# ---- vdg_display_fetch ----
==> vdg_display_fetch/class_map.png <==
The bar under the picture is 20 um long.
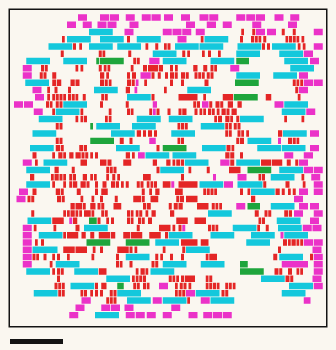

[src/rtl/vdg_display_fetch.sv]
// Video RAM responder for the VDG display-address bus: fetches the byte addressed by DA
// into Q/Inv/AnS and shares the synchronous RAM with a CPU req/ack port (video has priority).
module vdg_display_fetch #(
    parameter int                ADDR_W   = 16,
    parameter int                MEM_LAT  = 1,
    parameter logic [ADDR_W-1:0] BASE_RST = 16'h0400
) (
    input  logic              clk,
    input  logic              reset_n,
    input  logic [12:0]       da,
    input  logic              fsn,
    input  logic              ang,
    input  logic [ADDR_W-1:0] base,
    input  logic              cpu_req,
    input  logic              cpu_we,
    input  logic [ADDR_W-1:0] cpu_addr,
    input  logic [7:0]        cpu_wdata,
    output logic              cpu_ack,
    output logic [7:0]        cpu_rdata,
    output logic [ADDR_W-1:0] mem_addr,
    output logic              mem_we,
    output logic [7:0]        mem_wdata,
    input  logic [7:0]        mem_rdata,
    output logic [7:0]        q,
    output logic              inv,
    output logic              ans,
    output logic              overrun
);
    localparam logic [2:0] IDLE  = 3'd0;
    localparam logic [2:0] VRD   = 3'd1;
    localparam logic [2:0] VWAIT = 3'd2;
    localparam logic [2:0] CRD   = 3'd3;
    localparam logic [2:0] CWAIT = 3'd4;
    localparam logic [2:0] CWR   = 3'd5;

    logic [2:0]        state;
    logic [12:0]       da_r;
    logic              fsn_r;
    logic [ADDR_W-1:0] base_r;
    logic [ADDR_W-1:0] vid_addr;
    logic              vid_pend;
    logic [1:0]        lat_cnt;
    logic              da_chg;
    logic              fsn_fall;
    logic              vid_issue;
    logic              lat_done;

    assign da_chg    = (da != da_r);
    assign fsn_fall  = fsn_r & ~fsn;
    // The fetch counts as issued on the IDLE->VRD edge, where mem_addr is loaded.
    assign vid_issue = (state == IDLE) && vid_pend;
    assign lat_done  = (lat_cnt == 2'(MEM_LAT - 1));

    always_ff @(posedge clk or negedge reset_n) begin
        if (!reset_n) begin
            da_r     <= '0;
            fsn_r    <= 1'b1;
            base_r   <= BASE_RST;
            vid_pend <= 1'b0;
            vid_addr <= '0;
            overrun  <= 1'b0;
        end else begin
            da_r  <= da;
            fsn_r <= fsn;
            if (fsn_fall)
                base_r <= base;
            // A new DA always wins over the clear, so a change landing on the issue edge is not lost.
            if (da_chg) begin
                vid_pend <= 1'b1;
                vid_addr <= base_r + ADDR_W'(da);
            end else if (vid_issue) begin
                vid_pend <= 1'b0;
            end
            if (da_chg && vid_pend && !vid_issue)
                overrun <= 1'b1;
            else if (fsn_fall)
                overrun <= 1'b0;
        end
    end

    always_ff @(posedge clk or negedge reset_n) begin
        if (!reset_n) begin
            state     <= IDLE;
            lat_cnt   <= '0;
            mem_addr  <= '0;
            mem_we    <= 1'b0;
            mem_wdata <= '0;
            cpu_ack   <= 1'b0;
            cpu_rdata <= '0;
            q         <= '0;
            inv       <= 1'b0;
            ans       <= 1'b0;
        end else begin
            mem_we  <= 1'b0;
            cpu_ack <= 1'b0;
            case (state)
                IDLE: begin
                    // A DA change about to raise vid_pend also holds off the CPU.
                    if (vid_pend) begin
                        mem_addr <= vid_addr;
                        state    <= VRD;
                    end else if (cpu_req && !da_chg) begin
                        mem_addr <= cpu_addr;
                        if (cpu_we) begin
                            mem_wdata <= cpu_wdata;
                            mem_we    <= 1'b1;
                            cpu_ack   <= 1'b1;
                            state     <= CWR;
                        end else begin
                            state <= CRD;
                        end
                    end
                end
                VRD: begin
                    lat_cnt <= '0;
                    state   <= VWAIT;
                end
                VWAIT: begin
                    if (lat_done) begin
                        q     <= mem_rdata;
                        inv   <= mem_rdata[6] & ~ang;
                        ans   <= mem_rdata[7] & ~ang;
                        state <= IDLE;
                    end else begin
                        lat_cnt <= lat_cnt + 2'd1;
                    end
                end
                CRD: begin
                    lat_cnt <= '0;
                    state   <= CWAIT;
                end
                CWAIT: begin
                    if (lat_done) begin
                        cpu_rdata <= mem_rdata;
                        cpu_ack   <= 1'b1;
                        state     <= IDLE;
                    end else begin
                        lat_cnt <= lat_cnt + 2'd1;
                    end
                end
                CWR:     state <= IDLE;
                default: state <= IDLE;
            endcase
        end
    end
endmodule
[config.mk]
export PLATFORM = sky130hd
export DESIGN_NAME = vdg_display_fetch
export DESIGN_NICKNAME = d
export VERILOG_FILES = /design/src/rtl/vdg_display_fetch.sv
export SDC_FILE = /design/constraint.sdc
export NUM_CORES = 1
export LEC_CHECK = 0
export ABC_AREA = 1
export CORE_MARGIN = 1
export CORE_UTILIZATION = 35
export DETAILED_ROUTE_END_ITERATION = 16
export GPL_TIMING_DRIVEN = 0
export PLACE_DENSITY_LB_ADDON = 0.1
export SKIP_CTS_REPAIR_TIMING = 1
export SYNTH_ARGS = -nofsm -noshare
export SYNTH_HDL_FRONTEND = slang
export SYNTH_SLANG_ARGS = --single-unit
[constraint.sdc]
create_clock -name clk -period 3.6 [get_ports clk]
set_input_delay 0.36 -clock clk [delete_from_list [all_inputs] [get_ports clk]]
set_output_delay 0.36 -clock clk [all_outputs]
set_load 0.02 [all_outputs]
# ---- round_key_sequencer_flat ----
<file path="src/rtl/aes_pkg.sv">
// Shared types and helpers for the round-key sequencer.
// Holds key geometry, the FSM state enum and the slot-extract function.
package aes_pkg;

  localparam int KEY_W       = 128;
  localparam int NUM_RK      = 11;
  localparam int RK_BUNDLE_W = KEY_W * NUM_RK;

  typedef enum logic {
    IDLE,
    STREAM
  } state_t;

  // rk0 sits in the top KEY_W bits of the bundle.
  // Out-of-range indices read as zero.
  function automatic logic [KEY_W-1:0] rk_slot(
    input logic [RK_BUNDLE_W-1:0] bundle,
    input logic [3:0]             k
  );
    rk_slot = '0;
    for (int i = 0; i < NUM_RK; i++) begin
      if (k == 4'(i))
        rk_slot = bundle[RK_BUNDLE_W-1-KEY_W*i -: KEY_W];
    end
  endfunction

endpackage

</file>
<file path="src/rtl/round_key_sequencer_if.sv">
// Round-key stream handshake bundle.
// master drives the key stream, slave returns ready.
interface round_key_sequencer_if #(
  parameter int KEY_W = 128
);

  logic [KEY_W-1:0] rk;
  logic [3:0]       rk_idx;
  logic             rk_valid;
  logic             rk_ready;
  logic             rk_last;

  modport master (
    output rk, rk_idx, rk_valid, rk_last,
    input  rk_ready
  );

  modport slave (
    input  rk, rk_idx, rk_valid, rk_last,
    output rk_ready
  );

endinterface

</file>
<file path="src/rtl/round_key_mux.sv">
// 11:1 round-key select from the stored bundle.
// Purely combinational.
module round_key_mux
  import aes_pkg::*;
(
  input  logic [RK_BUNDLE_W-1:0] bundle,
  input  logic [3:0]             idx,
  output logic [KEY_W-1:0]       rk
);

  // select slot idx
  always_comb begin
    rk = rk_slot(bundle, idx);
  end

endmodule

</file>
<file path="src/rtl/round_key_sequencer.sv">
// Streams a captured round-key bundle in encrypt or decrypt order.
// Define AES_KEY_ZEROIZE_EN to wipe keys after use and mask idle rk.
module round_key_sequencer #(
  parameter int KEY_W  = 128,
  parameter int NUM_RK = 11
) (
  input  logic                    clk,
  input  logic                    rst,
  input  logic                    load,
  input  logic                    mode,
  input  logic [KEY_W*NUM_RK-1:0] keys_in,
  input  logic                    flush,
  output logic                    busy,
  output logic                    done,
  round_key_sequencer_if.master   rk_if
);

  import aes_pkg::*;

  localparam logic [3:0] LAST = 4'(NUM_RK - 1);

  state_t                  state_q, state_d;
  logic [3:0]              idx_q, idx_d;
  logic                    mode_q, mode_d;
  logic [KEY_W*NUM_RK-1:0] bundle_q, bundle_d;
  logic                    done_d;
  logic                    is_last;
  logic                    xfer;
  logic [KEY_W-1:0]        slot;

  assign is_last = mode_q ? (idx_q == LAST)
                          : (idx_q == 4'd0);
  assign xfer    = (state_q == STREAM) &&
                   rk_if.rk_ready;

  // next state, counter step and capture
  always_comb begin
    state_d  = state_q;
    idx_d    = idx_q;
    mode_d   = mode_q;
    bundle_d = bundle_q;
    done_d   = 1'b0;
    if (flush) begin
      state_d = IDLE;
`ifdef AES_KEY_ZEROIZE_EN
      bundle_d = '0;
`endif
    end else begin
      unique case (state_q)
        IDLE: begin
          if (load) begin
            state_d  = STREAM;
            mode_d   = mode;
            bundle_d = keys_in;
            idx_d    = mode ? 4'd0 : LAST;
          end
        end
        STREAM: begin
          if (xfer) begin
            if (is_last) begin
              state_d = IDLE;
              done_d  = 1'b1;
`ifdef AES_KEY_ZEROIZE_EN
              bundle_d = '0;
`endif
            end else if (mode_q) begin
              idx_d = idx_q + 4'd1;
            end else begin
              idx_d = idx_q - 4'd1;
            end
          end
        end
        default: state_d = IDLE;
      endcase
    end
  end

  // state, counter, bundle and done registers
  always_ff @(posedge clk or posedge rst) begin
    if (rst) begin
      state_q  <= IDLE;
      idx_q    <= 4'd0;
      mode_q   <= 1'b0;
      bundle_q <= '0;
      done     <= 1'b0;
    end else begin
      state_q  <= state_d;
      idx_q    <= idx_d;
      mode_q   <= mode_d;
      bundle_q <= bundle_d;
      done     <= done_d;
    end
  end

  round_key_mux u_mux (
    .bundle (bundle_q),
    .idx    (idx_q),
    .rk     (slot)
  );

  assign busy           = (state_q == STREAM);
  assign rk_if.rk_valid = busy;
  assign rk_if.rk_last  = busy && is_last;
  assign rk_if.rk_idx   = idx_q;
`ifdef AES_KEY_ZEROIZE_EN
  assign rk_if.rk       = busy ? slot : '0;
`else
  assign rk_if.rk       = slot;
`endif

endmodule

</file>
<file path="src/flat_wrapper.sv">
// flat-port wrapper written by rule: the top's interface ports become plain ports
module round_key_sequencer_flat import aes_pkg::*;
#(
  parameter int KEY_W  = 128,
  parameter int NUM_RK = 11
)
  (clk, rst, load, mode, keys_in, flush, busy, done, rk_if_rk, rk_if_rk_idx, rk_if_rk_valid, rk_if_rk_last, rk_if_rk_ready);
  round_key_sequencer_if #(.KEY_W(KEY_W)) rk_if_i ();
  input  logic clk;
  input  logic rst;
  input  logic load;
  input  logic mode;
  input  logic [KEY_W*NUM_RK-1:0] keys_in;
  input  logic flush;
  output logic busy;
  output logic done;
  output wire logic [$bits(rk_if_i.rk)-1:0] rk_if_rk;
  output wire logic [$bits(rk_if_i.rk_idx)-1:0] rk_if_rk_idx;
  output wire logic [$bits(rk_if_i.rk_valid)-1:0] rk_if_rk_valid;
  output wire logic [$bits(rk_if_i.rk_last)-1:0] rk_if_rk_last;
  input wire logic [$bits(rk_if_i.rk_ready)-1:0] rk_if_rk_ready;
  assign rk_if_rk = rk_if_i.rk;
  assign rk_if_rk_idx = rk_if_i.rk_idx;
  assign rk_if_rk_valid = rk_if_i.rk_valid;
  assign rk_if_rk_last = rk_if_i.rk_last;
  assign rk_if_i.rk_ready = rk_if_rk_ready;
  round_key_sequencer #(.KEY_W(KEY_W), .NUM_RK(NUM_RK)) u_core (.clk(clk), .rst(rst), .load(load), .mode(mode), .keys_in(keys_in), .flush(flush), .busy(busy), .done(done), .rk_if(rk_if_i));
endmodule
</file>
<file path="config.mk">
export PLATFORM = sky130hd
export DESIGN_NAME = round_key_sequencer_flat
export DESIGN_NICKNAME = d
export VERILOG_FILES = /design/src/rtl/aes_pkg.sv /design/src/rtl/round_key_sequencer_if.sv /design/src/rtl/round_key_mux.sv /design/src/rtl/round_key_sequencer.sv /design/src/flat_wrapper.sv
export SDC_FILE = /design/constraint.sdc
export NUM_CORES = 2
export LEC_CHECK = 0
export CAP_MARGIN = 0
export CORE_AREA = 2 2 606 608
export DETAILED_ROUTE_END_ITERATION = 8
export DIE_AREA = 0 0 608 610
export HOLD_SLACK_MARGIN = 0.1
export SYNTH_ARGS = -nofsm -noshare
export SYNTH_HDL_FRONTEND = slang
export SYNTH_SLANG_ARGS = --single-unit
</file>
<file path="constraint.sdc">
create_clock -name clk -period 113.5 [get_ports clk]
set_input_delay 22.7 -clock clk [delete_from_list [all_inputs] [get_ports clk]]
set_output_delay 22.7 -clock clk [all_outputs]
set_load 0.1 [all_outputs]
</file>
# ---- multislot_tracker ----
$ cat config.mk
export PLATFORM = sky130hd
export DESIGN_NAME = multislot_tracker
export DESIGN_NICKNAME = d
export VERILOG_FILES = /design/src/rtl/multislot_tracker_pkg.sv /design/src/rtl/multislot_tracker_seq_cnt.sv /design/src/rtl/multislot_tracker.sv
export SDC_FILE = /design/constraint.sdc
export NUM_CORES = 1
export LEC_CHECK = 0
export ABC_AREA = 1
export CORE_AREA = 3 3 63 59
export CTS_CLUSTER_DIAMETER = 40
export DETAILED_ROUTE_END_ITERATION = 16
export DIE_AREA = 0 0 66 62
export GPL_ROUTABILITY_DRIVEN = 0
export PLACE_DENSITY = 0.86
export SLEW_MARGIN = 10
export SYNTH_ARGS = -nofsm -noshare
export SYNTH_HDL_FRONTEND = slang
export SYNTH_SLANG_ARGS = --single-unit
export TNS_END_PERCENT = 5
$ cat constraint.sdc
create_clock -name clk_6M -period 3 [get_ports clk_6M]
set_input_delay 0.3 -clock clk_6M [delete_from_list [all_inputs] [get_ports clk_6M]]
set_output_delay 0.3 -clock clk_6M [all_outputs]
set_load 0.02 [all_outputs]
$ cat src/rtl/multislot_tracker_pkg.sv
// Shared types and helpers for the multi-slot TX/RX slot tracker.
package multislot_tracker_pkg;

  typedef enum logic [1:0] {
    ST_IDLE = 2'd0,
    ST_TX   = 2'd1,
    ST_RX   = 2'd2
  } state_t;

  localparam logic [3:0] PK_NULL = 4'h0;
  localparam logic [3:0] PK_POLL = 4'h1;
  localparam logic [3:0] PK_FHS  = 4'h2;
  localparam logic [3:0] PK_DM1  = 4'h3;
  localparam logic [3:0] PK_DH1  = 4'h4;
  localparam logic [3:0] PK_HV1  = 4'h5;
  localparam logic [3:0] PK_HV2  = 4'h6;
  localparam logic [3:0] PK_HV3  = 4'h7;
  localparam logic [3:0] PK_DV   = 4'h8;
  localparam logic [3:0] PK_AUX1 = 4'h9;
  localparam logic [3:0] PK_DM3  = 4'hA;
  localparam logic [3:0] PK_DH3  = 4'hB;
  localparam logic [3:0] PK_EV4  = 4'hC;
  localparam logic [3:0] PK_EV5  = 4'hD;
  localparam logic [3:0] PK_DM5  = 4'hE;
  localparam logic [3:0] PK_DH5  = 4'hF;

  // Slot occupancy of a packet type, clamped to the configured cap.
  function automatic int unsigned slots(input logic [3:0] pk_type, input int unsigned maxslots);
    int unsigned n;
    if (pk_type >= PK_DM3 && pk_type <= PK_EV5) n = 3;
    else if (pk_type >= PK_DM5)                 n = 5;
    else                                        n = 1;
    return (n > maxslots) ? maxslots : n;
  endfunction

endpackage

$ cat src/rtl/multislot_tracker_seq_cnt.sv
// 1-based slot counter shared by the TX and RX phases of the tracker.
module slot_seq_cnt #(
  parameter int CW = 3
) (
  input  logic          clk,
  input  logic          rstz,
  input  logic          clr,
  input  logic          load,
  input  logic          inc,
  input  logic [CW-1:0] cmp_val,
  output logic [CW-1:0] cnt,
  output logic          eq
);

  always_ff @(posedge clk or negedge rstz) begin
    if (!rstz)     cnt <= '0;
    else if (clr)  cnt <= '0;
    else if (load) cnt <= CW'(1);
    else if (inc)  cnt <= cnt + CW'(1);
  end

  assign eq = (cnt == cmp_val);

endmodule

$ cat src/rtl/multislot_tracker.sv
// Link-aware multi-slot TX/RX slot tracker: FSM, occupancy latches and slot flags.
module multislot_tracker
  import multislot_tracker_pkg::*;
#(
  parameter  int NLINK    = 8,
  parameter  int MAXSLOTS = 5,
  parameter  int CW       = 3,
  localparam int LW       = (NLINK > 1) ? $clog2(NLINK) : 1
) (
  input  logic             clk_6M,
  input  logic             rstz,
  input  logic             ms_tslot_p,
  input  logic             ms_halftslot_p,
  input  logic             regi_isMaster,
  input  logic             corre_trgp,
  input  logic             tx_start,
  input  logic [3:0]       tx_pk_type,
  input  logic [LW-1:0]    link_sel,
  input  logic             rx_hdr_valid,
  input  logic [3:0]       rx_pk_type,
  input  logic             abort,
  output logic [CW-1:0]    tx_slots_f,
  output logic [CW-1:0]    rx_slots_f,
  output logic             txextendslot,
  output logic             rxextendslot,
  output logic             ms_TXslot_endp,
  output logic             ms_RXslot_endp,
  output logic             conns_rx1stslot,
  output logic             mask_corre_win,
  output logic [NLINK-1:0] link_busy,
  output logic             tx_start_err
);

  state_t           state, state_nxt;
  logic [LW-1:0]    link_q, link_nxt;
  logic [CW-1:0]    tx_slots_nxt, rx_slots_nxt, rx_slots_eff, cmp_val, cnt;
  logic             txext_nxt, rxext_nxt, rx1st_nxt, mask_nxt, err_nxt;
  logic [NLINK-1:0] busy_nxt;
  logic             cnt_clr, cnt_load, cnt_inc, cnt_eq;
  logic             hdr_load, link_ok;

  // A first-slot header takes effect in the same cycle so a coincident boundary sees it.
  assign hdr_load     = (state == ST_RX) && conns_rx1stslot && rx_hdr_valid;
  assign rx_slots_eff = hdr_load ? CW'(slots(rx_pk_type, MAXSLOTS)) : rx_slots_f;
  assign cmp_val      = (state == ST_TX) ? tx_slots_f : rx_slots_eff;
  assign link_ok      = ({1'b0, link_sel} < (LW+1)'(NLINK));

  assign ms_TXslot_endp = !abort && (state == ST_TX) && ms_tslot_p && cnt_eq;
  assign ms_RXslot_endp = !abort && (state == ST_RX) && ms_tslot_p && cnt_eq;

  slot_seq_cnt #(.CW(CW)) u_cnt (
    .clk     (clk_6M),
    .rstz    (rstz),
    .clr     (cnt_clr),
    .load    (cnt_load),
    .inc     (cnt_inc),
    .cmp_val (cmp_val),
    .cnt     (cnt),
    .eq      (cnt_eq)
  );

  always_comb begin
    state_nxt    = state;
    link_nxt     = link_q;
    tx_slots_nxt = tx_slots_f;
    rx_slots_nxt = rx_slots_f;
    txext_nxt    = txextendslot;
    rxext_nxt    = rxextendslot;
    rx1st_nxt    = conns_rx1stslot;
    mask_nxt     = mask_corre_win;
    err_nxt      = 1'b0;
    cnt_clr      = 1'b0;
    cnt_load     = 1'b0;
    cnt_inc      = 1'b0;
    if (abort) begin
      state_nxt    = ST_IDLE;
      link_nxt     = '0;
      tx_slots_nxt = '0;
      rx_slots_nxt = '0;
      txext_nxt    = 1'b0;
      rxext_nxt    = 1'b0;
      rx1st_nxt    = 1'b0;
      mask_nxt     = 1'b0;
      cnt_clr      = 1'b1;
    end else begin
      unique case (state)
        ST_IDLE: begin
          if (tx_start) begin
            if (link_ok) begin
              state_nxt    = ST_TX;
              tx_slots_nxt = CW'(slots(tx_pk_type, MAXSLOTS));
              link_nxt     = link_sel;
              cnt_load     = 1'b1;
            end else begin
              err_nxt = 1'b1;
            end
          end else if (corre_trgp && !regi_isMaster) begin
            state_nxt    = ST_RX;
            rx_slots_nxt = CW'(1);
            rx1st_nxt    = 1'b1;
            cnt_load     = 1'b1;
          end
        end
        ST_TX: begin
          err_nxt = tx_start;
          if (ms_halftslot_p) begin
            if (cnt_eq)                                           mask_nxt = 1'b0;
            else if (tx_slots_f > CW'(1) && cnt == CW'(1))        mask_nxt = 1'b1;
          end
          if (ms_tslot_p) begin
            if (cnt_eq) begin
              txext_nxt = 1'b0;
              mask_nxt  = 1'b0;
              if (regi_isMaster) begin
                state_nxt    = ST_RX;
                rx_slots_nxt = CW'(1);
                rx1st_nxt    = 1'b1;
                cnt_load     = 1'b1;
              end else begin
                state_nxt = ST_IDLE;
                cnt_clr   = 1'b1;
              end
            end else begin
              txext_nxt = 1'b1;
              cnt_inc   = 1'b1;
            end
          end
        end
        ST_RX: begin
          err_nxt = tx_start;
          if (hdr_load) rx_slots_nxt = rx_slots_eff;
          if (ms_tslot_p) begin
            rx1st_nxt = 1'b0;
            if (cnt_eq) begin
              state_nxt = ST_IDLE;
              rxext_nxt = 1'b0;
              cnt_clr   = 1'b1;
            end else begin
              rxext_nxt = 1'b1;
              cnt_inc   = 1'b1;
            end
          end
        end
        default: state_nxt = ST_IDLE;
      endcase
    end
    for (int i = 0; i < NLINK; i++)
      busy_nxt[i] = (state_nxt != ST_IDLE) && (link_nxt == LW'(i));
  end

  always_ff @(posedge clk_6M or negedge rstz) begin
    if (!rstz) begin
      state           <= ST_IDLE;
      link_q          <= '0;
      tx_slots_f      <= '0;
      rx_slots_f      <= '0;
      txextendslot    <= 1'b0;
      rxextendslot    <= 1'b0;
      conns_rx1stslot <= 1'b0;
      mask_corre_win  <= 1'b0;
      link_busy       <= '0;
      tx_start_err    <= 1'b0;
    end else begin
      state           <= state_nxt;
      link_q          <= link_nxt;
      tx_slots_f      <= tx_slots_nxt;
      rx_slots_f      <= rx_slots_nxt;
      txextendslot    <= txext_nxt;
      rxextendslot    <= rxext_nxt;
      conns_rx1stslot <= rx1st_nxt;
      mask_corre_win  <= mask_nxt;
      link_busy       <= busy_nxt;
      tx_start_err    <= err_nxt;
    end
  end

endmodule

# ---- dice_roll_sched ----
===== config.mk =====
export PLATFORM = sky130hd
export DESIGN_NAME = dice_roll_sched
export DESIGN_NICKNAME = d
export VERILOG_FILES = /design/src/rtl/dice_pkg.sv /design/src/rtl/dice_face_counter.sv /design/src/rtl/dice_roll_sched.sv
export SDC_FILE = /design/constraint.sdc
export NUM_CORES = 1
export LEC_CHECK = 0
export ABC_AREA = 1
export CELL_PAD_IN_SITES_DETAIL_PLACEMENT = 1
export CELL_PAD_IN_SITES_GLOBAL_PLACEMENT = 1
export CORE_UTILIZATION = 45
export CTS_CLUSTER_SIZE = 24
export DETAILED_ROUTE_END_ITERATION = 6
export GPL_TIMING_DRIVEN = 0
export MAX_ROUTING_LAYER = met4
export PLACE_DENSITY = 0.8
export SETUP_SLACK_MARGIN = 0.05
export SYNTH_ARGS = -nofsm -noshare
export SYNTH_HDL_FRONTEND = slang
export SYNTH_HIERARCHICAL = 1
export SYNTH_SLANG_ARGS = --single-unit

===== constraint.sdc =====
create_clock -name clk -period 3.26 [get_ports clk]
set_input_delay 0.652 -clock clk [delete_from_list [all_inputs] [get_ports clk]]
set_output_delay 0.652 -clock clk [all_outputs]
set_load 0.05 [all_outputs]

===== src/rtl/dice_pkg.sv =====
// Shared types for the dice roll scheduler: die face width, face type and scheduler states.
// TUMBLE is always declared; it is only reachable when DICE_TUMBLE_EN is defined.
package dice_pkg;

  localparam int DIE_W = 5;

  typedef logic [DIE_W-1:0] face_t;

  typedef enum logic [1:0] {
    IDLE,
    TUMBLE,
    CAPTURE,
    HOLD
  } sched_state_t;

  // Faces run 1..top and wrap back to 1.
  function automatic face_t next_face(input face_t cur, input face_t top);
    return (cur >= top) ? face_t'(1) : cur + face_t'(1);
  endfunction

endpackage


===== src/rtl/dice_face_counter.sv =====
// Free-running die face counter: 1 after reset, then 2..SIDES,1,2,... one step per clock.
module dice_face_counter
  import dice_pkg::*;
#(
  parameter int SIDES = 12
) (
  input  logic  clk,
  input  logic  reset,
  output face_t face
);

  always_ff @(posedge clk) begin
    if (reset) begin
      face <= face_t'(1);
    end else begin
      face <= next_face(face, face_t'(SIDES));
    end
  end

endmodule


===== src/rtl/dice_roll_sched.sv =====
// Round-robin roll scheduler sharing one face counter among NUM_PLAYERS buttons.
// Optional macro DICE_TUMBLE_EN inserts a TUMBLE state that spins the displayed face before capture.
module dice_roll_sched
  import dice_pkg::*;
#(
  parameter int NUM_PLAYERS   = 4,
  parameter int SIDES         = 12,
  parameter int HOLD_CYCLES   = 1024,
  parameter int TUMBLE_CYCLES = 16
) (
  input  logic                           clk,
  input  logic                           reset,
  input  logic [NUM_PLAYERS-1:0]         req,
  output logic [NUM_PLAYERS-1:0]         grant,
  output face_t                          result,
  output logic [$clog2(NUM_PLAYERS)-1:0] result_player,
  output logic                           result_valid,
  output logic                           busy
);

  localparam int PW = $clog2(NUM_PLAYERS);
  localparam logic [PW:0] N_EXT = (PW+1)'(NUM_PLAYERS);
  localparam int CNT_MAX = (HOLD_CYCLES > TUMBLE_CYCLES) ? HOLD_CYCLES : TUMBLE_CYCLES;
  localparam int CNT_W = $clog2(CNT_MAX + 1);
  localparam logic [CNT_W-1:0] HOLD_LOAD   = CNT_W'(HOLD_CYCLES - 1);
  localparam logic [CNT_W-1:0] TUMBLE_LOAD = CNT_W'(TUMBLE_CYCLES - 1);

  face_t                   face;
  logic [NUM_PLAYERS-1:0]  req_q;
  logic [NUM_PLAYERS-1:0]  req_edge;
  logic [NUM_PLAYERS-1:0]  pending;
  logic [PW-1:0]           ptr;
  logic [PW-1:0]           ptr_next;
  logic [PW-1:0]           win_c;
  logic [PW-1:0]           win_idx;
  logic                    any_pending;
  logic [PW:0]             cand;
  logic [PW:0]             wrap;
  logic [CNT_W-1:0]        cnt;
  sched_state_t            state;
  sched_state_t            next_state;
  logic                    start_roll;
  logic                    capture;
  logic                    spin;
  logic                    hold_done;

  dice_face_counter #(
    .SIDES (SIDES)
  ) u_face (
    .clk   (clk),
    .reset (reset),
    .face  (face)
  );

  // req_q follows req even in reset so a button held through reset never looks like a new press.
  always_ff @(posedge clk) begin
    req_q <= req;
  end

  assign req_edge = req & ~req_q;

  // Search upward from ptr with wrap; iterating from the far end lets the nearest candidate win.
  always_comb begin
    win_c       = '0;
    any_pending = 1'b0;
    cand        = '0;
    wrap        = '0;
    for (int k = NUM_PLAYERS - 1; k >= 0; k--) begin
      cand = {1'b0, ptr} + (PW+1)'(k);
      if (cand >= N_EXT) cand = cand - N_EXT;
      if (pending[cand[PW-1:0]]) begin
        win_c       = cand[PW-1:0];
        any_pending = 1'b1;
      end
    end
    wrap = {1'b0, win_c} + (PW+1)'(1);
    if (wrap >= N_EXT) wrap = wrap - N_EXT;
    ptr_next = wrap[PW-1:0];
  end

  always_ff @(posedge clk) begin
    if (reset) begin
      state <= IDLE;
    end else begin
      state <= next_state;
    end
  end

  always_comb begin
    next_state = state;
    case (state)
      IDLE: begin
        if (any_pending) begin
`ifdef DICE_TUMBLE_EN
          next_state = TUMBLE;
`else
          next_state = CAPTURE;
`endif
        end
      end
      TUMBLE:  if (cnt == '0) next_state = CAPTURE;
      CAPTURE: next_state = HOLD;
      HOLD:    if (cnt == '0) next_state = IDLE;
      default: next_state = IDLE;
    endcase
  end

  always_comb begin
    busy       = (state != IDLE);
    start_roll = (state == IDLE) && any_pending;
    capture    = (state == CAPTURE);
    spin       = (state == TUMBLE);
    hold_done  = (state == HOLD) && (cnt == '0);
  end

  // One down-counter serves both TUMBLE and HOLD, reloaded on entry to either.
  always_ff @(posedge clk) begin
    if (reset) begin
      cnt <= '0;
    end else if (next_state != state) begin
      if (next_state == TUMBLE)    cnt <= TUMBLE_LOAD;
      else if (next_state == HOLD) cnt <= HOLD_LOAD;
      else                         cnt <= '0;
    end else if (cnt != '0) begin
      cnt <= cnt - CNT_W'(1);
    end
  end

  // grant already holds the winner one-hot, so it doubles as the pending clear mask; a same-cycle new press wins.
  always_ff @(posedge clk) begin
    if (reset) begin
      pending       <= '0;
      ptr           <= '0;
      win_idx       <= '0;
      grant         <= '0;
      result        <= '0;
      result_player <= '0;
      result_valid  <= 1'b0;
    end else begin
      pending      <= (pending & ~(capture ? grant : '0)) | req_edge;
      result_valid <= capture;
      if (start_roll) begin
        win_idx <= win_c;
        grant   <= NUM_PLAYERS'(1) << win_c;
        ptr     <= ptr_next;
      end else if (hold_done) begin
        grant <= '0;
      end
      if (capture) begin
        result        <= face;
        result_player <= win_idx;
      end else if (spin) begin
        result <= face;
      end
    end
  end

endmodule



==> layout pictures side by side <==
Congestion heat map.
shot_01.png
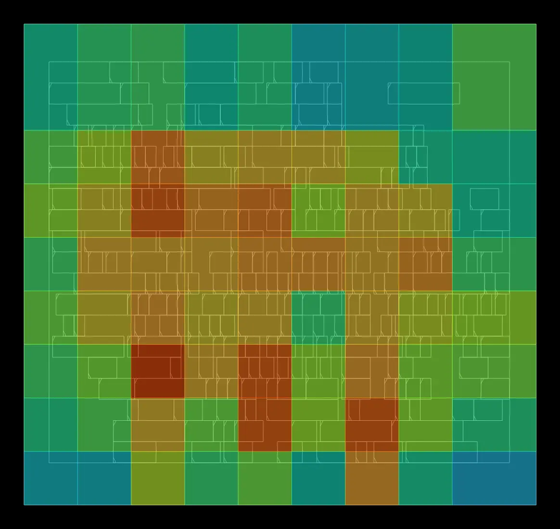
shot_02.png
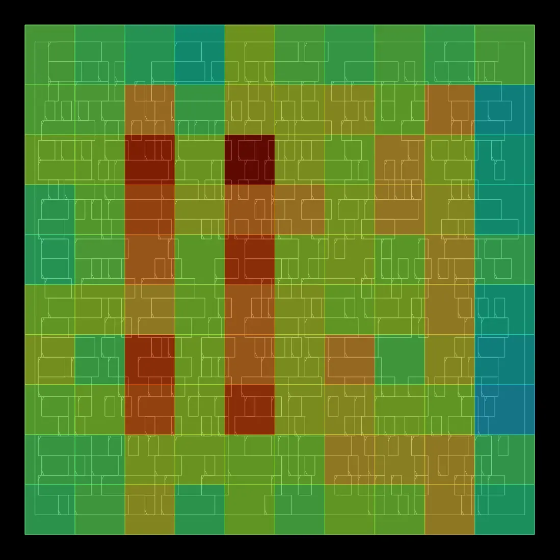
shot_03.png
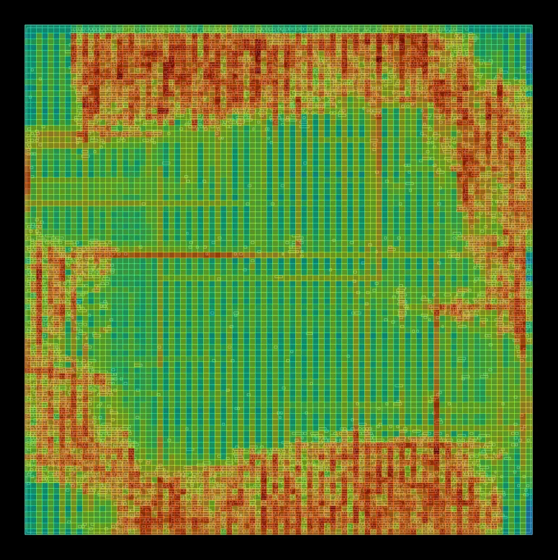
shot_04.png
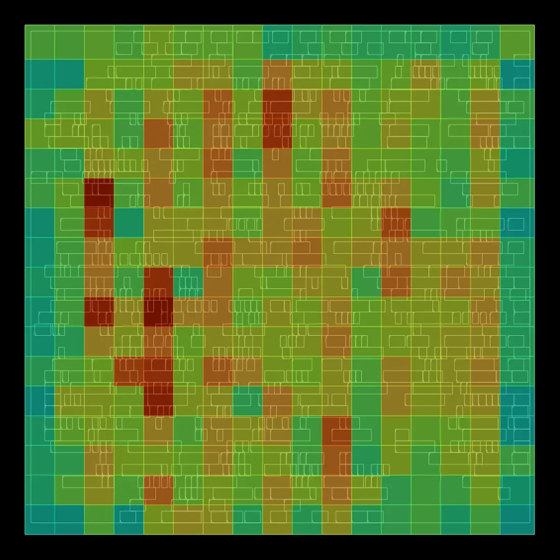
shot_01.png is multislot_tracker.
shot_04.png is vdg_display_fetch.
shot_02.png is dice_roll_sched.
shot_03.png is round_key_sequencer_flat.
- lowest track usage: shot_04.png
- most wire per cell: shot_03.png

==> multislot_tracker/class_map.png <==
The bar under the picture is 20 um long.
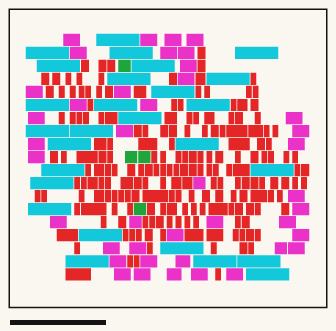
- cyan: registers (cells 27; share of their area 33%)
- green: clock drivers and dummy loads (cells 4; share of their area 1.5%)
- magenta: remaining buffers and delay cells (cells 41; share of their area 20%)
- red: remaining logic cells (cells 191; share of their area 46%)
Cell Rows: 19
Core Footprint: 0.003067 mm2
post-layout util: 68.14%

==> results_dict.tcl, multislot_tracker <==
# yosys + openroad results
set metrics [dict create \
    status "completed" \
    topCombFamilyByArea "simple AND/OR/NAND/NOR gates" \
    worst_hold_slack_ns 0.3255 \
    clock-sinks 27 \
    port_buffers 38 \
    stdcell_area_mm2 0.002090 \
    first_pass_iters 4 \
    setup_viol 0 \
    warnings 32 \
    buffers 41 \
    worstReg2RegStart "state[0]" \
    initialDrtViolationCount 63 \
    grt_pass1_vias 1437 \
    synth-edff-count 0 \
    numCtsBuffers 3 \
    clock_power_uw 162 \
    crit_slowest_cell "dfrtp_1" \
    max_freq_mhz 365.9 \
    fin_nets 290 \
    min_period_ns 2.733 \
    die-area_mm2 0.004092 \
    top_area_cell "dfrtp_1" \
    tightest_slew_ns 0.4781 \
    chipHeight_um 62 \
]
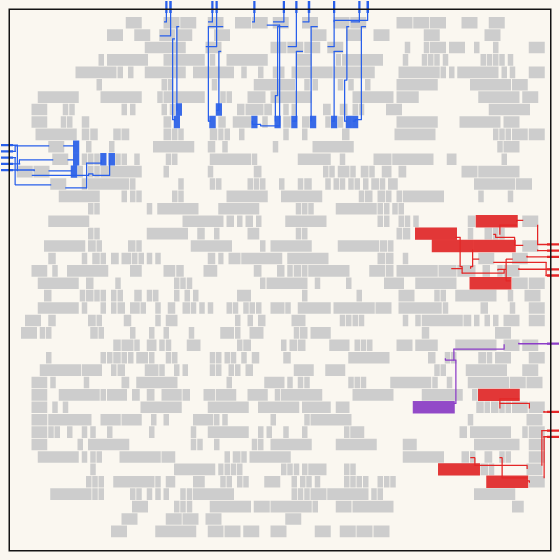
(vdg_display_fetch/port_trees.png)
- blue: cpu_addr (direction input; end cells 16; buffers 16; wire 390 um)
- red: cpu_rdata (direction output; end cells 8; buffers 8; wire 149 um)
- purple: ans (direction output; end cells 1; buffers 1; wire 33.9 um)
I/O pins: 112
PortBufs: 111

## Picture notes: vdg_display_fetch/class_map.png
- red: remaining logic cells (cells 487; share of their area 36%)
- magenta: remaining buffers and delay cells (cells 127; share of their area 20%)
- green: clock drivers and dummy loads (cells 16; share of their area 4.6%)
- cyan: registers (cells 97; share of their area 39%)
Core Footprint: 0.01324 mm2
final instance area: 0.006382 mm2
Seq/total area: 38.07%
post-layout util: 48.20%

==> results_dict.tcl, vdg_display_fetch <==
# yosys + openroad results
set metrics [dict create \
    cp-end-kind "register" \
    comb-cell-share_pct 32.03 \
    ys.warnings.count 0 \
    initCoreUtil_pct 35.80 \
    wl_per_cell_um 12.08 \
    grt_max_degree 59 \
    buffers 127 \
    seq_cells 97 \
    numCtsBuffers 9 \
    std_cell_rows 42 \
    critPathKind "input port to register" \
    grt_use_met3_pct 3.041 \
    mux_share_pct 0.4751 \
    chipHeight_um 118.4 \
    fin_nets 804 \
    lay_top_cells "nand2_1, clkdlybuf4s50_1, dfrtp_1" \
    synth-edff-count 0 \
    r2r_slack_ns 1.73 \
    synth_seq_share_pct 51.25 \
    initialDrtViolationCount 209 \
    clock-sinks 97 \
    synth-xor-area-share_pct 1.847 \
    status "completed" \
    clkCellAreaFrac_pct 4.470 \
    final-hold-violation-count 0 \
    setup.worst_path.end "vid_addr[14]" \
    min_period_ns 2.058 \
    ant_nets 0 \
]
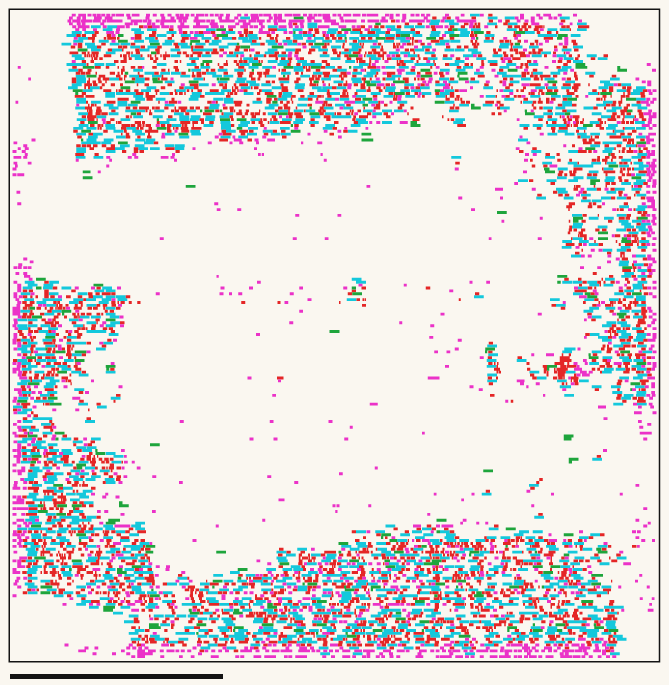
(round_key_sequencer_flat/class_map.png)
The bar under the picture is 200 um long.
- green: clock drivers and dummy loads (cells 306; share of their area 6.9%)
- red: remaining logic cells (cells 3280; share of their area 32%)
- cyan: registers (cells 1415; share of their area 42%)
- magenta: remaining buffers and delay cells (cells 1649; share of their area 19%)
post-layout util: 25.05%
Cell Rows: 222
final instance area: 0.09129 mm2

==> round_key_sequencer_flat/route_heat.png <==
The bar under the picture is 200 um long. 30 x 30 tiles, from dark purple (low) to yellow (high), scaled to the fullest tile. Values are wire area over tile area, all layers added.
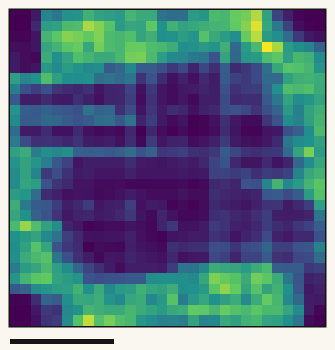
- emptiest ninth of the die: middle
- nearly empty tiles: 3.8%
- mean over tiles: 0.18
- fullest tile: 0.56
- tiles over half the peak: 29%
- densest ninth of the die: top right
wire length per cell: 33.62 um
Vias: 54863

==> results_dict.tcl, round_key_sequencer_flat <==
# yosys + openroad results
set metrics [dict create \
    rr_endpoint "u_core.bundle_q[434]" \
    total_power_mw 2.354 \
    final_common_cell "clkdlybuf4s50_1" \
    synth-xor-area-share_pct 0.01345 \
    status "completed" \
    met1_length_um 156900 \
    drive_gt1_share_pct 27.98 \
    num-fill-cells 38173 \
    area_growth_pct 40.18 \
    syn_inst 5183 \
    yosys-top-cells-count "dfrtp_1, mux2_2, nand2_1" \
    place_ws_ns 84.25 \
    initialDrtViolationCount 6258 \
    path_depth 11 \
    maxUsedRoutingLayer "met5" \
]
==> dice_roll_sched/route_heat.png <==
The bar under the picture is 20 um long. 14 x 14 tiles, from dark purple (low) to yellow (high), scaled to the fullest tile. Values are wire area over tile area, all layers added.
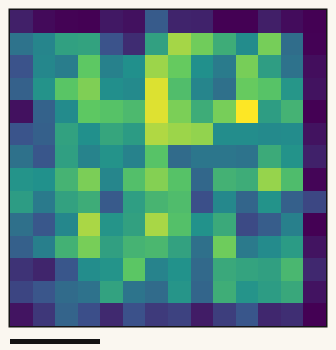
- fullest tile: 0.33
- nearly empty tiles: 5.1%
- densest ninth of the die: middle
- mean over tiles: 0.15
- tiles over half the peak: 44%
Vias: 1843
total wire length: 4768 um

==> dice_roll_sched/port_trees.png <==
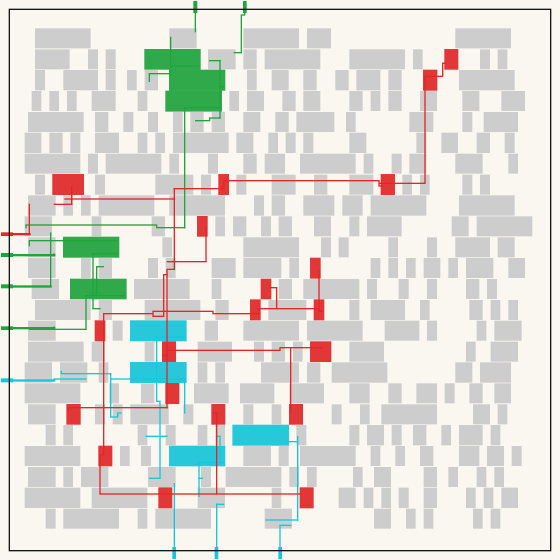
- green: result (direction output; end cells 5; buffers 5; wire 144 um)
- cyan: grant (direction output; end cells 4; buffers 4; wire 112 um)
- red: reset (direction input; end cells 20; buffers 3; wire 268 um)
I/O pins: 19
PortBufs: 18

==> results_dict.tcl, dice_roll_sched <==
# yosys + openroad results
set metrics [dict create \
    gr-usage-met2_pct 35.13 \
    syn_area_per_cell_um2 7.428 \
    ys_sh_adder_pct 7.143 \
    crit_path_max_incr_delay_ns 0.78 \
    syn_area_mm2 0.002102 \
    worstSetupStartpoint "state[0]" \
    largest-register "cnt" \
    comb-cell-share_pct 45.72 \
    status "completed" \
    grt_use_met3_pct 3.896 \
    cts_htree_levels 2 \
    switching_power_mw 1.352 \
    intPower_mw 1.342 \
    synth_nets 301 \
    crit_buf_inv 3 \
    total_power_mw 2.694 \
    power_leakage_nw 1.097 \
    stdcell_area_mm2 0.002439 \
    clkCellAreaFrac_pct 3.746 \
]

# ---- meta_timer_drawer ----
==> meta_timer_drawer/class_map.png <==
The bar under the picture is 20 um long.
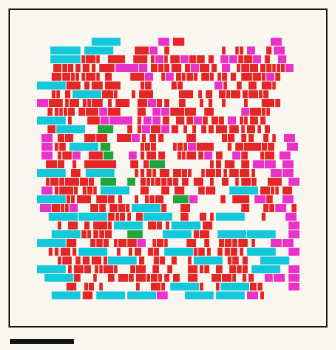

**src/rtl/meta_pkg.sv**
```systemverilog
// ============================================================================
//  Module  : meta_pkg
//  Purpose : Shared colours, glyph geometry and types for the HUD timer.
//  Rev     : 1.0  initial release
// ============================================================================
`default_nettype none

package meta_pkg;

    localparam logic [7:0] TEXT_COLOR = 8'hFF;
    localparam logic [7:0] WARN_COLOR = 8'hE0;

    localparam int GLYPH_W = 8;
    localparam int GLYPH_H = 16;

    // 0-9 are digits; the remaining codes are symbols
    typedef logic [3:0] glyph_code_t;
    localparam glyph_code_t GLYPH_COLON = 4'd10;
    localparam glyph_code_t GLYPH_BLANK = 4'd15;

    typedef enum logic [1:0] {
        IDLE    = 2'd0,
        RUNNING = 2'd1,
        EXPIRED = 2'd2
    } timer_state_t;

endpackage

`default_nettype wire

```
**src/rtl/meta_digit_bitmap.sv**
```systemverilog
// ============================================================================
//  Module  : meta_digit_bitmap
//  Purpose : Combinational 8x16 font ROM; bit 7 of the row is the leftmost column.
//  Rev     : 1.0  initial release
// ============================================================================
`default_nettype none

module meta_digit_bitmap
    import meta_pkg::*;
(
    input  glyph_code_t i_code,
    input  logic [3:0]  i_row,
    output logic [7:0]  o_bits
);

    // Each glyph is 16 rows packed MSB-first: row 0 is the top byte
    localparam logic [127:0] c_G0 = 128'h0000_7CC6_C6CE_DEF6_E6C6_C6C6_7C00_0000;
    localparam logic [127:0] c_G1 = 128'h0000_1838_7818_1818_1818_1818_7E00_0000;
    localparam logic [127:0] c_G2 = 128'h0000_7CC6_060C_1830_60C0_C6C6_FE00_0000;
    localparam logic [127:0] c_G3 = 128'h0000_7CC6_0606_3C06_0606_06C6_7C00_0000;
    localparam logic [127:0] c_G4 = 128'h0000_0C1C_3C6C_CCFE_0C0C_0C0C_1E00_0000;
    localparam logic [127:0] c_G5 = 128'h0000_FEC0_C0C0_FC06_0606_06C6_7C00_0000;
    localparam logic [127:0] c_G6 = 128'h0000_3860_C0C0_FCC6_C6C6_C6C6_7C00_0000;
    localparam logic [127:0] c_G7 = 128'h0000_FEC6_0606_0C18_3030_3030_3000_0000;
    localparam logic [127:0] c_G8 = 128'h0000_7CC6_C6C6_7CC6_C6C6_C6C6_7C00_0000;
    localparam logic [127:0] c_G9 = 128'h0000_7CC6_C6C6_7E06_0606_060C_7800_0000;
    localparam logic [127:0] c_GC = 128'h0000_0000_1818_0000_0000_1818_0000_0000;

    logic [127:0] w_glyph;

    always_comb begin
        w_glyph = '0;
        case (i_code)
            4'd0:        w_glyph = c_G0;
            4'd1:        w_glyph = c_G1;
            4'd2:        w_glyph = c_G2;
            4'd3:        w_glyph = c_G3;
            4'd4:        w_glyph = c_G4;
            4'd5:        w_glyph = c_G5;
            4'd6:        w_glyph = c_G6;
            4'd7:        w_glyph = c_G7;
            4'd8:        w_glyph = c_G8;
            4'd9:        w_glyph = c_G9;
            GLYPH_COLON: w_glyph = c_GC;
            default:     w_glyph = '0;
        endcase
        // ~row == 15-row selects the byte counted from the bottom
        o_bits = w_glyph[{~i_row, 3'b000} +: 8];
    end

endmodule

`default_nettype wire

```
**src/rtl/meta_timer_drawer.sv**
```systemverilog
// ============================================================================
//  Module  : meta_timer_drawer
//  Purpose : M:SS countdown round timer rendered as four HUD glyphs.
//  Rev     : 1.0  initial release
// ============================================================================
`default_nettype none

module meta_timer_drawer
    import meta_pkg::*;
#(
    parameter int CLK_FREQ      = 31_500_000,
    parameter int START_SECONDS = 180,
    parameter int TOP_LEFT_X    = 280,
    parameter int TOP_LEFT_Y    = 8,
    parameter int SCALE         = 2
) (
    input  logic        clk,
    input  logic        reset,
    input  logic        enable,
    input  logic        restart,
    input  logic [10:0] pixelX,
    input  logic [10:0] pixelY,
    output logic        drawingRequest,
    output logic [7:0]  RGBout,
    output logic        timeUp
);

    localparam int c_PW = (CLK_FREQ > 1) ? $clog2(CLK_FREQ) : 1;
    localparam logic [c_PW-1:0] c_PRESC_MAX  = c_PW'(CLK_FREQ - 1);
    localparam logic [c_PW-1:0] c_PRESC_HALF = c_PW'(CLK_FREQ / 2);
    localparam logic [3:0] c_MIN0  = 4'(START_SECONDS / 60);
    localparam logic [3:0] c_TENS0 = 4'((START_SECONDS % 60) / 10);
    localparam logic [3:0] c_ONES0 = 4'(START_SECONDS % 10);
    localparam logic [10:0] c_BOX_W    = 11'(4 * GLYPH_W * SCALE);
    localparam logic [10:0] c_BOX_H    = 11'(GLYPH_H * SCALE);
    localparam logic [10:0] c_GLYPH_PX = 11'(GLYPH_W * SCALE);
    localparam logic [10:0] c_SCALE    = 11'(SCALE);

    timer_state_t    r_state, w_state_nxt;
    logic [c_PW-1:0] r_presc;
    logic [3:0]      r_min, r_sec_tens, r_sec_ones;
    logic            r_time_up;
    logic            r_draw;
    logic [7:0]      r_rgb;

    logic w_running, w_tick, w_at_one;

    assign w_running = (r_state == RUNNING) && enable;
    assign w_tick    = w_running && (r_presc == c_PRESC_MAX);
    assign w_at_one  = (r_min == 4'd0) && (r_sec_tens == 4'd0) && (r_sec_ones == 4'd1);

    // ---------------- control FSM ----------------
    always_ff @(posedge clk or posedge reset) begin
        if (reset) r_state <= IDLE;
        else       r_state <= w_state_nxt;
    end

    always_comb begin
        w_state_nxt = r_state;
        if (restart)
            w_state_nxt = RUNNING;
        else if (w_tick && w_at_one)
            w_state_nxt = EXPIRED;
    end

    // ---------------- prescaler and BCD count ----------------
    always_ff @(posedge clk or posedge reset) begin
        if (reset) begin
            r_presc    <= '0;
            r_min      <= c_MIN0;
            r_sec_tens <= c_TENS0;
            r_sec_ones <= c_ONES0;
            r_time_up  <= 1'b0;
        end else begin
            // restart has priority, so a coincident tick never fires timeUp
            r_time_up <= !restart && w_tick && w_at_one;
            if (restart) begin
                r_presc    <= '0;
                r_min      <= c_MIN0;
                r_sec_tens <= c_TENS0;
                r_sec_ones <= c_ONES0;
            end else if (w_tick) begin
                r_presc <= '0;
                if (r_sec_ones != 4'd0) begin
                    r_sec_ones <= r_sec_ones - 4'd1;
                end else begin
                    r_sec_ones <= 4'd9;
                    if (r_sec_tens != 4'd0) begin
                        r_sec_tens <= r_sec_tens - 4'd1;
                    end else begin
                        r_sec_tens <= 4'd5;
                        r_min      <= r_min - 4'd1;
                    end
                end
            end else if (w_running) begin
                r_presc <= r_presc + 1'b1;
            end
        end
    end

    // ---------------- glyph addressing ----------------
    logic [10:0] w_rel_x, w_rel_y;
    logic        w_inside;
    logic [1:0]  w_gidx;
    logic [2:0]  w_col;
    logic [3:0]  w_row;
    glyph_code_t w_code;
    logic [7:0]  w_bits;

    // Pixels left of / above the box wrap to large values and fail the bound
    assign w_rel_x  = pixelX - 11'(TOP_LEFT_X);
    assign w_rel_y  = pixelY - 11'(TOP_LEFT_Y);
    assign w_inside = (w_rel_x < c_BOX_W) && (w_rel_y < c_BOX_H);
    assign w_gidx   = 2'(w_rel_x / c_GLYPH_PX);
    assign w_col    = 3'(w_rel_x / c_SCALE);
    assign w_row    = 4'(w_rel_y / c_SCALE);

    always_comb begin
        w_code = GLYPH_BLANK;
        case (w_gidx)
            2'd0: w_code = r_min;
            2'd1: w_code = GLYPH_COLON;
            2'd2: w_code = r_sec_tens;
            2'd3: w_code = r_sec_ones;
            default: w_code = GLYPH_BLANK;
        endcase
    end

    meta_digit_bitmap u_bitmap (
        .i_code (w_code),
        .i_row  (w_row),
        .o_bits (w_bits)
    );

    // ---------------- colour and output registers ----------------
    logic       w_warn, w_opaque;
    logic [7:0] w_color;

    assign w_warn   = (r_state == RUNNING) && (r_min == 4'd0) && (r_sec_tens == 4'd0);
    assign w_opaque = w_inside && w_bits[~w_col];

    always_comb begin
        w_color = TEXT_COLOR;
        if (r_state == EXPIRED)
            w_color = WARN_COLOR;
        else if (w_warn && (r_presc < c_PRESC_HALF))
            w_color = WARN_COLOR;
    end

    always_ff @(posedge clk or posedge reset) begin
        if (reset) begin
            r_draw <= 1'b0;
            r_rgb  <= 8'h00;
        end else begin
            r_draw <= w_opaque;
            r_rgb  <= w_opaque ? w_color : 8'h00;
        end
    end

    assign drawingRequest = r_draw;
    assign RGBout         = r_rgb;
    assign timeUp         = r_time_up;

endmodule

`default_nettype wire

```
**config.mk**
```make
export PLATFORM = sky130hd
export DESIGN_NAME = meta_timer_drawer
export DESIGN_NICKNAME = d
export VERILOG_FILES = /design/src/rtl/meta_pkg.sv /design/src/rtl/meta_digit_bitmap.sv /design/src/rtl/meta_timer_drawer.sv
export SDC_FILE = /design/constraint.sdc
export NUM_CORES = 1
export LEC_CHECK = 0
export CAP_MARGIN = 20
export CORE_MARGIN = 8
export CORE_UTILIZATION = 55
export DETAILED_ROUTE_END_ITERATION = 10
export PLACE_DENSITY_LB_ADDON = 0.2
export SLEW_MARGIN = 10
export SYNTH_ARGS = -nofsm -noshare
export SYNTH_HDL_FRONTEND = slang
export SYNTH_SLANG_ARGS = --single-unit
```
**constraint.sdc**
```tcl
create_clock -name clk -period 3.9 [get_ports clk]
set_input_delay 0.39 -clock clk [delete_from_list [all_inputs] [get_ports clk]]
set_output_delay 0.39 -clock clk [all_outputs]
set_load 0.05 [all_outputs]
```
# ---- aftab_restoring_divider ----
**src/rtl/aftab_restoring_divider_pkg.sv**
```systemverilog
// Shared AAU defines: divider FSM encodings and a ceil(log2) helper.
// Imported by the restoring divider and its iteration counter.
package aftab_restoring_divider_pkg;

    typedef enum logic [2:0] {
        IDLE      = 3'd0,
        INIT      = 3'd1,
        DIVIDE    = 3'd2,
        CORRECT   = 3'd3,
        COMPLETED = 3'd4
    } div_state_e;

    // Smallest r with 2**r >= n.
    function automatic int log2_ceil(input int n);
        int r;
        r = 0;
        for (int i = 0; i < 31; i++) begin
            if ((1 << i) < n) begin
                r = i + 1;
            end
        end
        return r;
    endfunction

endpackage

```
**src/rtl/aftab_counter.sv**
```systemverilog
// Loadable up-counter with carry-out on the all-ones count.
// Ports: clk, rst (sync, high), ld/init load, inc enable, co carry-out.
module aftab_counter #(
    parameter int W = 5
) (
    input  logic         clk,
    input  logic         rst,
    input  logic         ld,
    input  logic         inc,
    input  logic [W-1:0] init,
    output logic         co
);

    logic [W-1:0] cnt;

    always_ff @(posedge clk) begin
        if (rst) begin
            cnt <= '0;
        end else if (ld) begin
            cnt <= init;
        end else if (inc) begin
            cnt <= cnt + 1'b1;
        end
    end

    assign co = inc & (&cnt);

endmodule

```
**src/rtl/aftab_restoring_divider.sv**
```systemverilog
// Multi-cycle restoring divider, signed or unsigned, one bit per cycle.
// Ports: clk, rst, startDiv, signedOp, dividend, divisor in;
// quotient, remainder, done (pulse), divByZero out.
module aftab_restoring_divider
    import aftab_restoring_divider_pkg::*;
#(
    parameter int size = 32
) (
    input  logic            clk,
    input  logic            rst,
    input  logic            startDiv,
    input  logic            signedOp,
    input  logic [size-1:0] dividend,
    input  logic [size-1:0] divisor,
    output logic [size-1:0] quotient,
    output logic [size-1:0] remainder,
    output logic            done,
    output logic            divByZero
);

    localparam int CW = log2_ceil(size);
    // Preload so the counter wraps after exactly size increments.
    localparam logic [CW-1:0] CNT_INIT = CW'((1 << CW) - size);

    div_state_e state, nstate;

    logic [size-1:0] a_raw, b_raw;
    logic [size-1:0] a_mag, b_mag;
    logic [size-1:0] q_r, d_r;
    logic [size:0]   r_r;
    logic [size+1:0] trial;
    logic            sgn_r, qneg_r, rneg_r;
    logic            ld_cnt, inc_cnt, co;

    aftab_counter #(.W(CW)) u_cnt (
        .clk  (clk),
        .rst  (rst),
        .ld   (ld_cnt),
        .inc  (inc_cnt),
        .init (CNT_INIT),
        .co   (co)
    );

    always_ff @(posedge clk) begin
        if (rst) begin
            state <= IDLE;
        end else begin
            state <= nstate;
        end
    end

    always_comb begin
        nstate  = state;
        ld_cnt  = 1'b0;
        inc_cnt = 1'b0;
        done    = 1'b0;
        unique case (state)
            IDLE: begin
                if (startDiv) begin
                    nstate = INIT;
                end
            end
            INIT: begin
                ld_cnt = 1'b1;
                nstate = DIVIDE;
            end
            DIVIDE: begin
                inc_cnt = 1'b1;
                if (co) begin
                    nstate = CORRECT;
                end
            end
            CORRECT: begin
                nstate = COMPLETED;
            end
            COMPLETED: begin
                done   = 1'b1;
                nstate = IDLE;
            end
            default: begin
                nstate = IDLE;
            end
        endcase
    end

    assign a_mag = (sgn_r && a_raw[size-1]) ? -a_raw : a_raw;
    assign b_mag = (sgn_r && b_raw[size-1]) ? -b_raw : b_raw;

    // R stays below D, so the top bit of R is always zero; the extra
    // width of trial just carries the borrow of shifted R minus D.
    assign trial = {r_r, q_r[size-1]} - {2'b00, d_r};

    always_ff @(posedge clk) begin
        if (rst) begin
            a_raw     <= '0;
            b_raw     <= '0;
            sgn_r     <= 1'b0;
            q_r       <= '0;
            d_r       <= '0;
            r_r       <= '0;
            qneg_r    <= 1'b0;
            rneg_r    <= 1'b0;
            quotient  <= '0;
            remainder <= '0;
            divByZero <= 1'b0;
        end else begin
            unique case (state)
                IDLE: begin
                    if (startDiv) begin
                        a_raw <= dividend;
                        b_raw <= divisor;
                        sgn_r <= signedOp;
                    end
                end
                INIT: begin
                    q_r       <= a_mag;
                    d_r       <= b_mag;
                    r_r       <= '0;
                    qneg_r    <= a_raw[size-1] ^ b_raw[size-1];
                    rneg_r    <= a_raw[size-1];
                    divByZero <= (b_raw == '0);
                end
                DIVIDE: begin
                    if (!trial[size+1]) begin
                        r_r <= trial[size:0];
                        q_r <= {q_r[size-2:0], 1'b1};
                    end else begin
                        r_r <= {r_r[size-1:0], q_r[size-1]};
                        q_r <= {q_r[size-2:0], 1'b0};
                    end
                end
                CORRECT: begin
                    if (divByZero) begin
                        quotient  <= '1;
                        remainder <= a_raw;
                    end else begin
                        quotient  <= (sgn_r && qneg_r) ? -q_r : q_r;
                        remainder <= (sgn_r && rneg_r) ?
                                     -r_r[size-1:0] : r_r[size-1:0];
                    end
                end
                default: begin
                end
            endcase
        end
    end

endmodule

```
**config.mk**
```make
export PLATFORM = sky130hd
export DESIGN_NAME = aftab_restoring_divider
export DESIGN_NICKNAME = d
export VERILOG_FILES = /design/src/rtl/aftab_restoring_divider_pkg.sv /design/src/rtl/aftab_counter.sv /design/src/rtl/aftab_restoring_divider.sv
export SDC_FILE = /design/constraint.sdc
export NUM_CORES = 1
export LEC_CHECK = 0
export CAP_MARGIN = 0
export CORE_UTILIZATION = 40
export DETAILED_ROUTE_END_ITERATION = 7
export HOLD_SLACK_MARGIN = 0.03
export PLACE_DENSITY = 0.64
export SYNTH_ARGS = -nofsm -noshare
export SYNTH_HDL_FRONTEND = slang
export SYNTH_SLANG_ARGS = --single-unit
export TNS_END_PERCENT = 50
```
**constraint.sdc**
```tcl
create_clock -name clk -period 4 [get_ports clk]
set_input_delay 1 -clock clk [delete_from_list [all_inputs] [get_ports clk]]
set_output_delay 1 -clock clk [all_outputs]
set_load 0.05 [all_outputs]
```

==> screenshots <==
Sizing map.
picture 1
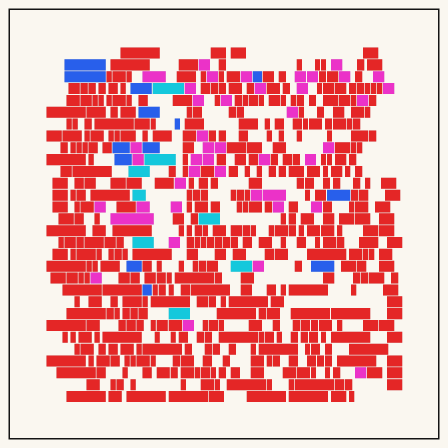
picture 2
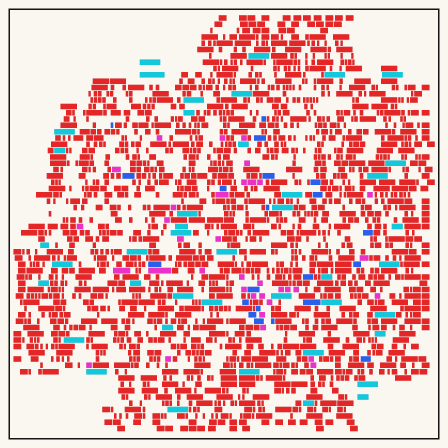
For aftab_restoring_divider, see picture 2.
For meta_timer_drawer, see picture 1.

==> aftab_restoring_divider/port_trees.png <==
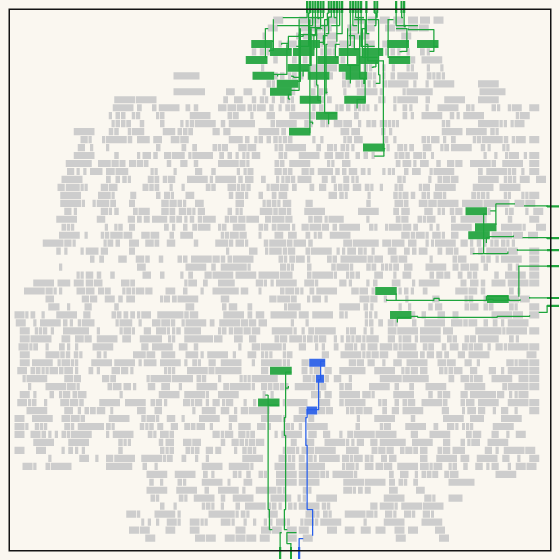
- green: remainder (direction output; end cells 32; buffers 32; wire 1070 um)
- blue: startDiv (direction input; end cells 3; buffers 1; wire 73.2 um)
PortBufs: 133
I/O pins: 134

==> results_dict.tcl, aftab_restoring_divider <==
# yosys + openroad results
set metrics [dict create \
    total_power_mw 7.610 \
    seqPwrFrac_pct 35.0 \
    status "completed" \
    reg2reg_depth 12 \
    worst_hold_slack_ns 0.4512 \
    grt_max_degree 93 \
    ir_worst_vdd_mv 0.3164 \
    critPathKind "register to register" \
    maxCapViolCount 0 \
    chipHeight_um 184.3 \
    lay_top_cells "nand2_1, dfxtp_1, a21oi_1" \
    topCombFamilyByArea "simple AND/OR/NAND/NOR gates" \
    worstSetupStartpoint "r_r[22]" \
    vias_per_cell 5.497 \
    insertion_delay_ns 0.56 \
    cp_max_fo 16 \
]
==> meta_timer_drawer/congestion_map.png <==
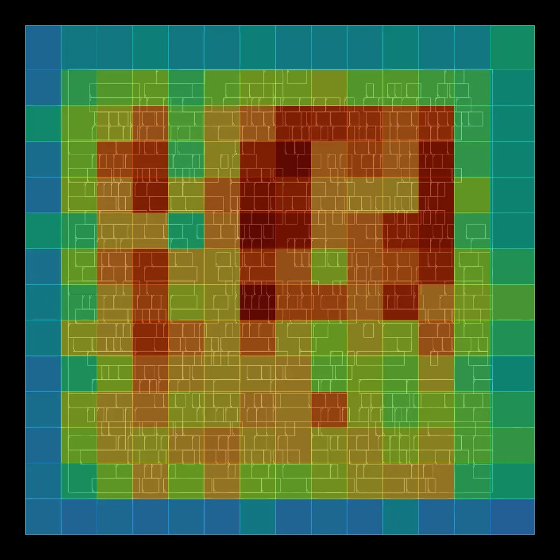
GR Layer Usage met1: 29.69%
Total GRT Usage: 21.94%
met2 usage: 33.86%
wire length per cell: 17.99 um
grt met3 use: 4.765%

About meta_timer_drawer/class_map.png:
- magenta: remaining buffers and delay cells (cells 73; share of their area 15%)
- cyan: registers (cells 42; share of their area 24%)
- red: remaining logic cells (cells 409; share of their area 58%)
- green: clock drivers and dummy loads (cells 8; share of their area 2.2%)
Seq/total area: 23.88%
post-layout util: 66.03%
Core Footprint: 0.006681 mm2
Cell Rows: 30
final instance area: 0.004412 mm2

==> results_dict.tcl, meta_timer_drawer <==
# yosys + openroad results
set metrics [dict create \
    intPower_uw 914.6 \
    largestPowerGroup "combinational cells" \
    cp-end-kind "register" \
    initialDrtViolationCount 588 \
    required_ns 4.10 \
    dr_wl_met3_um 968 \
    largest-register "r_presc" \
    insertion_delay_ns 0.30 \
    crit_chain "clkdlybuf4s50_1 -> ha_1 -> mux2i_1 -> mux2_2 -> inv_1 -> ha_1 -> nor2_1 -> a21oi_1 -> o21ai_0 -> a21oi_1 -> nor3_1 -> a211oi_1 -> a311oi_1 -> buf_4 -> a2111oi_2" \
    synth_seq_share_pct 28.29 \
    power_frac_comb_pct 48.8 \
    powerComb_uw 754 \
    relSlewSlack_pct 48.74 \
    ant_nets 0 \
    power_leakage_nw 1.780 \
    status "completed" \
    min_period_ns 3.598 \
    grt_pass1_wl_um 17520 \
    nMultiInputCombCells 386 \
    comb-cell-share_pct 54.91 \
]


==> notes/layouts.md <==
Pictures saved along the way, in no particular order.

Sizing map.
(a)
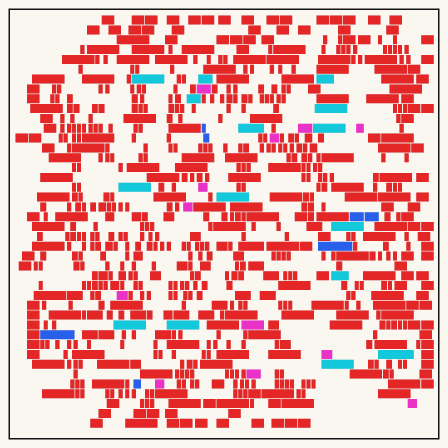
(b)
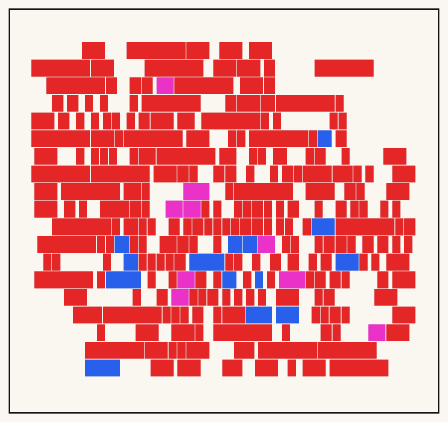
(c)
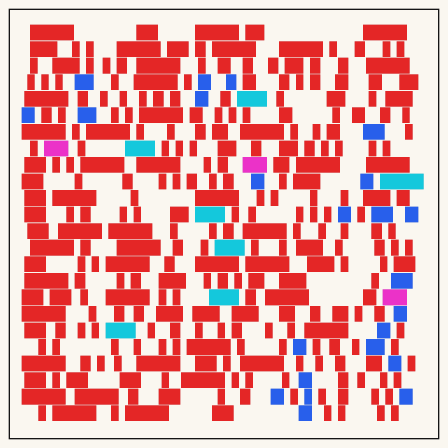
| picture | from |
|---|---|
| (c) | dice_roll_sched |
| (a) | vdg_display_fetch |
| (b) | multislot_tracker |
- most cells: (a)
- fewest cells: (b)

Key to (b):
- blue: x2 (cells 14; share 5.3%; most used nand2_2)
- red: x1 and smaller (cells 240; share 91%; most used nand2_1)
- magenta: x3 and x4 (cells 9; share 3.4%)


==> screenshots <==
Nets reached from selected ports.
image #1
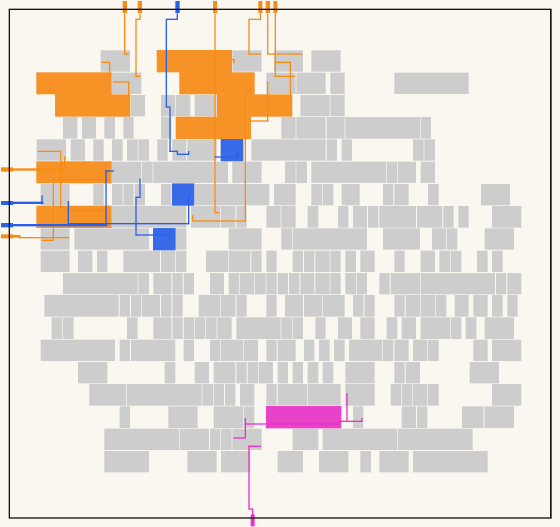
image #2
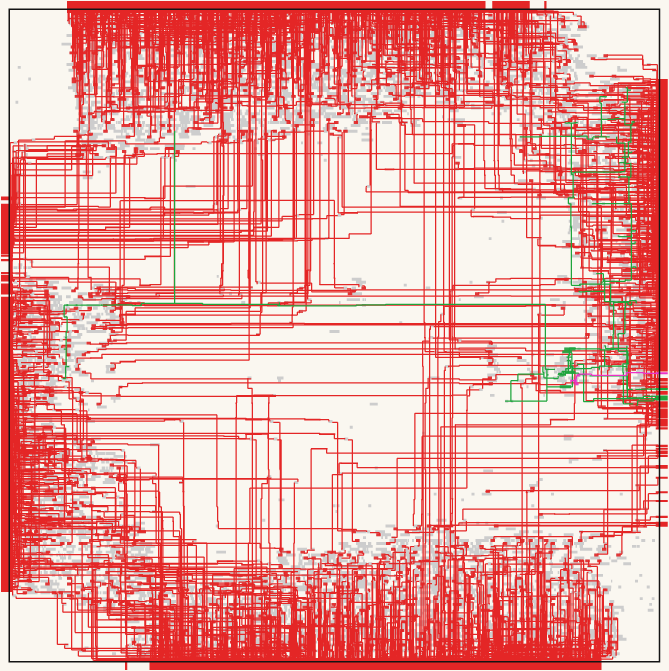
image #3
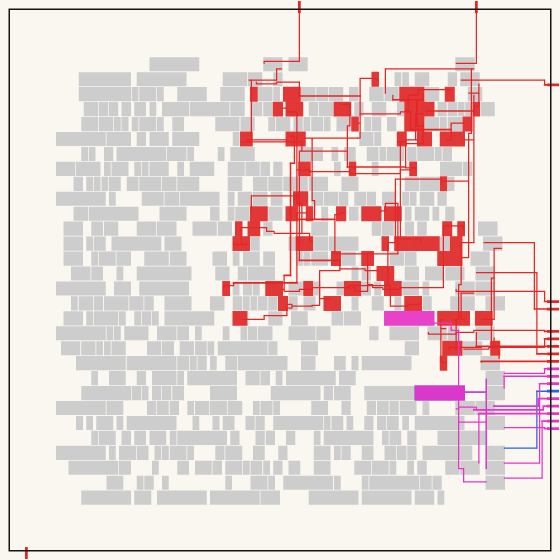
round_key_sequencer_flat is image #2.
meta_timer_drawer is image #3.
multislot_tracker is image #1.
- most cells: image #2

